==================== block 1
==> src/rtl/bus_controller_if.sv <==
// CPU6 address/data bus and byte-wide RAM port, as seen by bus_controller.
// master = CPU core plus RAM side, slave = the controller.
interface bus_controller_if;
    logic [15:0] cpu_address;
    logic        cpu_write_en;
    logic [7:0]  cpu_data_out;
    logic [7:0]  cpu_data_in;
    logic [10:0] ram_address;
    logic        ram_write_en;
    logic [7:0]  ram_data_in;
    logic [7:0]  ram_data_out;

    modport master (
        output cpu_address, cpu_write_en, cpu_data_out, ram_data_out,
        input  cpu_data_in, ram_address, ram_write_en, ram_data_in
    );

    modport slave (
        input  cpu_address, cpu_write_en, cpu_data_out, ram_data_out,
        output cpu_data_in, ram_address, ram_write_en, ram_data_in
    );
endinterface

==> src/rtl/bus_controller.sv <==
// CPU6 address decoder: RAM, reset-vector ROM, buffered serial TX and halt latch.
// Define UART_TX_FIFO_EN for a FIFO_DEPTH-entry TX FIFO; otherwise a single holding register.
//
// state | meaning
// IDLE  | line high, waiting for a buffered byte
// START | start bit (low) for CLKS_PER_BIT cycles
// DATA  | 8 data bits LSB first, CLKS_PER_BIT cycles each
// STOP  | stop bit (high), then next byte or IDLE
module bus_controller #(
    parameter int CLKS_PER_BIT = 16,
    parameter int FIFO_DEPTH   = 8
) (
    input  logic             clock,
    input  logic             reset,
    bus_controller_if.slave  bus,
    output logic             uart_tx,
    output logic             halt
);
    typedef enum logic [1:0] {IDLE, START, DATA, STOP} tx_state_t;

    localparam int CW = (CLKS_PER_BIT > 2) ? $clog2(CLKS_PER_BIT) : 1;
    localparam logic [CW-1:0] CNT_LOAD = CW'(CLKS_PER_BIT - 1);

    if (CLKS_PER_BIT < 2 || FIFO_DEPTH < 2 || (FIFO_DEPTH & (FIFO_DEPTH - 1)) != 0) begin : g_param_check
        $error("bus_controller: CLKS_PER_BIT must be >= 2, FIFO_DEPTH a power of two >= 2");
    end

    logic sel_ram, sel_tx, sel_stat, sel_halt;
    logic push, push_ok, push_drop, pop;
    logic fifo_empty, fifo_full;
    logic [7:0] head;
    logic overflow, tx_busy;

    tx_state_t state, state_nx;
    logic [CW-1:0] cnt, cnt_nx;
    logic [2:0] bit_idx, bit_nx;
    logic [7:0] shift, shift_nx;

    assign sel_ram  = (bus.cpu_address[15:11] == 5'd0);
    assign sel_tx   = (bus.cpu_address == 16'hF200);
    assign sel_stat = (bus.cpu_address == 16'hF201);
    assign sel_halt = (bus.cpu_address == 16'hF900);

    assign bus.ram_address  = bus.cpu_address[10:0];
    assign bus.ram_data_in  = bus.cpu_data_out;
    assign bus.ram_write_en = reset & bus.cpu_write_en & sel_ram;

    assign tx_busy = (state != IDLE) | ~fifo_empty;

    always_comb begin
        bus.cpu_data_in = bus.ram_data_out;
        case (bus.cpu_address)
            16'hFD00: bus.cpu_data_in = 8'h71;
            16'hFD01: bus.cpu_data_in = 8'h80;
            16'hFD02: bus.cpu_data_in = 8'h01;
            16'hF200: bus.cpu_data_in = 8'h00;
            16'hF201: bus.cpu_data_in = {5'b0, overflow, fifo_full, tx_busy};
            default:  bus.cpu_data_in = bus.ram_data_out;
        endcase
    end

    // A pop on the same edge frees a slot, so a push into a full buffer still lands.
    assign push      = bus.cpu_write_en & sel_tx;
    assign push_ok   = push & (~fifo_full | pop);
    assign push_drop = push & fifo_full & ~pop;

`ifdef UART_TX_FIFO_EN
    localparam int PW = $clog2(FIFO_DEPTH);

    logic [7:0]  mem [FIFO_DEPTH];
    logic [PW-1:0] rd_ptr, wr_ptr;
    logic [PW:0]   count;

    assign fifo_empty = (count == '0);
    assign fifo_full  = (count == (PW+1)'(FIFO_DEPTH));
    assign head       = mem[rd_ptr];

    always_ff @(posedge clock or negedge reset) begin
        if (!reset) begin
            rd_ptr <= '0;
            wr_ptr <= '0;
            count  <= '0;
        end else begin
            if (push_ok) wr_ptr <= wr_ptr + 1'b1;
            if (pop)     rd_ptr <= rd_ptr + 1'b1;
            count <= count + (PW+1)'(push_ok) - (PW+1)'(pop);
        end
    end

    always_ff @(posedge clock) begin
        if (push_ok) mem[wr_ptr] <= bus.cpu_data_out;
    end
`else
    logic [7:0] hold;
    logic       hold_valid;

    assign fifo_empty = ~hold_valid;
    assign fifo_full  = hold_valid;
    assign head       = hold;

    always_ff @(posedge clock or negedge reset) begin
        if (!reset) begin
            hold       <= 8'h00;
            hold_valid <= 1'b0;
        end else begin
            if (push_ok) begin
                hold       <= bus.cpu_data_out;
                hold_valid <= 1'b1;
            end else if (pop) begin
                hold_valid <= 1'b0;
            end
        end
    end
`endif

    always_ff @(posedge clock or negedge reset) begin
        if (!reset) begin
            overflow <= 1'b0;
            halt     <= 1'b0;
        end else begin
            if (bus.cpu_write_en & sel_stat) overflow <= 1'b0;
            else if (push_drop)              overflow <= 1'b1;
            if (bus.cpu_write_en & sel_halt & (bus.cpu_data_out == 8'h01)) halt <= 1'b1;
        end
    end

    always_ff @(posedge clock or negedge reset) begin
        if (!reset) begin
            state   <= IDLE;
            cnt     <= '0;
            bit_idx <= 3'd0;
            shift   <= 8'h00;
        end else begin
            state   <= state_nx;
            cnt     <= cnt_nx;
            bit_idx <= bit_nx;
            shift   <= shift_nx;
        end
    end

    always_comb begin
        state_nx = state;
        cnt_nx   = cnt;
        bit_nx   = bit_idx;
        shift_nx = shift;
        pop      = 1'b0;
        case (state)
            IDLE: begin
                if (!fifo_empty) begin
                    pop      = 1'b1;
                    shift_nx = head;
                    cnt_nx   = CNT_LOAD;
                    state_nx = START;
                end
            end
            START: begin
                if (cnt == '0) begin
                    cnt_nx   = CNT_LOAD;
                    bit_nx   = 3'd0;
                    state_nx = DATA;
                end else begin
                    cnt_nx = cnt - 1'b1;
                end
            end
            DATA: begin
                if (cnt == '0) begin
                    cnt_nx = CNT_LOAD;
                    if (bit_idx == 3'd7) state_nx = STOP;
                    else                 bit_nx   = bit_idx + 1'b1;
                end else begin
                    cnt_nx = cnt - 1'b1;
                end
            end
            STOP: begin
                if (cnt == '0) begin
                    // Chain straight into the next start bit so frames have no idle gap.
                    if (!fifo_empty) begin
                        pop      = 1'b1;
                        shift_nx = head;
                        cnt_nx   = CNT_LOAD;
                        state_nx = START;
                    end else begin
                        state_nx = IDLE;
                    end
                end else begin
                    cnt_nx = cnt - 1'b1;
                end
            end
            default: state_nx = IDLE;
        endcase
    end

    always_comb begin
        uart_tx = 1'b1;
        case (state)
            START:   uart_tx = 1'b0;
            DATA:    uart_tx = shift[bit_idx];
            default: uart_tx = 1'b1;
        endcase
    end
endmodule

==> src/flat_wrapper.sv <==
// flat-port wrapper written by rule: the top's interface ports become plain ports
module bus_controller_flat 
#(
    parameter int CLKS_PER_BIT = 16,
    parameter int FIFO_DEPTH   = 8
)
  (clock, reset, uart_tx, halt, bus_cpu_address, bus_cpu_write_en, bus_cpu_data_out, bus_ram_data_out, bus_cpu_data_in, bus_ram_address, bus_ram_write_en, bus_ram_data_in);
  bus_controller_if bus_i ();
  input  logic clock;
  input  logic reset;
  output logic uart_tx;
  output logic halt;
  input wire logic [$bits(bus_i.cpu_address)-1:0] bus_cpu_address;
  input wire logic [$bits(bus_i.cpu_write_en)-1:0] bus_cpu_write_en;
  input wire logic [$bits(bus_i.cpu_data_out)-1:0] bus_cpu_data_out;
  input wire logic [$bits(bus_i.ram_data_out)-1:0] bus_ram_data_out;
  output wire logic [$bits(bus_i.cpu_data_in)-1:0] bus_cpu_data_in;
  output wire logic [$bits(bus_i.ram_address)-1:0] bus_ram_address;
  output wire logic [$bits(bus_i.ram_write_en)-1:0] bus_ram_write_en;
  output wire logic [$bits(bus_i.ram_data_in)-1:0] bus_ram_data_in;
  assign bus_i.cpu_address = bus_cpu_address;
  assign bus_i.cpu_write_en = bus_cpu_write_en;
  assign bus_i.cpu_data_out = bus_cpu_data_out;
  assign bus_i.ram_data_out = bus_ram_data_out;
  assign bus_cpu_data_in = bus_i.cpu_data_in;
  assign bus_ram_address = bus_i.ram_address;
  assign bus_ram_write_en = bus_i.ram_write_en;
  assign bus_ram_data_in = bus_i.ram_data_in;
  bus_controller #(.CLKS_PER_BIT(CLKS_PER_BIT), .FIFO_DEPTH(FIFO_DEPTH)) u_core (.clock(clock), .reset(reset), .bus(bus_i), .uart_tx(uart_tx), .halt(halt));
endmodule
==> config.mk <==
export PLATFORM = sky130hd
export DESIGN_NAME = bus_controller_flat
export DESIGN_NICKNAME = d
export VERILOG_FILES = /design/src/rtl/bus_controller_if.sv /design/src/rtl/bus_controller.sv /design/src/flat_wrapper.sv
export SDC_FILE = /design/constraint.sdc
export NUM_CORES = 1
export LEC_CHECK = 0
export CAP_MARGIN = 15
export CORE_MARGIN = 2
export CORE_UTILIZATION = 49
export DETAILED_ROUTE_END_ITERATION = 7
export GPL_TIMING_DRIVEN = 0
export PLACE_DENSITY = 0.84
export RECOVER_POWER = 50
export SYNTH_ARGS = -nofsm -noshare
export SYNTH_HDL_FRONTEND = slang
export SYNTH_SLANG_ARGS = --single-unit
==> constraint.sdc <==
create_clock -name clock -period 4.95 [get_ports clock]
set_input_delay 0.495 -clock clock [delete_from_list [all_inputs] [get_ports clock]]
set_output_delay 0.495 -clock clock [all_outputs]
set_load 0.01 [all_outputs]
==================== block 2
--- config.mk ---
export PLATFORM = sky130hd
export DESIGN_NAME = mips_multicycle_ctrl
export DESIGN_NICKNAME = d
export VERILOG_FILES = /design/src/rtl/mips_multicycle_ctrl.sv
export SDC_FILE = /design/constraint.sdc
export NUM_CORES = 1
export LEC_CHECK = 0
export CORE_AREA = 2 2 83 85
export CTS_CLUSTER_DIAMETER = 30
export CTS_CLUSTER_SIZE = 40
export DETAILED_ROUTE_END_ITERATION = 7
export DIE_AREA = 0 0 85 87
export PLACE_DENSITY = 0.58
export SKIP_LAST_GASP = 1
export SYNTH_ARGS = -nofsm -noshare
export SYNTH_HDL_FRONTEND = slang
export SYNTH_SLANG_ARGS = --single-unit
--- constraint.sdc ---
create_clock -name clk -period 3 [get_ports clk]
set_clock_uncertainty 0.1 [all_clocks]
set_input_delay 0.6 -clock clk [delete_from_list [all_inputs] [get_ports clk]]
set_output_delay 0.6 -clock clk [all_outputs]
set_load 0.05 [all_outputs]
--- src/rtl/mips_multicycle_ctrl.sv ---
// Main control FSM for the multi-cycle MIPS datapath.
// Sequences the shared ALU, register file and unified memory through
// fetch/decode/execute/memory/writeback, and counts retired instructions.
module mips_multicycle_ctrl #(
    parameter int unsigned CNT_W = 32
) (
    input  logic             clk,
    input  logic             rst,
    input  logic [5:0]       opcode,
    input  logic [5:0]       funct,
    input  logic             mem_ready,
    output logic             PCWrite,
    output logic             PCWriteCond,
    output logic             IorD,
    output logic             MemRead,
    output logic             MemWrite,
    output logic             IRWrite,
    output logic             MemtoReg,
    output logic             RegDst,
    output logic             RegWrite,
    output logic             ALUSrcA,
    output logic [1:0]       ALUSrcB,
    output logic [1:0]       ALUOp,
    output logic [1:0]       PCSource,
    output logic [3:0]       state,
    output logic             retire,
    output logic             illegal_op,
    output logic [CNT_W-1:0] inst_count
);

    localparam logic [5:0] OP_RTYPE = 6'b000000;
    localparam logic [5:0] OP_LW    = 6'b100011;
    localparam logic [5:0] OP_SW    = 6'b101011;
    localparam logic [5:0] OP_BEQ   = 6'b000100;
    localparam logic [5:0] OP_J     = 6'b000010;
    localparam logic [5:0] OP_ADDI  = 6'b001000;
    localparam logic [5:0] FN_JR    = 6'b001000;

    typedef enum logic [3:0] {
        S_FETCH   = 4'd0,
        S_DECODE  = 4'd1,
        S_MEMADR  = 4'd2,
        S_MEMRD   = 4'd3,
        S_MEMWB   = 4'd4,
        S_MEMWR   = 4'd5,
        S_EXEC    = 4'd6,
        S_RWB     = 4'd7,
        S_BRANCH  = 4'd8,
        S_JUMP    = 4'd9,
        S_ADDI_EX = 4'd10,
        S_ADDI_WB = 4'd11,
        S_JR      = 4'd12
    } state_t;

    state_t cur_state;
    state_t nxt_state;
    logic   is_store;

    assign state = cur_state;

    // State register; remembers lw vs sw across MEMADR since opcode is only trusted in DECODE
    always_ff @(posedge clk) begin
        if (rst) begin
            cur_state <= S_FETCH;
            is_store  <= 1'b0;
        end else begin
            cur_state <= nxt_state;
            if (cur_state == S_DECODE) begin
                is_store <= (opcode == OP_SW);
            end
        end
    end

    // Next-state and Moore output decode, all outputs forced low while rst is high
    always_comb begin
        nxt_state   = S_FETCH;
        PCWrite     = 1'b0;
        PCWriteCond = 1'b0;
        IorD        = 1'b0;
        MemRead     = 1'b0;
        MemWrite    = 1'b0;
        IRWrite     = 1'b0;
        MemtoReg    = 1'b0;
        RegDst      = 1'b0;
        RegWrite    = 1'b0;
        ALUSrcA     = 1'b0;
        ALUSrcB     = 2'b00;
        ALUOp       = 2'b00;
        PCSource    = 2'b00;
        retire      = 1'b0;
        illegal_op  = 1'b0;

        case (cur_state)
            S_FETCH: begin
                MemRead   = 1'b1;
                ALUSrcB   = 2'b01;
                IRWrite   = mem_ready;
                PCWrite   = mem_ready;
                nxt_state = mem_ready ? S_DECODE : S_FETCH;
            end
            S_DECODE: begin
                ALUSrcB = 2'b11;
                if (opcode == OP_LW || opcode == OP_SW) begin
                    nxt_state = S_MEMADR;
                end else if (opcode == OP_RTYPE) begin
                    nxt_state = (funct == FN_JR) ? S_JR : S_EXEC;
                end else if (opcode == OP_BEQ) begin
                    nxt_state = S_BRANCH;
                end else if (opcode == OP_J) begin
                    nxt_state = S_JUMP;
                end else if (opcode == OP_ADDI) begin
                    nxt_state = S_ADDI_EX;
                end else begin
                    illegal_op = 1'b1;
                    nxt_state  = S_FETCH;
                end
            end
            S_MEMADR: begin
                ALUSrcA   = 1'b1;
                ALUSrcB   = 2'b10;
                nxt_state = is_store ? S_MEMWR : S_MEMRD;
            end
            S_MEMRD: begin
                MemRead   = 1'b1;
                IorD      = 1'b1;
                nxt_state = mem_ready ? S_MEMWB : S_MEMRD;
            end
            S_MEMWB: begin
                RegWrite = 1'b1;
                MemtoReg = 1'b1;
                retire   = 1'b1;
            end
            S_MEMWR: begin
                MemWrite  = 1'b1;
                IorD      = 1'b1;
                retire    = mem_ready;
                nxt_state = mem_ready ? S_FETCH : S_MEMWR;
            end
            S_EXEC: begin
                ALUSrcA   = 1'b1;
                ALUOp     = 2'b10;
                nxt_state = S_RWB;
            end
            S_RWB: begin
                RegDst   = 1'b1;
                RegWrite = 1'b1;
                retire   = 1'b1;
            end
            S_BRANCH: begin
                ALUSrcA     = 1'b1;
                ALUOp       = 2'b01;
                PCWriteCond = 1'b1;
                PCSource    = 2'b01;
                retire      = 1'b1;
            end
            S_JUMP: begin
                PCWrite  = 1'b1;
                PCSource = 2'b10;
                retire   = 1'b1;
            end
            S_ADDI_EX: begin
                ALUSrcA   = 1'b1;
                ALUSrcB   = 2'b10;
                nxt_state = S_ADDI_WB;
            end
            S_ADDI_WB: begin
                RegWrite = 1'b1;
                retire   = 1'b1;
            end
            S_JR: begin
                PCWrite  = 1'b1;
                PCSource = 2'b11;
                retire   = 1'b1;
            end
            default: begin
                nxt_state = S_FETCH;
            end
        endcase

        if (rst) begin
            PCWrite     = 1'b0;
            PCWriteCond = 1'b0;
            IorD        = 1'b0;
            MemRead     = 1'b0;
            MemWrite    = 1'b0;
            IRWrite     = 1'b0;
            MemtoReg    = 1'b0;
            RegDst      = 1'b0;
            RegWrite    = 1'b0;
            ALUSrcA     = 1'b0;
            ALUSrcB     = 2'b00;
            ALUOp       = 2'b00;
            PCSource    = 2'b00;
            retire      = 1'b0;
            illegal_op  = 1'b0;
        end
    end

    // Retired-instruction counter, wraps silently
    always_ff @(posedge clk) begin
        if (rst) begin
            inst_count <= '0;
        end else if (retire) begin
            inst_count <= inst_count + CNT_W'(1);
        end
    end

endmodule

### Zoomed window, block 1

Scale bar: 5 µm. Region (23, 36) to (43, 56) µm. Cells in grey, sequential cells in the stronger grey; small squares are vias.
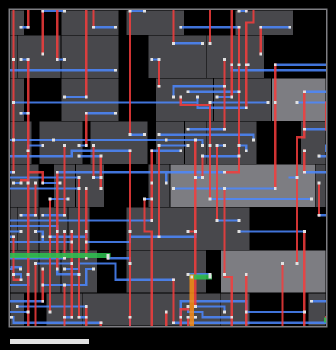
[red] M2
[orange] M4
[blue] M1
[green] M3
sequential cells in the window: 2
netlist names of flops here include: u_core.overflow (1), u_core.state (1)
cells with their middle in the window: 36
most frequent: clkdlybuf4s50_1 (7), nor2_1 (4)

==> qor.yml, block 1 <==
die:
  fp.dieW_um: 66.4
  taps: 48
  initCoreUtil_pct: 51.3
  design.portCount: 65
critical_path:
  critical-path-top-delay-family: "simple AND/OR/NAND/NOR gates"
  r2r_start: "u_core.cnt[0]"
  crit_path_max_fanout: 10
logic_synthesis:
  syn_inst: 178
  seq_area_frac_synth_pct: 36.7
  aoi_share_pct: 15.2
  syn_area_per_cell_um2: 10.7
  synth_cell_types: 48
finish:
  fillCellCount: 278
  lay_top_cells: "clkdlybuf4s50_1 (60), dfrtp_1 (28), mux2_2 (19), buf_4 (19), nor2_1 (13)"
clock_tree:
  cts_tree: "yes"
  clk_latency_ps: 270
  cts_root_buffer: "clkbuf_8"
power:
  power-top-group: "sequential cells"
route:
  vias: 1583
run_status:
  status: "complete, no violations"
placement:
  placed_cells: 290
### Zoomed window, block 2

Scale bar: 5 µm. Region (32, 51) to (52, 71) µm. Cells in grey, sequential cells in the stronger grey; small squares are vias.
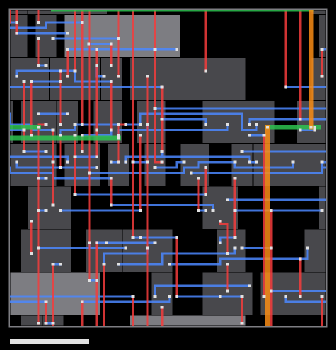
[blue] M1
[red] M2
[orange] M4
[green] M3
netlist names of flops here include: inst_count (2)
sequential cells in the window: 2
cells with their middle in the window: 29
most frequent: nor2_1 (5), xnor2_1 (3)

### Signal metal coverage by tile, block 2

17 x 17 tiles, from white (low) to dark blue (high), scaled to the fullest tile. Values are wire area over tile area, all layers added.
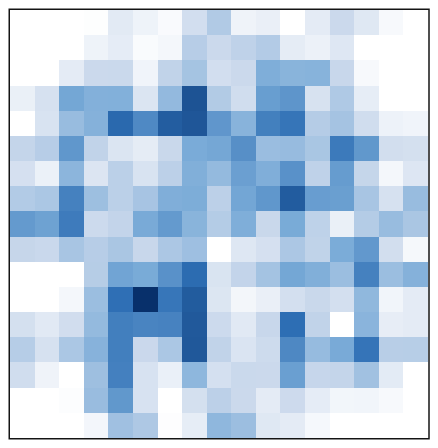
densest ninth of the die: middle
nearly empty tiles: 14%
mean over tiles: 0.12
fullest tile: 0.41
tiles over half the peak: 18%
gr usage total: 15.2%
via count: 2231
Avg WL per Cell: 12.8 µm
drt total wl: 5.53 mm

==> qor.yml, block 2 <==
global_routing:
  use_met2_pct: 23.4
  grt_use_met3_pct: 2.94
  grt_max_degree: 34
logic_synthesis:
  logic_family: "simple AND/OR/NAND/NOR gates"
  ys_warn_count: 0
  mux_share_pct: 0.450
  synth.top_cells.by_count: "nor2_1 (40), dfxtp_1 (37), a21oi_1 (21), nand2_1 (17), nor3_1 (16)"
  syn-num-nets: 298
route:
  met2_length_mm: 2.48
  via_per_inst: 5.16
  drc: 0
run_status:
  status: "complete, no violations"
sta:
  max_slew_margin_pct: 65.0
  rsz0062_at_grt: "no"
  worst_hold_slack_ps: 372
placement:
  io_buffers: 68
die:
  design.portCount: 69
critical_path:
  reg2reg_depth: 6
min_path:
  worstHoldPathType: "flip-flop to flip-flop"
clock_tree:
  clk_latency_ps: 290
  cts_buffers: 5

==> screenshots <==
Clock nets.
(a)
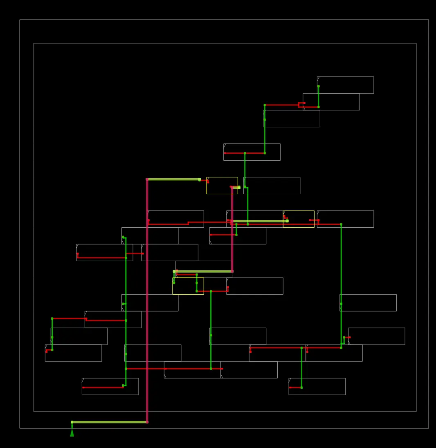
(b)
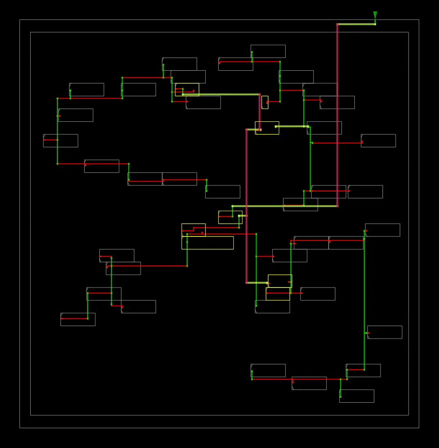
- (a) = block 1
- (b) = block 2


==================== block 3
### Gate-type map, block 3

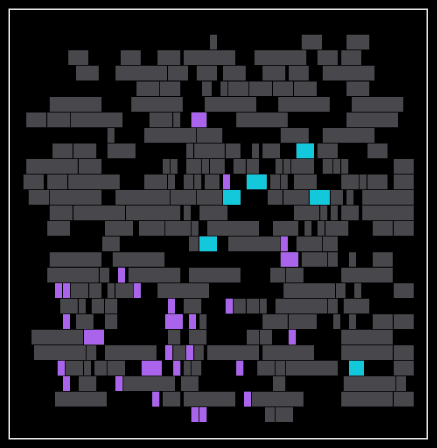

===== config.mk =====
export PLATFORM = sky130hd
export DESIGN_NAME = seg7_scan_driver
export DESIGN_NICKNAME = d
export VERILOG_FILES = /design/src/rtl/seg7_scan_driver.sv
export SDC_FILE = /design/constraint.sdc
export NUM_CORES = 1
export LEC_CHECK = 0
export CAP_MARGIN = 25
export CORE_AREA = 2 2 71 73
export CTS_BUF_LIST = sky130_fd_sc_hd__clkbuf_8
export CTS_CLUSTER_SIZE = 30
export DETAILED_ROUTE_END_ITERATION = 8
export DIE_AREA = 0 0 73 75
export PLACE_DENSITY_LB_ADDON = 0.1
export RECOVER_POWER = 25
export REMOVE_ABC_BUFFERS = 1
export SLEW_MARGIN = 20
export SYNTH_ARGS = -nofsm -noshare
export SYNTH_HDL_FRONTEND = slang
export SYNTH_SLANG_ARGS = --single-unit

===== constraint.sdc =====
create_clock -name Clock -period 2.72 [get_ports Clock]
set_clock_uncertainty 0.05 [all_clocks]
set_input_delay 0.272 -clock Clock [delete_from_list [all_inputs] [get_ports Clock]]
set_output_delay 0.272 -clock Clock [all_outputs]
set_load 0.02 [all_outputs]

===== src/rtl/seg7_scan_driver.sv =====
// Multiplexed BCD seven-segment scan driver: one digit lit per interval, one dark cycle between digits.
// Optional leading-zero blanking is compiled in with `define SEG7_LZ_BLANK_EN.
module seg7_scan_driver #(
    parameter int DIGITS  = 4,
    parameter int CLK_DIV = 50000
) (
    input  logic                Clock,
    input  logic                Resetn,
    input  logic                Load,
    input  logic [4*DIGITS-1:0] Digits,
    output logic [1:7]          Seg,
    output logic [DIGITS-1:0]   Dig_sel,
    output logic                Frame
);
    localparam int IW = (DIGITS > 1) ? $clog2(DIGITS) : 1;
    localparam int CW = $clog2(CLK_DIV);
    localparam logic [IW-1:0] IDX_LAST = IW'(DIGITS - 1);
    localparam logic [CW-1:0] CNT_LAST = CW'(CLK_DIV - 1);

    typedef enum logic {GAP = 1'b0, SHOW = 1'b1} state_t;

    state_t              state;
    logic [IW-1:0]       idx;
    logic [IW-1:0]       idx_next;
    logic [CW-1:0]       cnt;
    logic [4*DIGITS-1:0] disp;
    logic [3:0]          digit_next;
    logic [DIGITS-1:0]   sel_next;
    logic [1:7]          seg_next;
    logic                blank_next;
`ifdef SEG7_LZ_BLANK_EN
    logic                zero_run;
`endif

    function automatic logic [1:7] decode(input logic [3:0] bcd);
        logic [1:7] s;
        case (bcd)
            4'd0:    s = 7'b1111110;
            4'd1:    s = 7'b0110000;
            4'd2:    s = 7'b1101101;
            4'd3:    s = 7'b1111001;
            4'd4:    s = 7'b0110011;
            4'd5:    s = 7'b1011011;
            4'd6:    s = 7'b1011111;
            4'd7:    s = 7'b1110000;
            4'd8:    s = 7'b1111111;
            4'd9:    s = 7'b1111011;
            default: s = 7'b0000000;
        endcase
        return s;
    endfunction

    // Everything below looks at the digit that the next SHOW entry will light,
    // using the display register as it stands before this edge's Load.
    always_comb begin
        idx_next   = (idx == IDX_LAST) ? '0 : idx + 1'b1;
        digit_next = '0;
        sel_next   = '0;
        for (int i = 0; i < DIGITS; i++) begin
            if (idx_next == IW'(i)) begin
                digit_next  = disp[4*i +: 4];
                sel_next[i] = 1'b1;
            end
        end
        blank_next = 1'b0;
`ifdef SEG7_LZ_BLANK_EN
        // Walk down from the top digit; a digit is blanked while every digit above it is zero too.
        zero_run = 1'b1;
        for (int i = DIGITS - 1; i >= 1; i--) begin
            zero_run = zero_run && (disp[4*i +: 4] == 4'd0);
            if (sel_next[i] && zero_run)
                blank_next = 1'b1;
        end
`endif
        seg_next = blank_next ? '0 : decode(digit_next);
    end

    always_ff @(posedge Clock or negedge Resetn) begin
        if (!Resetn) begin
            state   <= GAP;
            idx     <= IDX_LAST;
            cnt     <= '0;
            disp    <= '0;
            Seg     <= '0;
            Dig_sel <= '0;
            Frame   <= 1'b0;
        end else begin
            if (Load)
                disp <= Digits;
            case (state)
                GAP: begin
                    state   <= SHOW;
                    idx     <= idx_next;
                    cnt     <= '0;
                    Dig_sel <= sel_next;
                    Seg     <= seg_next;
                    Frame   <= (idx_next == '0);
                end
                SHOW: begin
                    Frame <= 1'b0;
                    if (cnt == CNT_LAST) begin
                        state   <= GAP;
                        cnt     <= '0;
                        Dig_sel <= '0;
                        Seg     <= '0;
                    end else begin
                        cnt <= cnt + 1'b1;
                    end
                end
                default: state <= GAP;
            endcase
        end
    end
endmodule


==================== block 4
==> src/rtl/alu_share_arbiter.sv <==
// alu_share_arbiter
// Round-robin front end that lets NUM_REQ requesters share one combinational
// ALU. One op is issued per cycle into a single-entry response slot, and each
// requester keeps its own carry so interleaved ADDC/SUBC chains stay separate.
module alu_share_arbiter #(
    parameter int NUM_REQ          = 3,
    parameter int DATABUS_SIZE     = 32,
    parameter int ALU_CONTROL_SIZE = 5,
    parameter logic [ALU_CONTROL_SIZE-1:0] OP_ADD  = ALU_CONTROL_SIZE'(0),
    parameter logic [ALU_CONTROL_SIZE-1:0] OP_SUB  = ALU_CONTROL_SIZE'(1),
    parameter logic [ALU_CONTROL_SIZE-1:0] OP_ADDC = ALU_CONTROL_SIZE'(2),
    parameter logic [ALU_CONTROL_SIZE-1:0] OP_SUBC = ALU_CONTROL_SIZE'(3)
) (
    input  logic                                  clk,
    input  logic                                  reset,
    input  logic [NUM_REQ-1:0]                    req_valid,
    output logic [NUM_REQ-1:0]                    req_ready,
    input  logic [NUM_REQ*ALU_CONTROL_SIZE-1:0]   req_op,
    input  logic [NUM_REQ*DATABUS_SIZE-1:0]       req_a,
    input  logic [NUM_REQ*DATABUS_SIZE-1:0]       req_b,
    output logic [DATABUS_SIZE-1:0]               alu_input1,
    output logic [DATABUS_SIZE-1:0]               alu_input2,
    output logic [ALU_CONTROL_SIZE-1:0]           alu_control,
    output logic                                  alu_carry_in,
    input  logic [DATABUS_SIZE-1:0]               alu_Z,
    input  logic [3:0]                            alu_flags,
    output logic                                  rsp_valid,
    input  logic                                  rsp_ready,
    output logic [$clog2(NUM_REQ)-1:0]            rsp_id,
    output logic [DATABUS_SIZE-1:0]               rsp_data,
    output logic [3:0]                            rsp_flags
);

    localparam int IDW = $clog2(NUM_REQ);

    logic                    rsp_valid_q, rsp_valid_d;
    logic [IDW-1:0]          rsp_id_q, rsp_id_d;
    logic [DATABUS_SIZE-1:0] rsp_data_q, rsp_data_d;
    logic [3:0]              rsp_flags_q, rsp_flags_d;
    logic [IDW-1:0]          rr_ptr_q, rr_ptr_d;
    logic [NUM_REQ-1:0]      carry_q, carry_d;

    logic                    can_issue;
    logic                    issue;
    logic                    grant_found;
    logic [IDW-1:0]          grant_idx;
    logic [IDW:0]            scan_idx;
    logic                    carry_op;

    // Search upward from rr_ptr (wrapping) for the first pending requester.
    always_comb begin
        grant_found = 1'b0;
        grant_idx   = '0;
        scan_idx    = '0;
        for (int k = 0; k < NUM_REQ; k++) begin
            scan_idx = {1'b0, rr_ptr_q} + (IDW+1)'(k);
            if (scan_idx >= (IDW+1)'(NUM_REQ)) begin
                scan_idx = scan_idx - (IDW+1)'(NUM_REQ);
            end
            if (!grant_found && req_valid[scan_idx[IDW-1:0]]) begin
                grant_found = 1'b1;
                grant_idx   = scan_idx[IDW-1:0];
            end
        end
    end

    // The slot can take a new result when empty or when it drains this cycle.
    assign can_issue = !rsp_valid_q || rsp_ready;
    assign issue     = !reset && can_issue && grant_found;

    // One-hot grant and ALU operand steering; everything is zero when idle.
    always_comb begin
        req_ready    = '0;
        alu_input1   = '0;
        alu_input2   = '0;
        alu_control  = '0;
        alu_carry_in = 1'b0;
        if (issue) begin
            req_ready[grant_idx] = 1'b1;
            alu_input1   = req_a[int'(grant_idx)*DATABUS_SIZE +: DATABUS_SIZE];
            alu_input2   = req_b[int'(grant_idx)*DATABUS_SIZE +: DATABUS_SIZE];
            alu_control  = req_op[int'(grant_idx)*ALU_CONTROL_SIZE +: ALU_CONTROL_SIZE];
            alu_carry_in = carry_q[grant_idx];
        end
    end

    assign carry_op = (alu_control == OP_ADD)  || (alu_control == OP_SUB) ||
                      (alu_control == OP_ADDC) || (alu_control == OP_SUBC);

    // Next state: issue overwrites the slot, a bare pop just clears valid.
    always_comb begin
        rsp_valid_d = rsp_valid_q;
        rsp_id_d    = rsp_id_q;
        rsp_data_d  = rsp_data_q;
        rsp_flags_d = rsp_flags_q;
        rr_ptr_d    = rr_ptr_q;
        carry_d     = carry_q;
        if (issue) begin
            rsp_valid_d = 1'b1;
            rsp_id_d    = grant_idx;
            rsp_data_d  = alu_Z;
            rsp_flags_d = alu_flags;
            rr_ptr_d    = (grant_idx == IDW'(NUM_REQ-1)) ? '0 : grant_idx + IDW'(1);
            if (carry_op) begin
                carry_d[grant_idx] = alu_flags[1];
            end
        end else if (rsp_ready) begin
            rsp_valid_d = 1'b0;
        end
    end

    // State registers with synchronous active-high reset.
    always_ff @(posedge clk) begin
        if (reset) begin
            rsp_valid_q <= 1'b0;
            rsp_id_q    <= '0;
            rsp_data_q  <= '0;
            rsp_flags_q <= '0;
            rr_ptr_q    <= '0;
            carry_q     <= '0;
        end else begin
            rsp_valid_q <= rsp_valid_d;
            rsp_id_q    <= rsp_id_d;
            rsp_data_q  <= rsp_data_d;
            rsp_flags_q <= rsp_flags_d;
            rr_ptr_q    <= rr_ptr_d;
            carry_q     <= carry_d;
        end
    end

    assign rsp_valid = rsp_valid_q;
    assign rsp_id    = rsp_id_q;
    assign rsp_data  = rsp_data_q;
    assign rsp_flags = rsp_flags_q;

endmodule

==> config.mk <==
export PLATFORM = sky130hd
export DESIGN_NAME = alu_share_arbiter
export DESIGN_NICKNAME = d
export VERILOG_FILES = /design/src/rtl/alu_share_arbiter.sv
export SDC_FILE = /design/constraint.sdc
export NUM_CORES = 1
export LEC_CHECK = 0
export CORE_AREA = 2 2 141 143
export DETAILED_ROUTE_END_ITERATION = 10
export DIE_AREA = 0 0 143 145
export PLACE_DENSITY = 0.64
export SLEW_MARGIN = 5
export SYNTH_ARGS = -nofsm -noshare
export SYNTH_HDL_FRONTEND = slang
export SYNTH_SLANG_ARGS = --single-unit
==> constraint.sdc <==
create_clock -name clk -period 3.3 [get_ports clk]
set_input_delay 0.495 -clock clk [delete_from_list [all_inputs] [get_ports clk]]
set_output_delay 0.495 -clock clk [all_outputs]
set_load 0.1 [all_outputs]
==================== block 5
--- src/rtl/psg_pkg.sv ---
// Shared types and address-field layout for the PSG wave-fetch path.
package psg_pkg;

  typedef enum logic [1:0] {
    ST_IDLE = 2'd0,
    ST_ARB  = 2'd1,
    ST_BUS  = 2'd2
  } state_t;

  localparam int NVOICE    = 4;
  localparam int WAVE_W    = 12;
  localparam int ADR_W     = 64;
  localparam int BASE_W    = 34;
  localparam int BASE_LSB  = 14;
  localparam int VOICE_LSB = 12;
  localparam int IDX_LSB   = 1;
  localparam int IDX_W     = VOICE_LSB - IDX_LSB;

  // Sample address: base page, voice sub-table, halfword-aligned index.
  function automatic logic [ADR_W-1:0] wave_adr(input logic [BASE_W-1:0] base,
                                                input logic [1:0]        voice,
                                                input logic [IDX_W-1:0]  idx);
    return (ADR_W'(base) << BASE_LSB) | (ADR_W'(voice) << VOICE_LSB) | (ADR_W'(idx) << IDX_LSB);
  endfunction

endpackage

--- src/rtl/psg_rr_pick.sv ---
// Combinational 4-way round-robin picker: first eligible voice after ptr, wrapping.
module psg_rr_pick
  import psg_pkg::*;
(
  input  logic [NVOICE-1:0] eligible,
  input  logic [1:0]        ptr,
  output logic              valid,
  output logic [1:0]        sel
);

  always_comb begin
    valid = 1'b0;
    sel   = ptr;
    // Offset NVOICE wraps to ptr itself, so the last winner ranks lowest.
    for (int i = 1; i <= NVOICE; i++) begin
      if (!valid && eligible[ptr + 2'(i)]) begin
        valid = 1'b1;
        sel   = ptr + 2'(i);
      end
    end
  end

endmodule

--- src/rtl/psg_wave_fetch_ctrl.sv ---
// Round-robins per-voice wave-sample fetches onto one WISHBONE read master,
// with a bus timeout so a dead slave cannot stall the voice sequence.
module psg_wave_fetch_ctrl
  import psg_pkg::*;
#(
  parameter int unsigned TIMEOUT = 15
) (
  input  logic                   clk_i,
  input  logic                   rst_i,
  input  logic [NVOICE-1:0]      req_i,
  input  logic [NVOICE*WAVE_W-1:0] idx_i,
  input  logic [BASE_W-1:0]      base_i,
  output logic [NVOICE-1:0]      gnt_o,
  output logic [WAVE_W-1:0]      wave_o,
  output logic                   err_o,
  output logic                   busy_o,
  output logic                   m_cyc_o,
  output logic                   m_stb_o,
  output logic                   m_we_o,
  output logic [1:0]             m_sel_o,
  output logic [ADR_W-1:0]       m_adr_o,
  input  logic                   m_ack_i,
  input  logic [WAVE_W-1:0]      m_dat_i
);

  localparam logic [7:0] TMO_LAST = 8'(TIMEOUT - 1);

  state_t               state, state_d;
  logic [1:0]           ptr, ptr_d;
  logic [1:0]           voice, voice_d;
  logic [7:0]           cnt, cnt_d;
  logic [NVOICE-1:0]    gnt_d;
  logic [WAVE_W-1:0]    wave_d;
  logic                 err_d, busy_d, cyc_d;
  logic [ADR_W-1:0]     adr_d;

  logic [NVOICE-1:0]    eligible;
  logic                 pick_valid;
  logic [1:0]           pick_sel;
  logic [IDX_W-1:0]     idx_hi;

  // A voice whose grant is pulsing right now has not yet dropped its request.
  assign eligible = req_i & ~gnt_o;
  assign idx_hi   = idx_i[int'(pick_sel)*WAVE_W + IDX_LSB +: IDX_W];

  psg_rr_pick u_pick (
    .eligible (eligible),
    .ptr      (ptr),
    .valid    (pick_valid),
    .sel      (pick_sel)
  );

  assign m_stb_o = m_cyc_o;
  assign m_we_o  = 1'b0;
  assign m_sel_o = {2{m_cyc_o}};

  always_comb begin
    state_d = state;
    ptr_d   = ptr;
    voice_d = voice;
    cnt_d   = cnt;
    gnt_d   = '0;
    wave_d  = wave_o;
    err_d   = 1'b0;
    cyc_d   = m_cyc_o;
    adr_d   = m_adr_o;
    unique case (state)
      ST_IDLE: begin
        if (|eligible) state_d = ST_ARB;
      end
      ST_ARB: begin
        cnt_d = '0;
        if (pick_valid) begin
          voice_d = pick_sel;
          adr_d   = wave_adr(base_i, pick_sel, idx_hi);
          cyc_d   = 1'b1;
          state_d = ST_BUS;
        end else begin
          state_d = ST_IDLE;
        end
      end
      ST_BUS: begin
        cnt_d = cnt + 8'd1;
        // Ack takes precedence over a timeout landing in the same cycle.
        if (m_ack_i) begin
          wave_d  = m_dat_i;
          gnt_d   = NVOICE'(1) << voice;
          ptr_d   = voice;
          cyc_d   = 1'b0;
          state_d = ST_IDLE;
        end else if (cnt == TMO_LAST) begin
          wave_d  = '0;
          gnt_d   = NVOICE'(1) << voice;
          err_d   = 1'b1;
          ptr_d   = voice;
          cyc_d   = 1'b0;
          state_d = ST_IDLE;
        end
      end
      default: state_d = ST_IDLE;
    endcase
    busy_d = (state_d != ST_IDLE);
  end

  always_ff @(posedge clk_i) begin
    if (rst_i) begin
      state   <= ST_IDLE;
      ptr     <= 2'd3;
      voice   <= 2'd0;
      cnt     <= '0;
      gnt_o   <= '0;
      wave_o  <= '0;
      err_o   <= 1'b0;
      busy_o  <= 1'b0;
      m_cyc_o <= 1'b0;
      m_adr_o <= '0;
    end else begin
      state   <= state_d;
      ptr     <= ptr_d;
      voice   <= voice_d;
      cnt     <= cnt_d;
      gnt_o   <= gnt_d;
      wave_o  <= wave_d;
      err_o   <= err_d;
      busy_o  <= busy_d;
      m_cyc_o <= cyc_d;
      m_adr_o <= adr_d;
    end
  end

endmodule

--- config.mk ---
export PLATFORM = sky130hd
export DESIGN_NAME = psg_wave_fetch_ctrl
export DESIGN_NICKNAME = d
export VERILOG_FILES = /design/src/rtl/psg_pkg.sv /design/src/rtl/psg_rr_pick.sv /design/src/rtl/psg_wave_fetch_ctrl.sv
export SDC_FILE = /design/constraint.sdc
export NUM_CORES = 1
export LEC_CHECK = 0
export CORE_ASPECT_RATIO = 1.2
export CORE_MARGIN = 8
export CORE_UTILIZATION = 30
export CTS_CLUSTER_SIZE = 14
export DETAILED_ROUTE_END_ITERATION = 16
export PLACE_DENSITY = 0.67
export RECOVER_POWER = 100
export SLEW_MARGIN = 20
export SYNTH_ARGS = -nofsm -noshare
export SYNTH_HDL_FRONTEND = slang
export SYNTH_SLANG_ARGS = --single-unit
--- constraint.sdc ---
create_clock -name clk_i -period 4.8 [get_ports clk_i]
set_input_delay 0.72 -clock clk_i [delete_from_list [all_inputs] [get_ports clk_i]]
set_output_delay 0.72 -clock clk_i [all_outputs]
set_load 0.02 [all_outputs]
==================== block 6
===== src/rtl/booth_mult_seq_if.sv =====
// Operand/result bundle for booth_mult_seq.
// Handshake: start is accepted on a rising clk edge only while ready=1; done pulses
// for one cycle and product is valid from that cycle until the next completion.
interface booth_mult_seq_if #(
  parameter int WIDTH = 6
);
  logic               start;
  logic               signed_mode;
  logic [WIDTH-1:0]   a_in;
  logic [WIDTH-1:0]   b_in;
  logic               ready;
  logic               busy;
  logic               done;
  logic [2*WIDTH-1:0] product;
  logic [1:0]         stateDbg;

  modport master (
    output start, signed_mode, a_in, b_in,
    input  ready, busy, done, product, stateDbg
  );

  modport slave (
    input  start, signed_mode, a_in, b_in,
    output ready, busy, done, product, stateDbg
  );
endinterface


===== src/rtl/booth_mult_seq.sv =====
// Radix-2 Booth sequential multiplier (WIDTH+1 iterations, signed or unsigned operands).
// Optional BOOTH_ZERO_SKIP_EN: a zero operand completes in one cycle, bypassing CALC.
module booth_mult_seq #(
  parameter  int WIDTH = 6,
  localparam int CNT_W = $clog2(WIDTH + 2)
) (
  input logic             clk,
  input logic             rst,
  booth_mult_seq_if.slave bus
);
  typedef enum logic [1:0] {
    IDLE = 2'd0,
    CALC = 2'd1,
    DONE = 2'd2
  } state_t;

  state_t             state, stateNext;
  logic [WIDTH:0]     xReg, aReg, yReg;
  logic [WIDTH:0]     xNext, aNext, yNext;
  logic               y1Reg, y1Next;
  logic [CNT_W-1:0]   cnt, cntNext;
  logic [2*WIDTH-1:0] prodReg, prodNext;
  logic [WIDTH:0]     sum;
  logic               accept;

  always_ff @(posedge clk or posedge rst) begin
    if (rst) begin
      state   <= IDLE;
      xReg    <= '0;
      aReg    <= '0;
      yReg    <= '0;
      y1Reg   <= 1'b0;
      cnt     <= '0;
      prodReg <= '0;
    end else begin
      state   <= stateNext;
      xReg    <= xNext;
      aReg    <= aNext;
      yReg    <= yNext;
      y1Reg   <= y1Next;
      cnt     <= cntNext;
      prodReg <= prodNext;
    end
  end

  always_comb begin
    stateNext = state;
    xNext     = xReg;
    aNext     = aReg;
    yNext     = yReg;
    y1Next    = y1Reg;
    cntNext   = cnt;
    prodNext  = prodReg;
    sum       = aReg;
    accept    = (state != CALC) && bus.start;

    case (state)
      IDLE, DONE: begin
        stateNext = IDLE;
        if (accept) begin
          // Unsigned operands are zero-extended so they act as non-negative signed values.
          xNext     = {bus.signed_mode & bus.a_in[WIDTH-1], bus.a_in};
          yNext     = {bus.signed_mode & bus.b_in[WIDTH-1], bus.b_in};
          aNext     = '0;
          y1Next    = 1'b0;
          cntNext   = CNT_W'(WIDTH + 1);
          stateNext = CALC;
`ifdef BOOTH_ZERO_SKIP_EN
          if ((bus.a_in == '0) || (bus.b_in == '0)) begin
            stateNext = DONE;
            prodNext  = '0;
          end
`else
`endif
        end
      end
      CALC: begin
        case ({yReg[0], y1Reg})
          2'b01:   sum = aReg + xReg;
          2'b10:   sum = aReg - xReg;
          default: sum = aReg;
        endcase
        aNext   = {sum[WIDTH], sum[WIDTH:1]};
        yNext   = {sum[0], yReg[WIDTH:1]};
        y1Next  = yReg[0];
        cntNext = cnt - CNT_W'(1);
        if (cnt == CNT_W'(1)) begin
          stateNext = DONE;
          prodNext  = {aNext[WIDTH-2:0], yNext};
        end
      end
      default: stateNext = IDLE;
    endcase
  end

  assign bus.ready    = (state != CALC);
  assign bus.busy     = (state == CALC);
  assign bus.done     = (state == DONE);
  assign bus.product  = prodReg;
  assign bus.stateDbg = state;
endmodule


===== src/flat_wrapper.sv =====
// flat-port wrapper written by rule: the top's interface ports become plain ports
module booth_mult_seq_flat 
#(
  parameter  int WIDTH = 6,
  localparam int CNT_W = $clog2(WIDTH + 2)
)
  (clk, rst, bus_start, bus_signed_mode, bus_a_in, bus_b_in, bus_ready, bus_busy, bus_done, bus_product, bus_stateDbg);
  booth_mult_seq_if #(.WIDTH(WIDTH)) bus_i ();
  input logic clk;
  input logic rst;
  input wire logic [$bits(bus_i.start)-1:0] bus_start;
  input wire logic [$bits(bus_i.signed_mode)-1:0] bus_signed_mode;
  input wire logic [$bits(bus_i.a_in)-1:0] bus_a_in;
  input wire logic [$bits(bus_i.b_in)-1:0] bus_b_in;
  output wire logic [$bits(bus_i.ready)-1:0] bus_ready;
  output wire logic [$bits(bus_i.busy)-1:0] bus_busy;
  output wire logic [$bits(bus_i.done)-1:0] bus_done;
  output wire logic [$bits(bus_i.product)-1:0] bus_product;
  output wire logic [$bits(bus_i.stateDbg)-1:0] bus_stateDbg;
  assign bus_i.start = bus_start;
  assign bus_i.signed_mode = bus_signed_mode;
  assign bus_i.a_in = bus_a_in;
  assign bus_i.b_in = bus_b_in;
  assign bus_ready = bus_i.ready;
  assign bus_busy = bus_i.busy;
  assign bus_done = bus_i.done;
  assign bus_product = bus_i.product;
  assign bus_stateDbg = bus_i.stateDbg;
  booth_mult_seq #(.WIDTH(WIDTH)) u_core (.clk(clk), .rst(rst), .bus(bus_i));
endmodule

===== config.mk =====
export PLATFORM = sky130hd
export DESIGN_NAME = booth_mult_seq_flat
export DESIGN_NICKNAME = d
export VERILOG_FILES = /design/src/rtl/booth_mult_seq_if.sv /design/src/rtl/booth_mult_seq.sv /design/src/flat_wrapper.sv
export SDC_FILE = /design/constraint.sdc
export NUM_CORES = 1
export LEC_CHECK = 0
export CAP_MARGIN = 20
export CELL_PAD_IN_SITES_DETAIL_PLACEMENT = 0
export CELL_PAD_IN_SITES_GLOBAL_PLACEMENT = 2
export CORE_AREA = 5 5 84 86
export DETAILED_ROUTE_END_ITERATION = 8
export DIE_AREA = 0 0 89 91
export MAX_ROUTING_LAYER = met4
export PLACE_DENSITY = 0.83
export RECOVER_POWER = 25
export SLEW_MARGIN = 10
export SYNTH_ARGS = -nofsm -noshare
export SYNTH_HDL_FRONTEND = slang
export SYNTH_SLANG_ARGS = --single-unit

===== constraint.sdc =====
create_clock -name clk -period 2.9 [get_ports clk]
set_clock_uncertainty 0.15 [all_clocks]
set_input_delay 0.58 -clock clk [delete_from_list [all_inputs] [get_ports clk]]
set_output_delay 0.58 -clock clk [all_outputs]
set_load 0.05 [all_outputs]


==> gallery <==
Zoomed window.
picture 1
Scale bar: 5 µm. Region (34, 54) to (54, 74) µm. Cells in grey, sequential cells in the stronger grey; small squares are vias.
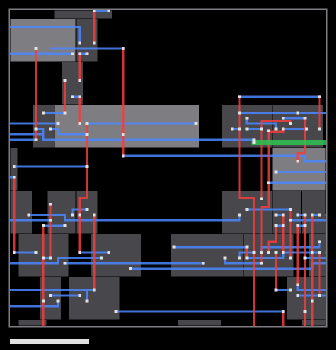
picture 2
Scale bar: 5 µm. Region (26, 42) to (46, 62) µm. Cells in grey, sequential cells in the stronger grey; small squares are vias.
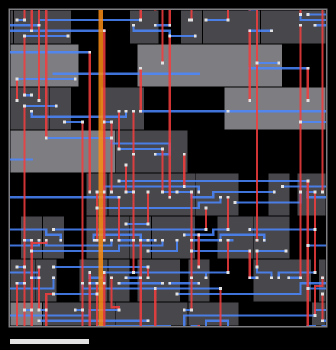
picture 3
Scale bar: 5 µm. Region (46, 82) to (66, 102) µm. Cells in grey, sequential cells in the stronger grey; small squares are vias.
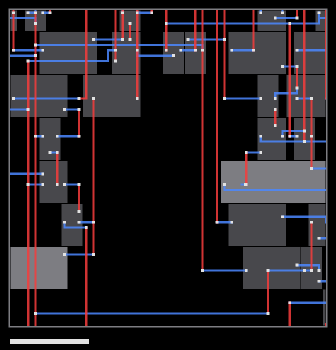
Of these, largest die: picture 3
Of these, smallest die: picture 2
| picture | from |
|---|---|
| picture 3 | block 5 |
| picture 1 | block 6 |
| picture 2 | block 3 |

### Signal metal coverage by tile, block 5

23 x 26 tiles, from white (low) to dark blue (high), scaled to the fullest tile. Values are wire area over tile area, all layers added.
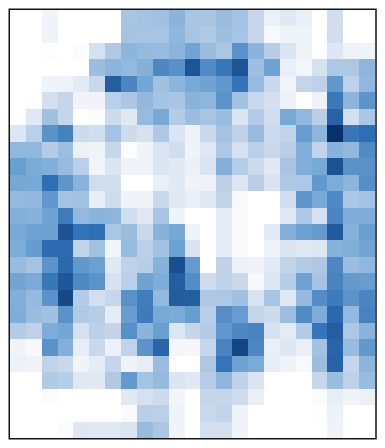
densest ninth of the die: left middle
tiles over half the peak: 20%
fullest tile: 0.40
nearly empty tiles: 16%
emptiest ninth of the die: top left
gr usage total: 14.4%
via count: 3254
drt total wl: 10.7 mm
Avg WL per Cell: 15.7 µm

### I/O pins on the die edge, block 5

Scale bar: 20 µm. Pins as bars across the die edge, other pins in grey.
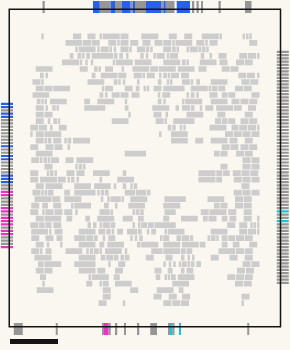
[cyan] req_i | pins: 4 | direction: input | edge: 2 right, 2 bottom
[magenta] m_dat_i | pins: 12 | direction: input | edge: 10 left, 2 bottom
[blue] base_i | pins: 34 | direction: input | edge: 24 top, 10 left

==> qor.yml, block 5 <==
global_routing:
  use_met2_pct: 24.4
  busiest_layer: "met2"
run_status:
  status: "finished, violations left"
  violations: "capacitance limit, slew limit"
clock_tree:
  cts_buffers: 9
  hold_buffers: 0
logic_synthesis:
  syn_inst: 391
finish:
  n_antenna_cell: 0
  final_cells: 682
  area_growth_pct: 57.3
sta:
  fin_ws_ps: 1420
  finalMaxSlewViolations: 47
  fmax_mhz: 296
  setup_viol: 0
  fin_skew_ps: 6.00
die:
  dieArea_um2: 14900
critical_path:
  rr_endpoint: "m_adr_o[36]"
  startpoint: "rst_i"
  end_kind: "flip-flop"
job:
  cap_violations: 1
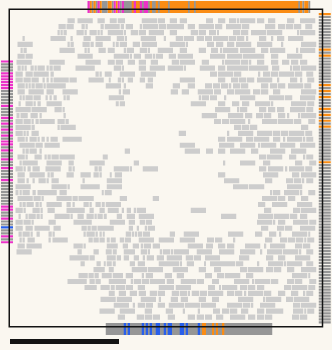
*I/O pins on the die edge, block 4*
Scale bar: 50 µm. Pins as bars across the die edge, other pins in grey.
[magenta] alu_Z | pins: 32 | direction: input | edge: 23 left, 9 top
[blue] req_op | pins: 15 | direction: input | edge: 14 bottom, 1 left
[orange] req_b | pins: 96 | direction: input | edge: 80 top, 11 right, 5 bottom
all pins by edge: 111 top, 105 right, 83 bottom, 62 left

### Port wiring, block 4

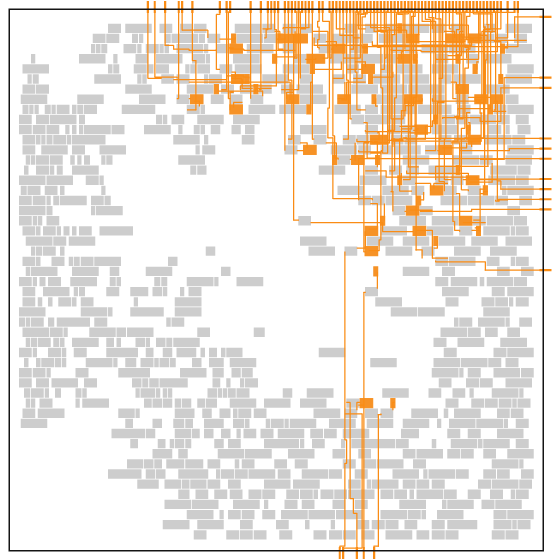
[orange] req_b | bits: 96 | direction: input | end cells: 64 | wire: 3900 µm
IO buf count: 360
IO Count: 361

==> qor.yml, block 4 <==
critical_path:
  crit_path_max_fanout: 8
  worstPathArrival_ps: 2760
  path_cells: "inv_4 > ha_4 > nand3b_1 > o21ai_2 > a311oi_2 > or2_4 > buf_12 > buf_12 > buf_16 > mux2i_4 > a211oi_4 > buf_12"
  startpoint: "rr_ptr_q[0]"
logic_synthesis:
  seq_area_frac_synth_pct: 24.8
  syn_inst: 483
  synth_cell_types: 41
finish:
  lay_top_count: "clkdlybuf4s50_1"
  buf_share_pct: 50.6
  n_antenna_cell: 2
  logic_area_um2: 3420
die:
  die_h_um: 145
sta:
  setup_viol: 0
  fmax_mhz: 307
global_routing:
  grt_pass1_wl_mm: 28.9
placement:
  place_hpwl_mm: 15.5
run_status:
  status: "complete, no violations"
job:
  warnings: 32
route:
  top_layer: "met4"
  drt-initial-drc-count: 116
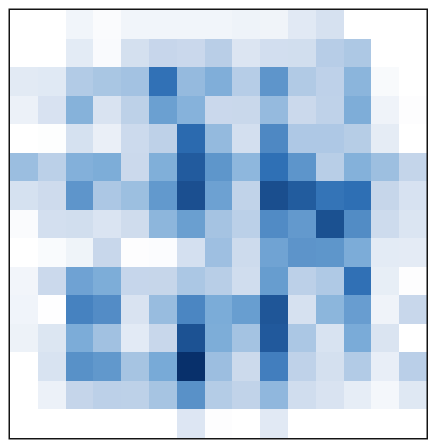
*Signal metal coverage by tile, block 3*
15 x 15 tiles, from white (low) to dark blue (high), scaled to the fullest tile. Values are wire area over tile area, all layers added.
emptiest ninth of the die: top left
fullest tile: 0.43
mean over tiles: 0.12

## Picture notes: 'Gate-type map' of block 3
[cyan] non-inverting ao/oa cells | cells: 6 | most used: a22o_1
[purple] nor cells | cells: 27 | most used: nor2_1
most frequent logic cell in the layout: dfrtp_1
fin cells: 290

==> qor.yml, block 3 <==
critical_path:
  r2r_start: "idx[0]"
  rr_endpoint: "Seg[7]"
  reg2reg_depth: 8
clock_tree:
  hold_buffers: 0
  cts.sinks: 47
  ctsResizeCount: 0
sta:
  fmax_mhz: 409
  max_slew_margin_pct: 24.7
logic_synthesis:
  aoi_share_pct: 8.46
  synth_adder_area_share_pct: 5.53
  ys_area_um2: 2260
finish:
  logic_area_um2: 1000
  clk_share_pct: 3.03
  fin_util_pct: 57.6
global_routing:
  grt_usage_pct: 18.5
  grt_pass1_wl_mm: 7.73
  grt_pass1_vias: 1631
route:
  drt-initial-drc-count: 114
min_path:
  worstHoldPathType: "flip-flop to flip-flop"
run_status:
  status: "complete, no violations"
### I/O pins on the die edge, block 6

Scale bar: 20 µm. Pins as bars across the die edge, other pins in grey.
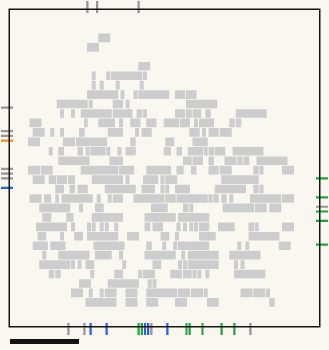
[orange] bus_signed_mode | pins: 1 | direction: input | edge: left
[green] bus_product | pins: 12 | direction: output | edge: 7 bottom, 5 right
[blue] bus_b_in | pins: 6 | direction: input | edge: 5 bottom, 1 left
all pins by edge: 16 bottom, 8 left, 6 right, 3 top
Die Ht: 91 µm
Horiz. Die Dim: 89 µm

### Clock nets, block 6

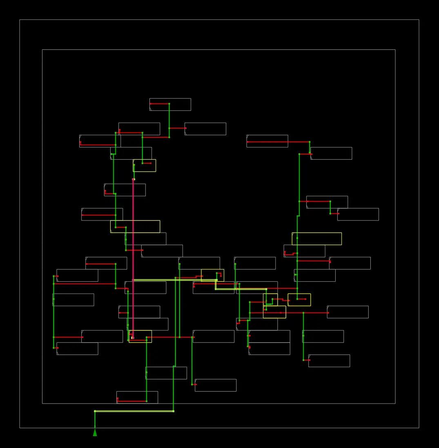
# clock sinks: 38
CLK BUF: 5
CTS Buf Count: 5
flip-flops: 38

==> qor.yml, block 6 <==
logic_synthesis:
  logic_family: "simple AND/OR/NAND/NOR gates"
  seq_area_frac_synth_pct: 48.8
global_routing:
  grt_pass1_wl_mm: 7.25
  grt_pass1_vias: 1523
  grt_use_met3_pct: 2.26
critical_path:
  crit_path_top_delay_cell: "mux2_2"
  crit_path_max_fanout: 6
  end_kind: "flip-flop"
finish:
  logic_area_um2: 901
  largestClassByArea: "sequential cells"
min_path:
  worstHoldStart: "u_core.bus.product[2]"
sta:
  setup_viol: 0
clock_tree:
  clk_latency_ps: 300
  cts_root_buffer: "clkbuf_8"
route:
  drt-initial-drc-count: 62
  drt_pass1_iterations: 4
run_status:
  status: "complete, no violations"
die:
  core-area_um2: 6200
placement:
  place_area_um2: 2330

==================== block 7
### Clock nets, block 7

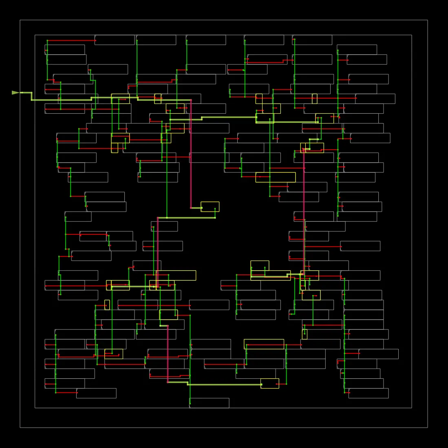

===== src/rtl/fetch_queue.sv =====
// In-order instruction buffer between the instruction-memory response path and decode.
// Wrong-path words are filtered by speculation id; a redirect or trap flushes everything.
module fetch_queue #(
    parameter int DEPTH = 2
) (
    input  logic        clk_core,
    input  logic        reset,
    input  logic        im_valid,
    input  logic [29:0] im_pc,
    input  logic [31:0] im_insn,
    input  logic        im_exc,
    input  logic        im_specid,
    output logic        fq_ready,
    output logic        fq_specid,
    input  logic        de_setpc,
    input  logic        de_setspecid,
    input  logic        csr_kill,
    output logic        fe1_valid,
    output logic        fe1_stall,
    output logic        fe1_exc,
    output logic [29:0] fe1_pc,
    output logic        fe1_specid,
    output logic [31:0] fe1_insn,
    input  logic        de_stall
);

    localparam int AW = $clog2(DEPTH);
    localparam logic [AW:0] FULL_COUNT = (AW + 1)'(DEPTH);

    typedef struct packed {
        logic [29:0] pc;
        logic [31:0] insn;
        logic        exc;
        logic        specid;
    } entry_t;

    entry_t        entries_q [DEPTH];
    logic [AW-1:0] rdPtr_q, rdPtr_d;
    logic [AW-1:0] wrPtr_q, wrPtr_d;
    logic [AW:0]   count_q, count_d;
    logic          curSpecid_q, curSpecid_d;
    logic          excHold_q, excHold_d;

    logic flush;
    logic toggle;
    logic doEnq;
    logic doDeq;
    entry_t head;

    assign flush  = de_setpc | csr_kill;
    assign toggle = (de_setpc & de_setspecid) | csr_kill;

    // A full queue never accepts, even when its head leaves this same cycle.
    assign fq_ready = (count_q != FULL_COUNT) & ~excHold_q & ~flush;
    assign doEnq    = im_valid & fq_ready & (im_specid == curSpecid_q);
    assign doDeq    = fe1_valid & ~de_stall & ~flush;

    assign head       = entries_q[rdPtr_q];
    assign fe1_valid  = (count_q != '0);
    assign fe1_stall  = (count_q == '0);
    assign fe1_exc    = head.exc;
    assign fe1_pc     = head.pc;
    assign fe1_specid = head.specid;
    assign fe1_insn   = head.insn;
    assign fq_specid  = curSpecid_q;

    always_comb begin
        rdPtr_d     = rdPtr_q;
        wrPtr_d     = wrPtr_q;
        count_d     = count_q;
        curSpecid_d = curSpecid_q;
        excHold_d   = excHold_q;

        if (flush) begin
            rdPtr_d   = '0;
            wrPtr_d   = '0;
            count_d   = '0;
            excHold_d = 1'b0;
            if (toggle) begin
                curSpecid_d = ~curSpecid_q;
            end
        end else begin
            if (doEnq) begin
                wrPtr_d = wrPtr_q + AW'(1);
                if (im_exc) begin
                    excHold_d = 1'b1;
                end
            end
            if (doDeq) begin
                rdPtr_d = rdPtr_q + AW'(1);
            end
            case ({doEnq, doDeq})
                2'b10:   count_d = count_q + (AW + 1)'(1);
                2'b01:   count_d = count_q - (AW + 1)'(1);
                default: count_d = count_q;
            endcase
        end
    end

    always_ff @(posedge clk_core) begin
        if (reset) begin
            rdPtr_q     <= '0;
            wrPtr_q     <= '0;
            count_q     <= '0;
            curSpecid_q <= 1'b0;
            excHold_q   <= 1'b0;
        end else begin
            rdPtr_q     <= rdPtr_d;
            wrPtr_q     <= wrPtr_d;
            count_q     <= count_d;
            curSpecid_q <= curSpecid_d;
            excHold_q   <= excHold_d;
        end
    end

    // Payload storage carries no reset; validity is tracked by count alone.
    always_ff @(posedge clk_core) begin
        if (!reset && doEnq) begin
            entries_q[wrPtr_q] <= '{pc: im_pc, insn: im_insn, exc: im_exc, specid: im_specid};
        end
    end

endmodule


===== config.mk =====
export PLATFORM = sky130hd
export DESIGN_NAME = fetch_queue
export DESIGN_NICKNAME = d
export VERILOG_FILES = /design/src/rtl/fetch_queue.sv
export SDC_FILE = /design/constraint.sdc
export NUM_CORES = 1
export LEC_CHECK = 0
export CAP_MARGIN = 15
export CORE_MARGIN = 4
export CORE_UTILIZATION = 45
export CTS_BUF_LIST = sky130_fd_sc_hd__clkbuf_8
export DETAILED_ROUTE_END_ITERATION = 8
export PLACE_DENSITY = 0.79
export SLEW_MARGIN = 10
export SYNTH_ARGS = -nofsm -noshare
export SYNTH_HDL_FRONTEND = slang
export SYNTH_SLANG_ARGS = --single-unit

===== constraint.sdc =====
create_clock -name clk_core -period 7.82 [get_ports clk_core]
set_input_delay 2.346 -clock clk_core [delete_from_list [all_inputs] [get_ports clk_core]]
set_output_delay 2.346 -clock clk_core [all_outputs]
set_load 0.01 [all_outputs]

==================== block 8
**src/rtl/utest_sequencer_if.sv**
```systemverilog
// Micro-PC observation stream and redirect handshake between the control unit and the self-test sequencer.
// master = sequencer side, slave = control unit side.
interface utest_sequencer_if #(
  parameter int UAW = 12
);
  logic           pc_valid;
  logic [UAW-1:0] pc_x;
  logic [UAW-1:0] pc_f;
  logic           redir_valid;
  logic [UAW-1:0] redir_addr;
  logic           redir_ack;

  modport master (
    input  pc_valid, pc_x, pc_f, redir_ack,
    output redir_valid, redir_addr
  );

  modport slave (
    output pc_valid, pc_x, pc_f, redir_ack,
    input  redir_valid, redir_addr
  );
endinterface

```
**src/rtl/utest_sequencer.sv**
```systemverilog
// Runs a table of microcode self-tests by watching the micro-PC and redirecting it; events show up one cycle later.
// A redirect is held until redir_ack; matching and the timeout counter pause while it is outstanding.
module utest_sequencer #(
  parameter int  NTESTS       = 8,
  parameter int  UAW          = 12,
  parameter int  TOW          = 16,
  parameter bit  STOP_ON_FAIL = 1'b1,
  localparam int IW           = $clog2(NTESTS)
) (
  input  logic                    clk,
  input  logic                    reset_n,
  input  logic                    cfg_we,
  input  logic [IW-1:0]           cfg_idx,
  input  logic [1:0]              cfg_sel,
  input  logic [UAW-1:0]          cfg_data,
  input  logic                    start,
  utest_sequencer_if.master       cu,
  output logic                    busy,
  output logic                    done,
  output logic [IW-1:0]           cur_test,
  output logic [NTESTS-1:0]       pass_mask,
  output logic [NTESTS-1:0]       fail_mask,
  output logic                    timeout
);

  typedef enum logic [2:0] {S_IDLE, S_LAUNCH, S_RUN, S_REDIR, S_DONE} state_t;

  state_t            state_q, state_d;
  logic [UAW-1:0]    entry_q [NTESTS];
  logic [UAW-1:0]    entry_d [NTESTS];
  logic [UAW-1:0]    from_q  [NTESTS];
  logic [UAW-1:0]    from_d  [NTESTS];
  logic [UAW-1:0]    to_q    [NTESTS];
  logic [UAW-1:0]    to_d    [NTESTS];
  logic [UAW-1:0]    flab_q  [NTESTS];
  logic [UAW-1:0]    flab_d  [NTESTS];
  logic [IW-1:0]     cur_q, cur_d;
  logic [NTESTS-1:0] pass_q, pass_d;
  logic [NTESTS-1:0] fail_q, fail_d;
  logic              tmo_q, tmo_d;
  logic              done_q, done_d;
  logic              rv_q, rv_d;
  logic [UAW-1:0]    ra_q, ra_d;
  logic [TOW-1:0]    cnt_q, cnt_d;

  logic          fail_hit, pass_hit, tmo_hit, is_fail, last;
  logic [IW-1:0] nxt;

  // Fail label outranks a simultaneous pass jump; the timeout only counts when nothing matched.
  assign fail_hit = cu.pc_valid && (cu.pc_x == flab_q[cur_q]);
  assign pass_hit = cu.pc_valid && (cu.pc_x == to_q[cur_q]) && (cu.pc_f == from_q[cur_q]);
  assign tmo_hit  = (cnt_q == {TOW{1'b1}});
  assign is_fail  = fail_hit || (!pass_hit && tmo_hit);
  assign last     = (cur_q == IW'(NTESTS - 1));
  assign nxt      = last ? cur_q : cur_q + IW'(1);

  always_comb begin
    state_d = state_q;
    entry_d = entry_q;
    from_d  = from_q;
    to_d    = to_q;
    flab_d  = flab_q;
    cur_d   = cur_q;
    pass_d  = pass_q;
    fail_d  = fail_q;
    tmo_d   = tmo_q;
    done_d  = done_q;
    rv_d    = rv_q;
    ra_d    = ra_q;
    cnt_d   = cnt_q;

    if (cfg_we && (state_q == S_IDLE || state_q == S_DONE)) begin
      case (cfg_sel)
        2'd0:    entry_d[cfg_idx] = cfg_data;
        2'd1:    from_d[cfg_idx]  = cfg_data;
        2'd2:    to_d[cfg_idx]    = cfg_data;
        default: flab_d[cfg_idx]  = cfg_data;
      endcase
    end

    case (state_q)
      S_IDLE, S_DONE: begin
        if (start) begin
          pass_d  = '0;
          fail_d  = '0;
          tmo_d   = 1'b0;
          done_d  = 1'b0;
          cur_d   = '0;
          cnt_d   = '0;
          state_d = S_LAUNCH;
        end
      end
      S_LAUNCH: begin
        ra_d    = entry_q[cur_q];
        rv_d    = 1'b1;
        state_d = S_REDIR;
      end
      S_REDIR: begin
        if (cu.redir_ack) begin
          rv_d    = 1'b0;
          cnt_d   = '0;
          state_d = S_RUN;
        end
      end
      S_RUN: begin
        if (fail_hit || pass_hit || tmo_hit) begin
          if (is_fail) fail_d[cur_q] = 1'b1;
          else         pass_d[cur_q] = 1'b1;
          if (!fail_hit && !pass_hit) tmo_d = 1'b1;
          if ((is_fail && STOP_ON_FAIL) || last) begin
            done_d  = 1'b1;
            state_d = S_DONE;
          end else begin
            cur_d   = nxt;
            cnt_d   = '0;
            ra_d    = entry_q[nxt];
            rv_d    = 1'b1;
            state_d = S_REDIR;
          end
        end else begin
          cnt_d = cnt_q + TOW'(1);
        end
      end
      default: state_d = S_IDLE;
    endcase
  end

  always_ff @(posedge clk or negedge reset_n) begin
    if (!reset_n) begin
      state_q <= S_IDLE;
      for (int i = 0; i < NTESTS; i++) begin
        entry_q[i] <= '0;
        from_q[i]  <= '0;
        to_q[i]    <= '0;
        flab_q[i]  <= '0;
      end
      cur_q  <= '0;
      pass_q <= '0;
      fail_q <= '0;
      tmo_q  <= 1'b0;
      done_q <= 1'b0;
      rv_q   <= 1'b0;
      ra_q   <= '0;
      cnt_q  <= '0;
    end else begin
      state_q <= state_d;
      entry_q <= entry_d;
      from_q  <= from_d;
      to_q    <= to_d;
      flab_q  <= flab_d;
      cur_q   <= cur_d;
      pass_q  <= pass_d;
      fail_q  <= fail_d;
      tmo_q   <= tmo_d;
      done_q  <= done_d;
      rv_q    <= rv_d;
      ra_q    <= ra_d;
      cnt_q   <= cnt_d;
    end
  end

  assign cu.redir_valid = rv_q;
  assign cu.redir_addr  = ra_q;
  assign busy           = (state_q == S_LAUNCH) || (state_q == S_RUN) || (state_q == S_REDIR);
  assign done           = done_q;
  assign cur_test       = cur_q;
  assign pass_mask      = pass_q;
  assign fail_mask      = fail_q;
  assign timeout        = tmo_q;

endmodule

```
**src/flat_wrapper.sv**
```systemverilog
// flat-port wrapper written by rule: the top's interface ports become plain ports
module utest_sequencer_flat 
#(
  parameter int  NTESTS       = 8,
  parameter int  UAW          = 12,
  parameter int  TOW          = 16,
  parameter bit  STOP_ON_FAIL = 1'b1,
  localparam int IW           = $clog2(NTESTS)
)
  (clk, reset_n, cfg_we, cfg_idx, cfg_sel, cfg_data, start, busy, done, cur_test, pass_mask, fail_mask, timeout, cu_pc_valid, cu_pc_x, cu_pc_f, cu_redir_ack, cu_redir_valid, cu_redir_addr);
  utest_sequencer_if #(.UAW(UAW)) cu_i ();
  input  logic clk;
  input  logic reset_n;
  input  logic cfg_we;
  input  logic [IW-1:0] cfg_idx;
  input  logic [1:0] cfg_sel;
  input  logic [UAW-1:0] cfg_data;
  input  logic start;
  output logic busy;
  output logic done;
  output logic [IW-1:0] cur_test;
  output logic [NTESTS-1:0] pass_mask;
  output logic [NTESTS-1:0] fail_mask;
  output logic timeout;
  input wire logic [$bits(cu_i.pc_valid)-1:0] cu_pc_valid;
  input wire logic [$bits(cu_i.pc_x)-1:0] cu_pc_x;
  input wire logic [$bits(cu_i.pc_f)-1:0] cu_pc_f;
  input wire logic [$bits(cu_i.redir_ack)-1:0] cu_redir_ack;
  output wire logic [$bits(cu_i.redir_valid)-1:0] cu_redir_valid;
  output wire logic [$bits(cu_i.redir_addr)-1:0] cu_redir_addr;
  assign cu_i.pc_valid = cu_pc_valid;
  assign cu_i.pc_x = cu_pc_x;
  assign cu_i.pc_f = cu_pc_f;
  assign cu_i.redir_ack = cu_redir_ack;
  assign cu_redir_valid = cu_i.redir_valid;
  assign cu_redir_addr = cu_i.redir_addr;
  utest_sequencer #(.NTESTS(NTESTS), .UAW(UAW), .TOW(TOW), .STOP_ON_FAIL(STOP_ON_FAIL)) u_core (.clk(clk), .reset_n(reset_n), .cfg_we(cfg_we), .cfg_idx(cfg_idx), .cfg_sel(cfg_sel), .cfg_data(cfg_data), .start(start), .cu(cu_i), .busy(busy), .done(done), .cur_test(cur_test), .pass_mask(pass_mask), .fail_mask(fail_mask), .timeout(timeout));
endmodule
```
**config.mk**
```make
export PLATFORM = sky130hd
export DESIGN_NAME = utest_sequencer_flat
export DESIGN_NICKNAME = d
export VERILOG_FILES = /design/src/rtl/utest_sequencer_if.sv /design/src/rtl/utest_sequencer.sv /design/src/flat_wrapper.sv
export SDC_FILE = /design/constraint.sdc
export NUM_CORES = 1
export LEC_CHECK = 0
export CAP_MARGIN = 20
export CORE_ASPECT_RATIO = 1.5
export CORE_MARGIN = 2
export CORE_UTILIZATION = 40
export CTS_CLUSTER_DIAMETER = 60
export DETAILED_ROUTE_END_ITERATION = 8
export PLACE_DENSITY = 0.62
export SYNTH_ARGS = -nofsm -noshare
export SYNTH_HDL_FRONTEND = slang
export SYNTH_SLANG_ARGS = --single-unit
```
**constraint.sdc**
```tcl
create_clock -name clk -period 5.2 [get_ports clk]
set_input_delay 0.78 -clock clk [delete_from_list [all_inputs] [get_ports clk]]
set_output_delay 0.78 -clock clk [all_outputs]
set_load 0.05 [all_outputs]
```
==================== block 9
**src/rtl/key_onehot_capture.sv**
```systemverilog
// Input stage for the 4-to-2 encoder: it synchronises and debounces four raw key lines,
// then locks onto one key and drives a registered one-hot Y with a matching enable.
module key_onehot_capture #(
  parameter int DEBOUNCE_CYCLES = 4,
  parameter int CNT_W           = $clog2(DEBOUNCE_CYCLES + 1)
) (
  input  logic       clk,
  input  logic       rst_n,
  input  logic       key3,
  input  logic       key2,
  input  logic       key1,
  input  logic       key0,
  output logic       Y3,
  output logic       Y2,
  output logic       Y1,
  output logic       Y0,
  output logic       en,
  output logic       press,
  output logic [1:0] dbg_state
);

  typedef enum logic [1:0] {
    ST_IDLE     = 2'd0,
    ST_LOCKED   = 2'd1,
    ST_WAIT_REL = 2'd2
  } state_t;

  localparam logic [CNT_W-1:0] CNT_LAST = CNT_W'(DEBOUNCE_CYCLES - 1);

  logic [3:0]       w_keys;
  logic [3:0]       r_sync1;
  logic [3:0]       r_sync2;
  logic [3:0]       r_stable;
  logic [CNT_W-1:0] r_cnt [4];

  state_t     r_state;
  logic [3:0] r_y;
  logic       r_en;
  logic       r_press;
  logic [1:0] r_lock;

  logic [1:0] w_lock_idx;
  logic [3:0] w_lock_oh;

  assign w_keys = {key3, key2, key1, key0};

  always_ff @(posedge clk or negedge rst_n) begin
    if (!rst_n) begin
      r_sync1 <= '0;
      r_sync2 <= '0;
    end else begin
      r_sync1 <= w_keys;
      r_sync2 <= r_sync1;
    end
  end

  // A key's stable bit flips only after DEBOUNCE_CYCLES consecutive disagreeing samples.
  always_ff @(posedge clk or negedge rst_n) begin
    if (!rst_n) begin
      r_stable <= '0;
      for (int i = 0; i < 4; i++) r_cnt[i] <= '0;
    end else begin
      for (int i = 0; i < 4; i++) begin
        if (r_sync2[i] == r_stable[i]) begin
          r_cnt[i] <= '0;
        end else if (r_cnt[i] == CNT_LAST) begin
          r_stable[i] <= ~r_stable[i];
          r_cnt[i]    <= '0;
        end else begin
          r_cnt[i] <= r_cnt[i] + 1'b1;
        end
      end
    end
  end

  always_comb begin
    w_lock_idx = 2'd0;
    if (r_stable[3])      w_lock_idx = 2'd3;
    else if (r_stable[2]) w_lock_idx = 2'd2;
    else if (r_stable[1]) w_lock_idx = 2'd1;
    else                  w_lock_idx = 2'd0;
  end

  assign w_lock_oh = 4'b0001 << w_lock_idx;

  always_ff @(posedge clk or negedge rst_n) begin
    if (!rst_n) begin
      r_state <= ST_IDLE;
      r_y     <= '0;
      r_en    <= 1'b0;
      r_press <= 1'b0;
      r_lock  <= '0;
    end else begin
      case (r_state)
        ST_IDLE: begin
          r_press <= 1'b0;
          if (|r_stable) begin
            r_state <= ST_LOCKED;
            r_y     <= w_lock_oh;
            r_en    <= 1'b1;
            r_press <= 1'b1;
            r_lock  <= w_lock_idx;
          end
        end
        ST_LOCKED: begin
          r_press <= 1'b0;
          if (!r_stable[r_lock]) begin
            r_state <= ST_WAIT_REL;
            r_y     <= '0;
            r_en    <= 1'b0;
          end
        end
        // Refuse to roll over into another key until every key is released.
        ST_WAIT_REL: begin
          r_press <= 1'b0;
          r_y     <= '0;
          r_en    <= 1'b0;
          if (r_stable == 4'b0000) r_state <= ST_IDLE;
        end
        default: begin
          r_state <= ST_IDLE;
          r_y     <= '0;
          r_en    <= 1'b0;
          r_press <= 1'b0;
        end
      endcase
    end
  end

  assign {Y3, Y2, Y1, Y0} = r_y;
  assign en        = r_en;
  assign press     = r_press;
  assign dbg_state = r_state;

endmodule

```
**config.mk**
```make
export PLATFORM = sky130hd
export DESIGN_NAME = key_onehot_capture
export DESIGN_NICKNAME = d
export VERILOG_FILES = /design/src/rtl/key_onehot_capture.sv
export SDC_FILE = /design/constraint.sdc
export NUM_CORES = 1
export LEC_CHECK = 0
export CAP_MARGIN = 20
export CELL_PAD_IN_SITES_DETAIL_PLACEMENT = 0
export CELL_PAD_IN_SITES_GLOBAL_PLACEMENT = 1
export CORE_MARGIN = 2
export CORE_UTILIZATION = 40
export DETAILED_ROUTE_END_ITERATION = 7
export GPL_TIMING_DRIVEN = 0
export HOLD_SLACK_MARGIN = 0.05
export PLACE_DENSITY_LB_ADDON = 0.15
export REMOVE_ABC_BUFFERS = 1
export SETUP_SLACK_MARGIN = 0.02
export SYNTH_ARGS = -nofsm -noshare
export SYNTH_HDL_FRONTEND = slang
export SYNTH_SLANG_ARGS = --single-unit
```
**constraint.sdc**
```tcl
create_clock -name clk -period 3.2 [get_ports clk]
set_input_delay 0.64 -clock clk [delete_from_list [all_inputs] [get_ports clk]]
set_output_delay 0.64 -clock clk [all_outputs]
set_load 0.005 [all_outputs]
```
==================== block 10
==> config.mk <==
export PLATFORM = sky130hd
export DESIGN_NAME = key_debounce_multi
export DESIGN_NICKNAME = d
export VERILOG_FILES = /design/src/rtl/key_debounce_multi.sv
export SDC_FILE = /design/constraint.sdc
export NUM_CORES = 1
export LEC_CHECK = 0
export CELL_PAD_IN_SITES_DETAIL_PLACEMENT = 1
export CELL_PAD_IN_SITES_GLOBAL_PLACEMENT = 2
export CORE_MARGIN = 5
export CORE_UTILIZATION = 44
export CTS_CLUSTER_DIAMETER = 30
export DETAILED_ROUTE_END_ITERATION = 6
export PLACE_DENSITY = 0.81
export SYNTH_ARGS = -nofsm -noshare
export SYNTH_HDL_FRONTEND = slang
export SYNTH_SLANG_ARGS = --single-unit
==> constraint.sdc <==
create_clock -name clk -period 3.17 [get_ports clk]
set_clock_uncertainty 0.05 [all_clocks]
set_input_delay 0.4755 -clock clk [delete_from_list [all_inputs] [get_ports clk]]
set_output_delay 0.4755 -clock clk [all_outputs]
set_load 0.02 [all_outputs]
==> src/rtl/key_debounce_multi.sv <==
`default_nettype none
// ============================================================================
// Module   : key_debounce_multi
// Brief    : N-channel key front end. Each channel has a 2-FF synchroniser,
//            a stability-counter debouncer, press/release strobes and a
//            one-shot long-press strobe. All outputs are registered.
// Revision : 1.0 - initial release
// ============================================================================
module key_debounce_multi #(
  parameter int N_KEYS     = 4,
  parameter int DB_CNT     = 1000000,
  parameter int LONG_CNT   = 50000000,
  parameter bit ACTIVE_LOW = 1'b1
) (
  input  logic              clk,
  input  logic              rst_n,
  input  logic [N_KEYS-1:0] key_in,
  output logic [N_KEYS-1:0] key_state,
  output logic [N_KEYS-1:0] key_press,
  output logic [N_KEYS-1:0] key_release,
  output logic [N_KEYS-1:0] key_long,
  output logic              key_any
);

  localparam int DB_W = $clog2(DB_CNT);
  localparam int LG_W = $clog2(LONG_CNT + 1);

  localparam logic [DB_W-1:0]   c_DB_LAST = DB_W'(DB_CNT - 1);
  localparam logic [DB_W-1:0]   c_DB_ONE  = DB_W'(1);
  localparam logic [LG_W-1:0]   c_LG_MAX  = LG_W'(LONG_CNT);
  localparam logic [LG_W-1:0]   c_LG_LAST = LG_W'(LONG_CNT - 1);
  localparam logic [LG_W-1:0]   c_LG_ONE  = LG_W'(1);
  // Synchroniser idle value: the level an unpressed key drives.
  localparam logic [N_KEYS-1:0] c_IDLE    = {N_KEYS{ACTIVE_LOW}};

  logic [N_KEYS-1:0] r_sync0;
  logic [N_KEYS-1:0] r_sync1;
  logic [N_KEYS-1:0] r_state;
  logic [N_KEYS-1:0] r_press;
  logic [N_KEYS-1:0] r_release;
  logic [N_KEYS-1:0] r_long;
  logic              r_any;
  logic [DB_W-1:0]   r_db_cnt [N_KEYS];
  logic [LG_W-1:0]   r_lg_cnt [N_KEYS];

  logic [N_KEYS-1:0] w_lvl;
  logic [N_KEYS-1:0] w_accept;

  // Polarity-normalise the synchronised level and flag channels whose new
  // level has been stable long enough to be accepted this cycle.
  always_comb begin
    w_lvl    = r_sync1 ^ c_IDLE;
    w_accept = '0;
    for (int i = 0; i < N_KEYS; i++) begin
      w_accept[i] = (w_lvl[i] != r_state[i]) && (r_db_cnt[i] == c_DB_LAST);
    end
  end

  // Two-flop synchroniser for the raw asynchronous key levels.
  always_ff @(posedge clk or negedge rst_n) begin
    if (!rst_n) begin
      r_sync0 <= c_IDLE;
      r_sync1 <= c_IDLE;
    end else begin
      r_sync0 <= key_in;
      r_sync1 <= r_sync0;
    end
  end

  // Per-channel debounce, strobe generation and long-press counting.
  always_ff @(posedge clk or negedge rst_n) begin
    if (!rst_n) begin
      r_state   <= '0;
      r_press   <= '0;
      r_release <= '0;
      r_long    <= '0;
      r_any     <= 1'b0;
      for (int i = 0; i < N_KEYS; i++) begin
        r_db_cnt[i] <= '0;
        r_lg_cnt[i] <= '0;
      end
    end else begin
      r_press   <= w_accept & w_lvl;
      r_release <= w_accept & ~w_lvl;
      r_any     <= |(w_accept & w_lvl);
      for (int i = 0; i < N_KEYS; i++) begin
        // Stability counter: any agreement with the accepted level restarts it.
        if (w_lvl[i] == r_state[i]) begin
          r_db_cnt[i] <= '0;
        end else if (w_accept[i]) begin
          r_db_cnt[i] <= '0;
          r_state[i]  <= w_lvl[i];
        end else begin
          r_db_cnt[i] <= r_db_cnt[i] + c_DB_ONE;
        end

        // Long-press counter: restarts on every accepted edge, so an accepted
        // release on the completing cycle suppresses the long strobe.
        r_long[i] <= 1'b0;
        if (w_accept[i] || !r_state[i]) begin
          r_lg_cnt[i] <= '0;
        end else if (r_lg_cnt[i] != c_LG_MAX) begin
          r_lg_cnt[i] <= r_lg_cnt[i] + c_LG_ONE;
          r_long[i]   <= (r_lg_cnt[i] == c_LG_LAST);
        end
      end
    end
  end

  assign key_state   = r_state;
  assign key_press   = r_press;
  assign key_release = r_release;
  assign key_long    = r_long;
  assign key_any     = r_any;

endmodule
`default_nettype wire

==================== block 11
### config.mk
export PLATFORM = sky130hd
export DESIGN_NAME = booth_mul_seq
export DESIGN_NICKNAME = d
export VERILOG_FILES = /design/src/rtl/fpu_pkg.sv /design/src/rtl/booth_enc_r4.sv /design/src/rtl/booth_mul_seq.sv
export SDC_FILE = /design/constraint.sdc
export NUM_CORES = 1
export LEC_CHECK = 0
export ABC_AREA = 0
export CORE_MARGIN = 2
export CORE_UTILIZATION = 35
export DETAILED_ROUTE_END_ITERATION = 10
export HOLD_SLACK_MARGIN = 0.03
export SYNTH_ARGS = -nofsm -noshare
export SYNTH_HDL_FRONTEND = slang
export SYNTH_SLANG_ARGS = --single-unit
### constraint.sdc
create_clock -name clk -period 17.89 [get_ports clk]
set_input_delay 1.789 -clock clk [delete_from_list [all_inputs] [get_ports clk]]
set_output_delay 1.789 -clock clk [all_outputs]
set_load 0.02 [all_outputs]
### src/rtl/fpu_pkg.sv
// Shared FPU definitions: radix-4 Booth digit codes and multiplier controller states.
package fpu_pkg;

    typedef enum logic [2:0] {
        BOOTH_0  = 3'b000,
        BOOTH_P1 = 3'b001,
        BOOTH_P2 = 3'b010,
        BOOTH_N1 = 3'b101,
        BOOTH_N2 = 3'b110
    } booth_digit_t;

    typedef enum logic [1:0] {
        ST_IDLE = 2'd0,
        ST_RUN  = 2'd1,
        ST_DONE = 2'd2
    } mul_state_t;

endpackage

### src/rtl/booth_enc_r4.sv
// Radix-4 Booth recoder: maps a multiplier bit triplet {b[2i+1], b[2i], b[2i-1]} to a digit.
module booth_enc_r4
    import fpu_pkg::*;
(
    input  logic [2:0]   trip,
    output booth_digit_t digit
);

    always_comb begin
        digit = BOOTH_0;
        unique case (trip)
            3'b000, 3'b111: digit = BOOTH_0;
            3'b001, 3'b010: digit = BOOTH_P1;
            3'b011:         digit = BOOTH_P2;
            3'b100:         digit = BOOTH_N2;
            3'b101, 3'b110: digit = BOOTH_N1;
            default:        digit = BOOTH_0;
        endcase
    end

endmodule

### src/rtl/booth_mul_seq.sv
// Iterative unsigned radix-4 Booth multiplier: one Booth digit per cycle into a shift-add accumulator.
module booth_mul_seq
    import fpu_pkg::*;
#(
    parameter int DWIDTH = 11
) (
    input  logic                  clk,
    input  logic                  rst_n,
    input  logic                  abort,
    input  logic                  in_valid,
    output logic                  in_ready,
    input  logic [DWIDTH-1:0]     in_a,
    input  logic [DWIDTH-1:0]     in_b,
    output logic                  out_valid,
    input  logic                  out_ready,
    output logic [2*DWIDTH-1:0]   out_p,
    output logic                  busy
);

    localparam int NITER = (DWIDTH + 2) / 2;
    localparam int BW    = 2 * NITER;
    localparam int AW    = 2 * DWIDTH + 2;
    localparam int PW    = DWIDTH + 2;
    localparam int CW    = $clog2(NITER + 1);
    localparam logic [CW-1:0] LAST_CNT = CW'(NITER - 1);

    // Handshake: a transfer happens on a rising edge where valid && ready; the
    // producer holds data stable while valid is high and ready is low.

    mul_state_t        state, state_nxt;
    logic [CW-1:0]     cnt;
    logic [DWIDTH-1:0] a_q;
    logic [BW:0]       b_q;      // {B_ext, implicit b[-1]=0}
    logic [AW-1:0]     acc;

    logic [CW:0]       shamt;
    logic [2:0]        trip;
    booth_digit_t      digit;
    logic [PW-1:0]     a_x1, a_x2, pp;
    logic [AW-1:0]     addend;

    assign shamt = {cnt, 1'b0};
    assign trip  = b_q[shamt +: 3];

    booth_enc_r4 u_enc (
        .trip  (trip),
        .digit (digit)
    );

    assign a_x1 = {2'b00, a_q};
    assign a_x2 = {1'b0, a_q, 1'b0};

    always_comb begin
        pp = '0;
        unique case (digit)
            BOOTH_P1: pp = a_x1;
            BOOTH_P2: pp = a_x2;
            BOOTH_N1: pp = -a_x1;
            BOOTH_N2: pp = -a_x2;
            default:  pp = '0;
        endcase
    end

    assign addend = {{(AW-PW){pp[PW-1]}}, pp} << shamt;

    always_comb begin
        state_nxt = state;
        if (abort) begin
            state_nxt = ST_IDLE;
        end else begin
            unique case (state)
                ST_IDLE: if (in_valid) state_nxt = ST_RUN;
                ST_RUN:  if (cnt == LAST_CNT) state_nxt = ST_DONE;
                ST_DONE: if (out_ready) state_nxt = ST_IDLE;
                default: state_nxt = ST_IDLE;
            endcase
        end
    end

    always_ff @(posedge clk or negedge rst_n) begin
        if (!rst_n) begin
            state <= ST_IDLE;
        end else begin
            state <= state_nxt;
        end
    end

    always_ff @(posedge clk or negedge rst_n) begin
        if (!rst_n) begin
            cnt <= '0;
            a_q <= '0;
            b_q <= '0;
            acc <= '0;
        end else if (abort) begin
            cnt <= '0;
            acc <= '0;
        end else begin
            unique case (state)
                ST_IDLE: begin
                    if (in_valid) begin
                        a_q <= in_a;
                        b_q <= {{(BW-DWIDTH){1'b0}}, in_b, 1'b0};
                        acc <= '0;
                        cnt <= '0;
                    end
                end
                ST_RUN: begin
                    acc <= acc + addend;
                    cnt <= cnt + 1'b1;
                end
                default: ;
            endcase
        end
    end

    assign in_ready  = (state == ST_IDLE);
    assign out_valid = (state == ST_DONE);
    assign busy      = (state != ST_IDLE);
    // Upper accumulator bits only hold sign extension of partial sums; they are zero once DONE.
    assign out_p     = (out_valid && (acc[AW-1:2*DWIDTH] == '0)) ? acc[2*DWIDTH-1:0] : '0;

endmodule

### I/O pins on the die edge, block 7

Scale bar: 20 µm. Pins as bars across the die edge, other pins in grey.
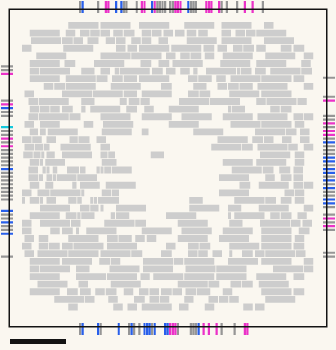
[cyan] fe1_specid | pins: 1 | direction: output | edge: left
[magenta] im_insn | pins: 32 | direction: input | edge: 14 top, 8 bottom, 6 right, 4 left
[blue] fe1_pc | pins: 30 | direction: output | edge: 11 bottom, 9 right, 5 top, 5 left
all pins by edge: 37 top, 36 left, 35 right, 31 bottom
Die Ht: 113 µm
IO buf count: 138
Horiz. Die Dim: 113 µm

About 'Clock nets' of block 7:
# clock sinks: 135
skew final: 6.26 ps
flip-flops: 135

==> qor.yml, block 7 <==
finish:
  logic_gates: 96
  buffers_excl_clock: 143
  seq_area_share_pct: 57.5
  regArea_um2: 3990
global_routing:
  grt_max_degree: 37
power:
  power-top-group: "sequential cells"
  powerComb_uw: 68.7
  p_sw_share_pct: 18.2
sta:
  setup_tns_ps: 0
route:
  met2_length_mm: 4.75
  via_per_inst: 4.75
critical_path:
  critPathBufInv: 2
  rr_endpoint: "entries_q[1][29]"
  reg2reg_slack_ps: 5910
  crit_path_max_fanout: 4
logic_synthesis:
  syn_inst: 241
  synth.top_cells.by_count: "edfxtp_1 (128), mux2_2 (64), nor2_1 (10), buf_2 (7), dfxtp_1 (7)"
  syn-num-nets: 313
run_status:
  status: "complete, no violations"
min_path:
  worstHoldStart: "rdPtr_q"
die:
  initCoreUtil_pct: 45.9
placement:
  pre_cts_ws_ps: 1730
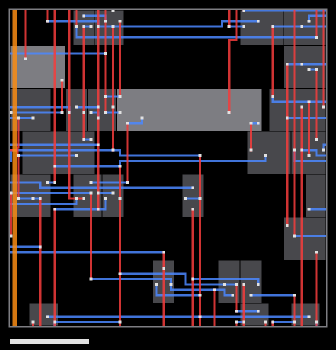
*Zoomed window, block 11*
Scale bar: 5 µm. Region (48, 72) to (68, 92) µm. Cells in grey, sequential cells in the stronger grey; small squares are vias.
[orange] M4
[blue] M1
[red] M2
netlist names of flops here include: cnt (1)
most frequent: ha_1 (4)
cells with their middle in the window: 24
sequential cells in the window: 1

==> qor.yml, block 11 <==
critical_path:
  crit_required_ps: 18080
  critPathBufInv: 3
die:
  die_h_um: 117
  initCoreUtil_pct: 35.5
power:
  pg_seq_uw: 150
  pg_clk_uw: 97.6
global_routing:
  grt_usage_pct: 16.3
  grt_pass1_vias: 3705
finish:
  drive_gt1_share_pct: 9.55
  area_growth_pct: 18.2
placement:
  placed_cells: 719
clock_tree:
  cts_tree: "yes"
route:
  detail-route-antenna-nets: 0
  met2_length_mm: 5.09
run_status:
  status: "complete, no violations"
logic_synthesis:
  simple_gate_share_pct: 18.5
sta:
  worst_hold_slack_ps: 512
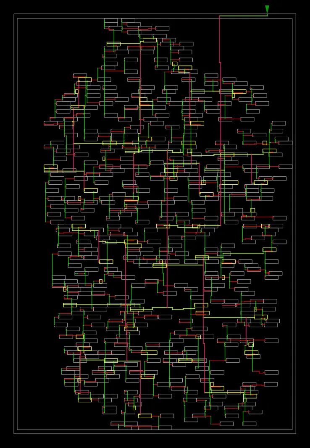
*Clock nets, block 8*
skew final: 22.1 ps
Clk. pwr: 3.13 mW
# clock sinks: 437
CTS Buf Count: 43
flip-flops: 437

==> qor.yml, block 8 <==
finish:
  n_antenna_cell: 0
  buf_share_pct: 5.68
  clk_share_pct: 5.63
sta:
  worst_hold_slack_ps: 275
  max_slew_margin_pct: 27.7
  fin_ws_ps: 736
clock_tree:
  clk_path_buf_depth: 3
run_status:
  status: "complete, no violations"
placement:
  place_hpwl_mm: 39.8
logic_synthesis:
  ys_area_um2: 21600
  syn-num-nets: 1707
critical_path:
  r2r_start: "u_core.cur_test[0]"
  critical-path-top-delay-family: "multiplexers"
global_routing:
  grt_max_degree: 108
  busiest_layer: "met2"
power:
  ir_worst_vdd_mv: 0.185
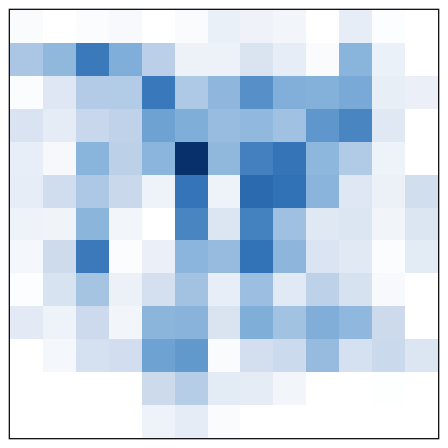
*Signal metal coverage by tile, block 9*
13 x 13 tiles, from white (low) to dark blue (high), scaled to the fullest tile. Values are wire area over tile area, all layers added.
mean over tiles: 0.083
densest ninth of the die: middle
nearly empty tiles: 20%
tiles over half the peak: 11%
fullest tile: 0.36
emptiest ninth of the die: bottom left

### Clock nets, block 9

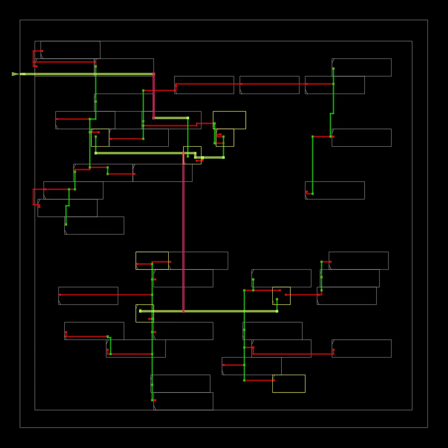
Clk. pwr: 283 µW
skew final: 9.03 ps
# clock sinks: 34
CTS Buf Count: 5
Worst-Skew Late Latency: 330 ps

==> qor.yml, block 9 <==
run_status:
  status: "complete, no violations"
logic_synthesis:
  mux_share_pct: 5.37
  ys_area_um2: 1400
  synth.top_cells.by_count: "dfrtp_1 (34), nor3b_1 (9), nand2b_1 (6), nand2_1 (5), o21ai_1 (5)"
  synth_cell_types: 31
sta:
  finalWorstPathRequiredPeriod_ps: 2110
  setup_viol: 0
  fin_ws_ps: 1090
clock_tree:
  clk_path_buf_depth: 2
placement:
  placed_cells: 163
critical_path:
  crit_end: "dbg_state[1]"
  end_kind: "output port"
power:
  clkPwrFrac_pct: 19.1
  ir_worst_vdd_mv: 0.399
  p_sw_share_pct: 33.3
  power_density_nw_per_um2: 912
global_routing:
  grt_max_degree: 35
finish:
  area_growth_pct: 16.6
  nClkBuffers: 8
  lay_top_count: "dfrtp_1"
  largest_reg_flops: 12
  regMostFlops: "r_cnt"
  seq_cell_count: 34
die:
  dieArea_um2: 3980
  core-area_um2: 3340
route:
  finalWirelength_mm: 2.08
  via_per_inst: 5.02
  drt_pass1_iterations: 2
job:
  cap_violations: 0
### Clock nets, block 10

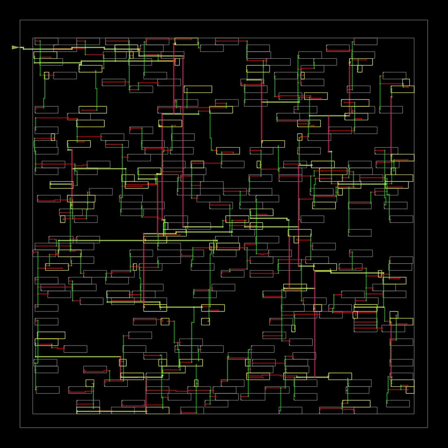
flip-flops: 209
CTS Buf Count: 49
# clock sinks: 209
CLK BUF: 62
Clk. pwr: 5.29 mW

### Zoomed window, block 10

Scale bar: 5 µm. Region (71, 104) to (91, 124) µm. Cells in grey, sequential cells in the stronger grey; small squares are vias.
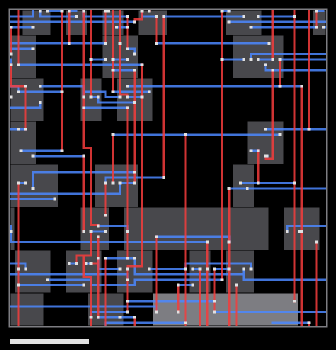
[red] M2
[blue] M1
sequential cells in the window: 1
netlist names of flops here include: r_lg_cnt (1)
cells with their middle in the window: 27

==> qor.yml, block 10 <==
sta:
  finalMaxSlewViolations: 0
  hold_viol: 0
logic_synthesis:
  aoi_share_pct: 1.41
  simple_gate_share_pct: 28.7
  ff_type: "dfrtp_1"
run_status:
  status: "complete, no violations"
finish:
  fillCellCount: 2498
  logic_area_um2: 4700
  clk_share_pct: 14.1
die:
  taps: 285
  core-area_um2: 22700
critical_path:
  critPathBufInv: 0
power:
  ir_worst_vdd_mv: 0.640
  pwr-share-seq_pct: 33.5
min_path:
  worstHoldPathType: "input pin to flip-flop"

==================== block 12
### Signal metal coverage by tile, block 12

27 x 27 tiles, from white (low) to dark blue (high), scaled to the fullest tile. Values are wire area over tile area, all layers added.
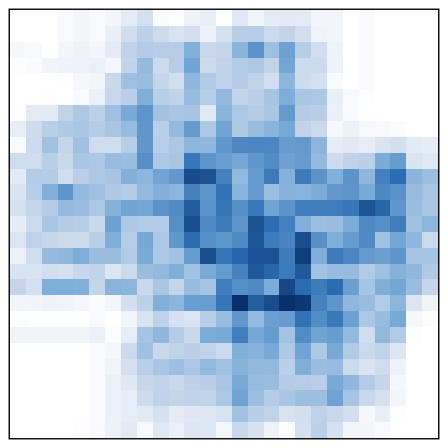

### config.mk
export PLATFORM = sky130hd
export DESIGN_NAME = aes_out_serializer
export DESIGN_NICKNAME = d
export VERILOG_FILES = /design/src/rtl/aes_out_serializer.sv
export SDC_FILE = /design/constraint.sdc
export NUM_CORES = 1
export LEC_CHECK = 0
export ABC_AREA = 0
export CAP_MARGIN = 15
export CORE_MARGIN = 2
export CORE_UTILIZATION = 37
export CTS_CLUSTER_DIAMETER = 150
export DETAILED_ROUTE_END_ITERATION = 16
export SYNTH_ARGS = -nofsm -noshare
export SYNTH_HDL_FRONTEND = slang
export SYNTH_SLANG_ARGS = --single-unit
### constraint.sdc
create_clock -name clk -period 5.75 [get_ports clk]
set_input_delay 0.8625 -clock clk [delete_from_list [all_inputs] [get_ports clk]]
set_output_delay 0.8625 -clock clk [all_outputs]
set_load 0.02 [all_outputs]
### src/rtl/aes_out_serializer.sv
// Captures each AES_CORE result on the rising edge of its finished flag, buffers whole
// blocks in a small FIFO and streams them out MS word first over a valid/ready port.
module aes_out_serializer #(
    parameter int DEPTH  = 4,
    parameter int WORD_W = 32
) (
    input  logic                     clk,
    input  logic                     rst_n,
    input  logic [127:0]             core_data_out,
    input  logic                     core_finished,
    output logic                     m_valid,
    input  logic                     m_ready,
    output logic [WORD_W-1:0]        m_data,
    output logic                     m_last,
    output logic [$clog2(DEPTH):0]   fifo_count,
    output logic                     overflow,
    input  logic                     clr_ovf
);

    localparam int NW = 128 / WORD_W;
    localparam int AW = $clog2(DEPTH);
    localparam int IW = (NW > 1) ? $clog2(NW) : 1;

    typedef enum logic {IDLE, SEND} state_t;

    logic                fin_q;
    logic [127:0]        mem_q [DEPTH];
    logic [AW-1:0]       wr_ptr_q;
    logic [AW-1:0]       rd_ptr_q;
    logic [AW:0]         count_q;
    logic [AW:0]         count_d;
    logic                overflow_q;
    state_t              state_q;
    logic [127:0]        shreg_q;
    logic [IW-1:0]       idx_q;
    logic                valid_q;

    logic cap;
    logic full;
    logic word_done;
    logic is_last;
    logic pop;
    logic wr_en;
    logic drop;

    // A pop in SEND only happens on the handshake of the final word, so blocks chain without a bubble.
    always_comb begin
        cap       = core_finished & ~fin_q;
        full      = (count_q == (AW+1)'(DEPTH));
        word_done = valid_q & m_ready;
        is_last   = (idx_q == IW'(NW - 1));
        pop       = (count_q != '0) & ((state_q == IDLE) | (word_done & is_last));
        wr_en     = cap & (~full | pop);
        drop      = cap & full & ~pop;
        count_d   = count_q;
        if (wr_en && !pop) begin
            count_d = count_q + (AW+1)'(1);
        end else if (!wr_en && pop) begin
            count_d = count_q - (AW+1)'(1);
        end
    end

    always_ff @(posedge clk or negedge rst_n) begin
        if (!rst_n) begin
            fin_q      <= 1'b0;
            wr_ptr_q   <= '0;
            rd_ptr_q   <= '0;
            count_q    <= '0;
            overflow_q <= 1'b0;
        end else begin
            fin_q   <= core_finished;
            count_q <= count_d;
            if (wr_en) begin
                wr_ptr_q <= wr_ptr_q + AW'(1);
            end
            if (pop) begin
                rd_ptr_q <= rd_ptr_q + AW'(1);
            end
            if (drop) begin
                overflow_q <= 1'b1;
            end else if (clr_ovf) begin
                overflow_q <= 1'b0;
            end
        end
    end

    // Block storage carries no reset; only entries already written are ever read.
    always_ff @(posedge clk) begin
        if (wr_en) begin
            mem_q[wr_ptr_q] <= core_data_out;
        end
    end

    always_ff @(posedge clk or negedge rst_n) begin
        if (!rst_n) begin
            state_q <= IDLE;
            shreg_q <= '0;
            idx_q   <= '0;
            valid_q <= 1'b0;
        end else begin
            case (state_q)
                IDLE: begin
                    if (pop) begin
                        shreg_q <= mem_q[rd_ptr_q];
                        idx_q   <= '0;
                        valid_q <= 1'b1;
                        state_q <= SEND;
                    end
                end
                SEND: begin
                    if (word_done) begin
                        if (is_last && pop) begin
                            shreg_q <= mem_q[rd_ptr_q];
                            idx_q   <= '0;
                        end else if (is_last) begin
                            shreg_q <= shreg_q << WORD_W;
                            idx_q   <= '0;
                            valid_q <= 1'b0;
                            state_q <= IDLE;
                        end else begin
                            shreg_q <= shreg_q << WORD_W;
                            idx_q   <= idx_q + IW'(1);
                        end
                    end
                end
                default: begin
                    state_q <= IDLE;
                    valid_q <= 1'b0;
                end
            endcase
        end
    end

    assign m_valid    = valid_q;
    assign m_data     = shreg_q[127 -: WORD_W];
    assign m_last     = valid_q & is_last;
    assign fifo_count = count_q;
    assign overflow   = overflow_q;

endmodule
==================== block 13
===== src/rtl/dmem_arbiter_if.sv =====
// Requester-side handshake bundle for dmem_arbiter: request fields in, grant/response out.
// The master modport is the requester and the slave modport is the arbiter.
interface dmem_arbiter_if #(
  parameter int S = 32,
  parameter int V = 192
);
  logic         req;
  logic         we;
  logic         vec;
  logic [S-1:0] addr;
  logic [V-1:0] wd;
  logic         gnt;
  logic         rvalid;
  logic [V-1:0] rdata;
  logic         err;

  modport master (output req, we, vec, addr, wd, input gnt, rvalid, rdata, err);
  modport slave  (input req, we, vec, addr, wd, output gnt, rvalid, rdata, err);
endinterface


===== src/rtl/dmem_arbiter.sv =====
// Two-requester round-robin data-memory arbiter, one access in flight; gnt at +1, rvalid at +2 (write/err) or +2+RD_LAT (read).
// Requests wait (held by the requester) until granted. Define DMEM_ARB_FIXED_PRIO_EN to make M0 always win a tie.
module dmem_arbiter #(
  parameter int S        = 32,
  parameter int V        = 192,
  parameter int ROM_BASE = 1000,
  parameter int ROM_SIZE = 30000,
  parameter int RAM_BASE = 31000,
  parameter int RAM_SIZE = 30015,
  parameter int RD_LAT   = 1
) (
  input  logic               clk,
  input  logic               rst,
  dmem_arbiter_if.slave      m0,
  dmem_arbiter_if.slave      m1,
  output logic               mem_en_o,
  output logic               mem_we_o,
  output logic               mem_vec_o,
  output logic               mem_sel_o,
  output logic [S-1:0]       mem_addr_o,
  output logic [V-1:0]       mem_wd_o,
  input  logic [V-1:0]       mem_rd_i,
  output logic               busy_o
);

  typedef enum logic [1:0] {S_IDLE, S_ISSUE, S_WAIT, S_RESP} state_t;

  localparam int CW = (RD_LAT > 1) ? $clog2(RD_LAT) : 1;
  localparam logic [S-1:0] ROM_LO = S'(ROM_BASE);
  localparam logic [S-1:0] ROM_HI = S'(ROM_BASE + ROM_SIZE);
  localparam logic [S-1:0] RAM_LO = S'(RAM_BASE);
  localparam logic [S-1:0] RAM_HI = S'(RAM_BASE + RAM_SIZE);

  state_t          state_q;
  logic            owner_q;
  logic            we_q;
  logic            err_q;
  logic [CW-1:0]   cnt_q;
  logic [1:0]      gnt_q;
  logic [1:0]      rvalid_q;
  logic [1:0]      rerr_q;
  logic [V-1:0]    rdata_q [2];
  logic            mem_en_q;
  logic            mem_we_q;
  logic            mem_vec_q;
  logic            mem_sel_q;
  logic [S-1:0]    mem_addr_q;
  logic [V-1:0]    mem_wd_q;
`ifndef DMEM_ARB_FIXED_PRIO_EN
  logic            last_q;
`endif

  logic            pick;
  logic            sel_we;
  logic            sel_vec;
  logic [S-1:0]    sel_addr;
  logic [V-1:0]    sel_wd;
  logic            rom_hit;
  logic            ram_hit;
  logic [S-1:0]    dec_off;
  logic            dec_err;

  // pick=1 selects M1; the decode runs on the fields about to be latched.
  always_comb begin
`ifdef DMEM_ARB_FIXED_PRIO_EN
    pick = m1.req && !m0.req;
`else
    pick = m1.req && (!m0.req || !last_q);
`endif
    sel_we   = pick ? m1.we   : m0.we;
    sel_vec  = pick ? m1.vec  : m0.vec;
    sel_addr = pick ? m1.addr : m0.addr;
    sel_wd   = pick ? m1.wd   : m0.wd;
    rom_hit  = (sel_addr >= ROM_LO) && (sel_addr < ROM_HI);
    ram_hit  = (sel_addr >= RAM_LO) && (sel_addr < RAM_HI);
    dec_off  = rom_hit ? (sel_addr - ROM_LO) : (ram_hit ? (sel_addr - RAM_LO) : '0);
    dec_err  = !(rom_hit || ram_hit) || (sel_we && rom_hit);
  end

  always_ff @(posedge clk or posedge rst) begin
    if (rst) begin
      state_q    <= S_IDLE;
      owner_q    <= 1'b0;
      we_q       <= 1'b0;
      err_q      <= 1'b0;
      cnt_q      <= '0;
      gnt_q      <= '0;
      rvalid_q   <= '0;
      rerr_q     <= '0;
      rdata_q[0] <= '0;
      rdata_q[1] <= '0;
      mem_en_q   <= 1'b0;
      mem_we_q   <= 1'b0;
      mem_vec_q  <= 1'b0;
      mem_sel_q  <= 1'b0;
      mem_addr_q <= '0;
      mem_wd_q   <= '0;
`ifndef DMEM_ARB_FIXED_PRIO_EN
      last_q     <= 1'b1;
`endif
    end else begin
      // Strobes are single-cycle; the case below raises them for one cycle only.
      gnt_q      <= '0;
      rvalid_q   <= '0;
      rerr_q     <= '0;
      mem_en_q   <= 1'b0;
      mem_we_q   <= 1'b0;
      mem_vec_q  <= 1'b0;
      mem_sel_q  <= 1'b0;
      mem_addr_q <= '0;
      mem_wd_q   <= '0;
      case (state_q)
        S_IDLE: begin
          if (m0.req || m1.req) begin
            owner_q     <= pick;
            we_q        <= sel_we;
            err_q       <= dec_err;
            gnt_q[pick] <= 1'b1;
`ifndef DMEM_ARB_FIXED_PRIO_EN
            last_q      <= pick;
`endif
            if (!dec_err) begin
              mem_en_q   <= 1'b1;
              mem_we_q   <= sel_we;
              mem_vec_q  <= sel_vec;
              mem_sel_q  <= ram_hit;
              mem_addr_q <= dec_off;
              mem_wd_q   <= sel_we ? sel_wd : '0;
            end
            state_q <= S_ISSUE;
          end
        end
        S_ISSUE: begin
          if (err_q || we_q) begin
            rvalid_q[owner_q] <= 1'b1;
            rerr_q[owner_q]   <= err_q;
            rdata_q[owner_q]  <= '0;
            state_q           <= S_RESP;
          end else begin
            cnt_q   <= CW'(RD_LAT - 1);
            state_q <= S_WAIT;
          end
        end
        S_WAIT: begin
          if (cnt_q == '0) begin
            rdata_q[owner_q]  <= mem_rd_i;
            rvalid_q[owner_q] <= 1'b1;
            state_q           <= S_RESP;
          end else begin
            cnt_q <= cnt_q - 1'b1;
          end
        end
        default: state_q <= S_IDLE;
      endcase
    end
  end

  assign m0.gnt     = gnt_q[0];
  assign m1.gnt     = gnt_q[1];
  assign m0.rvalid  = rvalid_q[0];
  assign m1.rvalid  = rvalid_q[1];
  assign m0.err     = rerr_q[0];
  assign m1.err     = rerr_q[1];
  assign m0.rdata   = rdata_q[0];
  assign m1.rdata   = rdata_q[1];
  assign mem_en_o   = mem_en_q;
  assign mem_we_o   = mem_we_q;
  assign mem_vec_o  = mem_vec_q;
  assign mem_sel_o  = mem_sel_q;
  assign mem_addr_o = mem_addr_q;
  assign mem_wd_o   = mem_wd_q;
  assign busy_o     = (state_q != S_IDLE);

endmodule

===== src/flat_wrapper.sv =====
// flat-port wrapper written by rule: the top's interface ports become plain ports
module dmem_arbiter_flat 
#(
  parameter int S        = 32,
  parameter int V        = 192,
  parameter int ROM_BASE = 1000,
  parameter int ROM_SIZE = 30000,
  parameter int RAM_BASE = 31000,
  parameter int RAM_SIZE = 30015,
  parameter int RD_LAT   = 1
)
  (clk, rst, mem_en_o, mem_we_o, mem_vec_o, mem_sel_o, mem_addr_o, mem_wd_o, mem_rd_i, busy_o, m0_req, m0_we, m0_vec, m0_addr, m0_wd, m0_gnt, m0_rvalid, m0_rdata, m0_err, m1_req, m1_we, m1_vec, m1_addr, m1_wd, m1_gnt, m1_rvalid, m1_rdata, m1_err);
  dmem_arbiter_if #(.S(S), .V(V)) m0_i ();
  dmem_arbiter_if #(.S(S), .V(V)) m1_i ();
  input  logic clk;
  input  logic rst;
  output logic mem_en_o;
  output logic mem_we_o;
  output logic mem_vec_o;
  output logic mem_sel_o;
  output logic [S-1:0] mem_addr_o;
  output logic [V-1:0] mem_wd_o;
  input  logic [V-1:0] mem_rd_i;
  output logic busy_o;
  input wire logic [$bits(m0_i.req)-1:0] m0_req;
  input wire logic [$bits(m0_i.we)-1:0] m0_we;
  input wire logic [$bits(m0_i.vec)-1:0] m0_vec;
  input wire logic [$bits(m0_i.addr)-1:0] m0_addr;
  input wire logic [$bits(m0_i.wd)-1:0] m0_wd;
  output wire logic [$bits(m0_i.gnt)-1:0] m0_gnt;
  output wire logic [$bits(m0_i.rvalid)-1:0] m0_rvalid;
  output wire logic [$bits(m0_i.rdata)-1:0] m0_rdata;
  output wire logic [$bits(m0_i.err)-1:0] m0_err;
  input wire logic [$bits(m1_i.req)-1:0] m1_req;
  input wire logic [$bits(m1_i.we)-1:0] m1_we;
  input wire logic [$bits(m1_i.vec)-1:0] m1_vec;
  input wire logic [$bits(m1_i.addr)-1:0] m1_addr;
  input wire logic [$bits(m1_i.wd)-1:0] m1_wd;
  output wire logic [$bits(m1_i.gnt)-1:0] m1_gnt;
  output wire logic [$bits(m1_i.rvalid)-1:0] m1_rvalid;
  output wire logic [$bits(m1_i.rdata)-1:0] m1_rdata;
  output wire logic [$bits(m1_i.err)-1:0] m1_err;
  assign m0_i.req = m0_req;
  assign m0_i.we = m0_we;
  assign m0_i.vec = m0_vec;
  assign m0_i.addr = m0_addr;
  assign m0_i.wd = m0_wd;
  assign m0_gnt = m0_i.gnt;
  assign m0_rvalid = m0_i.rvalid;
  assign m0_rdata = m0_i.rdata;
  assign m0_err = m0_i.err;
  assign m1_i.req = m1_req;
  assign m1_i.we = m1_we;
  assign m1_i.vec = m1_vec;
  assign m1_i.addr = m1_addr;
  assign m1_i.wd = m1_wd;
  assign m1_gnt = m1_i.gnt;
  assign m1_rvalid = m1_i.rvalid;
  assign m1_rdata = m1_i.rdata;
  assign m1_err = m1_i.err;
  dmem_arbiter #(.S(S), .V(V), .ROM_BASE(ROM_BASE), .ROM_SIZE(ROM_SIZE), .RAM_BASE(RAM_BASE), .RAM_SIZE(RAM_SIZE), .RD_LAT(RD_LAT)) u_core (.clk(clk), .rst(rst), .m0(m0_i), .m1(m1_i), .mem_en_o(mem_en_o), .mem_we_o(mem_we_o), .mem_vec_o(mem_vec_o), .mem_sel_o(mem_sel_o), .mem_addr_o(mem_addr_o), .mem_wd_o(mem_wd_o), .mem_rd_i(mem_rd_i), .busy_o(busy_o));
endmodule

===== config.mk =====
export PLATFORM = sky130hd
export DESIGN_NAME = dmem_arbiter_flat
export DESIGN_NICKNAME = d
export VERILOG_FILES = /design/src/rtl/dmem_arbiter_if.sv /design/src/rtl/dmem_arbiter.sv /design/src/flat_wrapper.sv
export SDC_FILE = /design/constraint.sdc
export NUM_CORES = 1
export LEC_CHECK = 0
export CAP_MARGIN = 20
export CORE_AREA = 2 2 494 496
export CTS_BUF_LIST = sky130_fd_sc_hd__clkbuf_8
export DETAILED_ROUTE_END_ITERATION = 8
export DIE_AREA = 0 0 496 498
export SKIP_LAST_GASP = 1
export SLEW_MARGIN = 30
export SYNTH_ARGS = -nofsm -noshare
export SYNTH_HDL_FRONTEND = slang
export SYNTH_SLANG_ARGS = --single-unit

===== constraint.sdc =====
create_clock -name clk -period 46.6 [get_ports clk]
set_input_delay 6.99 -clock clk [delete_from_list [all_inputs] [get_ports clk]]
set_output_delay 6.99 -clock clk [all_outputs]
set_load 0.005 [all_outputs]

### Signal metal coverage by tile, block 13

25 x 25 tiles, from white (low) to dark blue (high), scaled to the fullest tile. Values are wire area over tile area, all layers added.
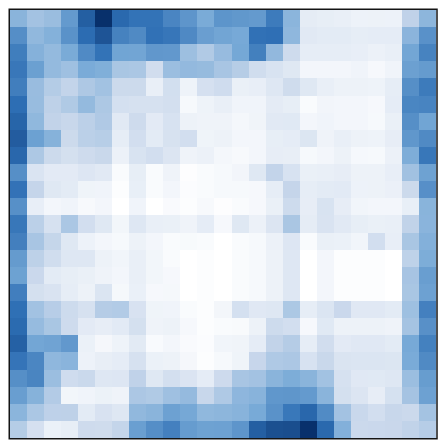
emptiest ninth of the die: middle
mean over tiles: 0.13
fullest tile: 0.53
Avg WL per Cell: 27.6 µm
via count: 23100
gr usage total: 14.2%
drt total wl: 183 mm

==> qor.yml, block 13 <==
clock_tree:
  clk_latency_ps: 940
  h-tree-depth: 3
  cts_root_buffer: "clkbuf_8"
run_status:
  status: "complete, no violations"
power:
  power-top-group: "combinational logic"
  p_int_mw: 1.46
job:
  warnings: 39
critical_path:
  start_kind: "input pin"
  reg2reg_depth: 12
  crit_path_top_delay_cell: "buf_4"
  worstPathArrival_ps: 12030
finish:
  seq_area_share_pct: 36.1
  drive_gt1_share_pct: 10.1
  lay_top_cells: "clkdlybuf4s50_1 (1266), dfrtp_1 (623), nand2_1 (421)"
  n_antenna_cell: 27
global_routing:
  use_met2_pct: 23.1
  met1_usage_pct: 14.9
  grt_use_met3_pct: 8.63
die:
  fp.dieW_um: 496
sta:
  fin_ws_ps: 35340
logic_synthesis:
  aoi_share_pct: 21.2
### Zoomed window, block 12

Scale bar: 5 µm. Region (124, 178) to (144, 198) µm. Cells in grey, sequential cells in the stronger grey; small squares are vias.
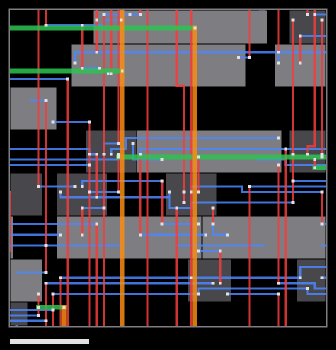
[red] M2
[orange] M4
[blue] M1
[green] M3
sequential cells in the window: 5
netlist names of flops here include: shreg_q (3), mem_q (2)
cells with their middle in the window: 12
most frequent: a22o_1 (5), dfrtp_1 (3)

## Picture notes: 'Signal metal coverage by tile' of block 12
tiles over half the peak: 21%
fullest tile: 0.47
nearly empty tiles: 15%
densest ninth of the die: middle
mean over tiles: 0.14
gr usage total: 17.7%
drt total wl: 63.0 mm

==> qor.yml, block 12 <==
logic_synthesis:
  yosys.area.top_type: "edfxtp_1"
  syn_area_per_cell_um2: 18.2
  synth_cell_types: 35
  mux_share_pct: 11.3
  edf_count: 512
  ys_ff: 653
  ys_sh_xor_pct: 0.238
route:
  detail-route-antenna-nets: 0
sta:
  fmax_mhz: 307
  rsz0062_at_grt: "no"
finish:
  final_cells: 2504
  area_growth_pct: 17.6
  buffers_excl_clock: 192
  nClkBuffers: 92
global_routing:
  grt_use_met3_pct: 3.96
  use_met2_pct: 28.3
  antenna_found_initial: 3
critical_path:
  cp.depth: 5
placement:
  place_hpwl_mm: 38.1
  place_area_um2: 28100
clock_tree:
  post_cts_buffers: 0
power:
  p_sw_share_pct: 23.6
  ir_worst_vdd_mv: 0.193
  combPwrFrac_pct: 8.3
die:
  initCoreUtil_pct: 37.5
  core-area_um2: 68800
run_status:
  status: "complete, no violations"


==> layout pictures side by side <==
Zoomed window.
panel A
Scale bar: 5 µm. Region (46, 69) to (66, 89) µm. Cells in grey, sequential cells in the stronger grey; small squares are vias.
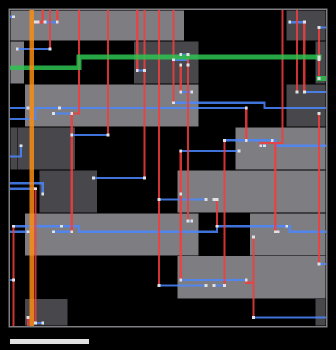
panel B
Scale bar: 5 µm. Region (22, 34) to (42, 54) µm. Cells in grey, sequential cells in the stronger grey; small squares are vias.
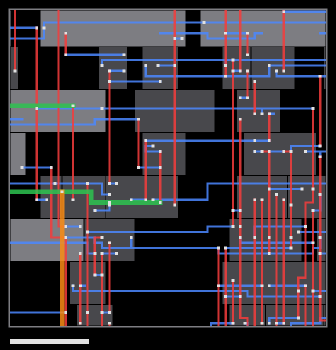
panel C
Scale bar: 5 µm. Region (87, 192) to (107, 212) µm. Cells in grey, sequential cells in the stronger grey; small squares are vias.
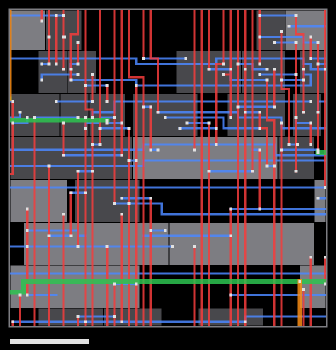
block 7: panel A
block 9: panel B
block 8: panel C
- largest die: panel C

Key to panel A:
[green] M3
[blue] M1
[red] M2
[orange] M4
most frequent: edfxtp_1 (6), clkdlybuf4s50_1 (3), mux2_2 (2)
sequential cells in the window: 6
netlist names of flops here include: entries_q (6)
cells with their middle in the window: 12


==> notes/layouts.md <==
Pictures saved along the way, in no particular order.

Gate-type map.
image #1
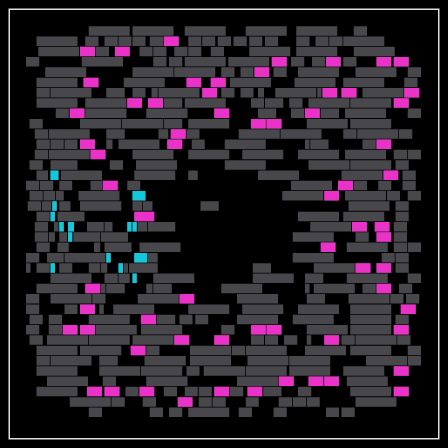
image #2
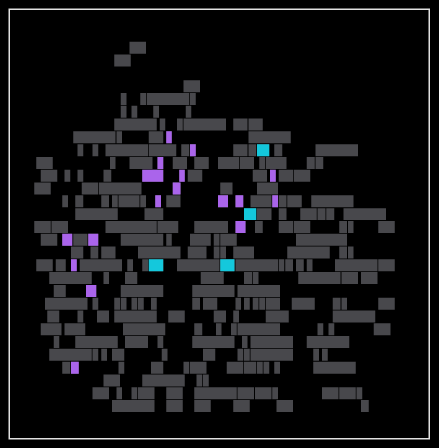
image #3
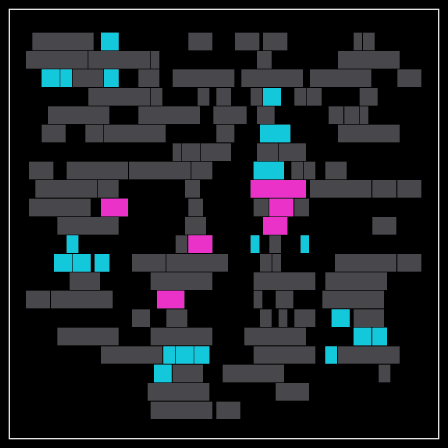
image #4
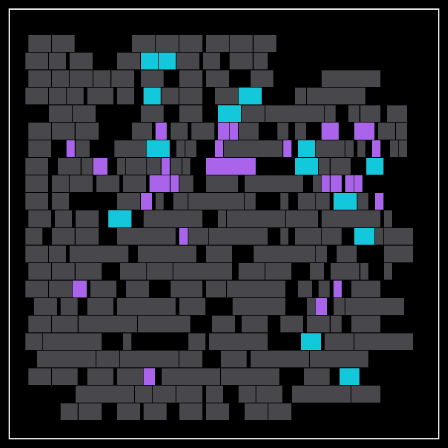
image #5
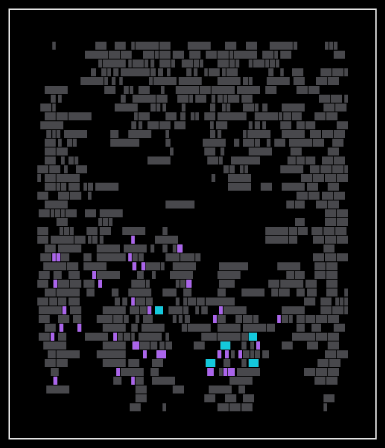
image #6
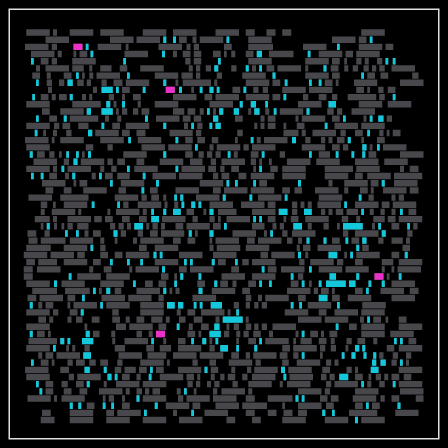
Of these, fewest cells: image #3
image #6 -> block 10
image #5 -> block 5
image #2 -> block 6
image #4 -> block 1
image #3 -> block 9
image #1 -> block 7

Power figures rest on the tool's default switching activity, not on a simulated workload.
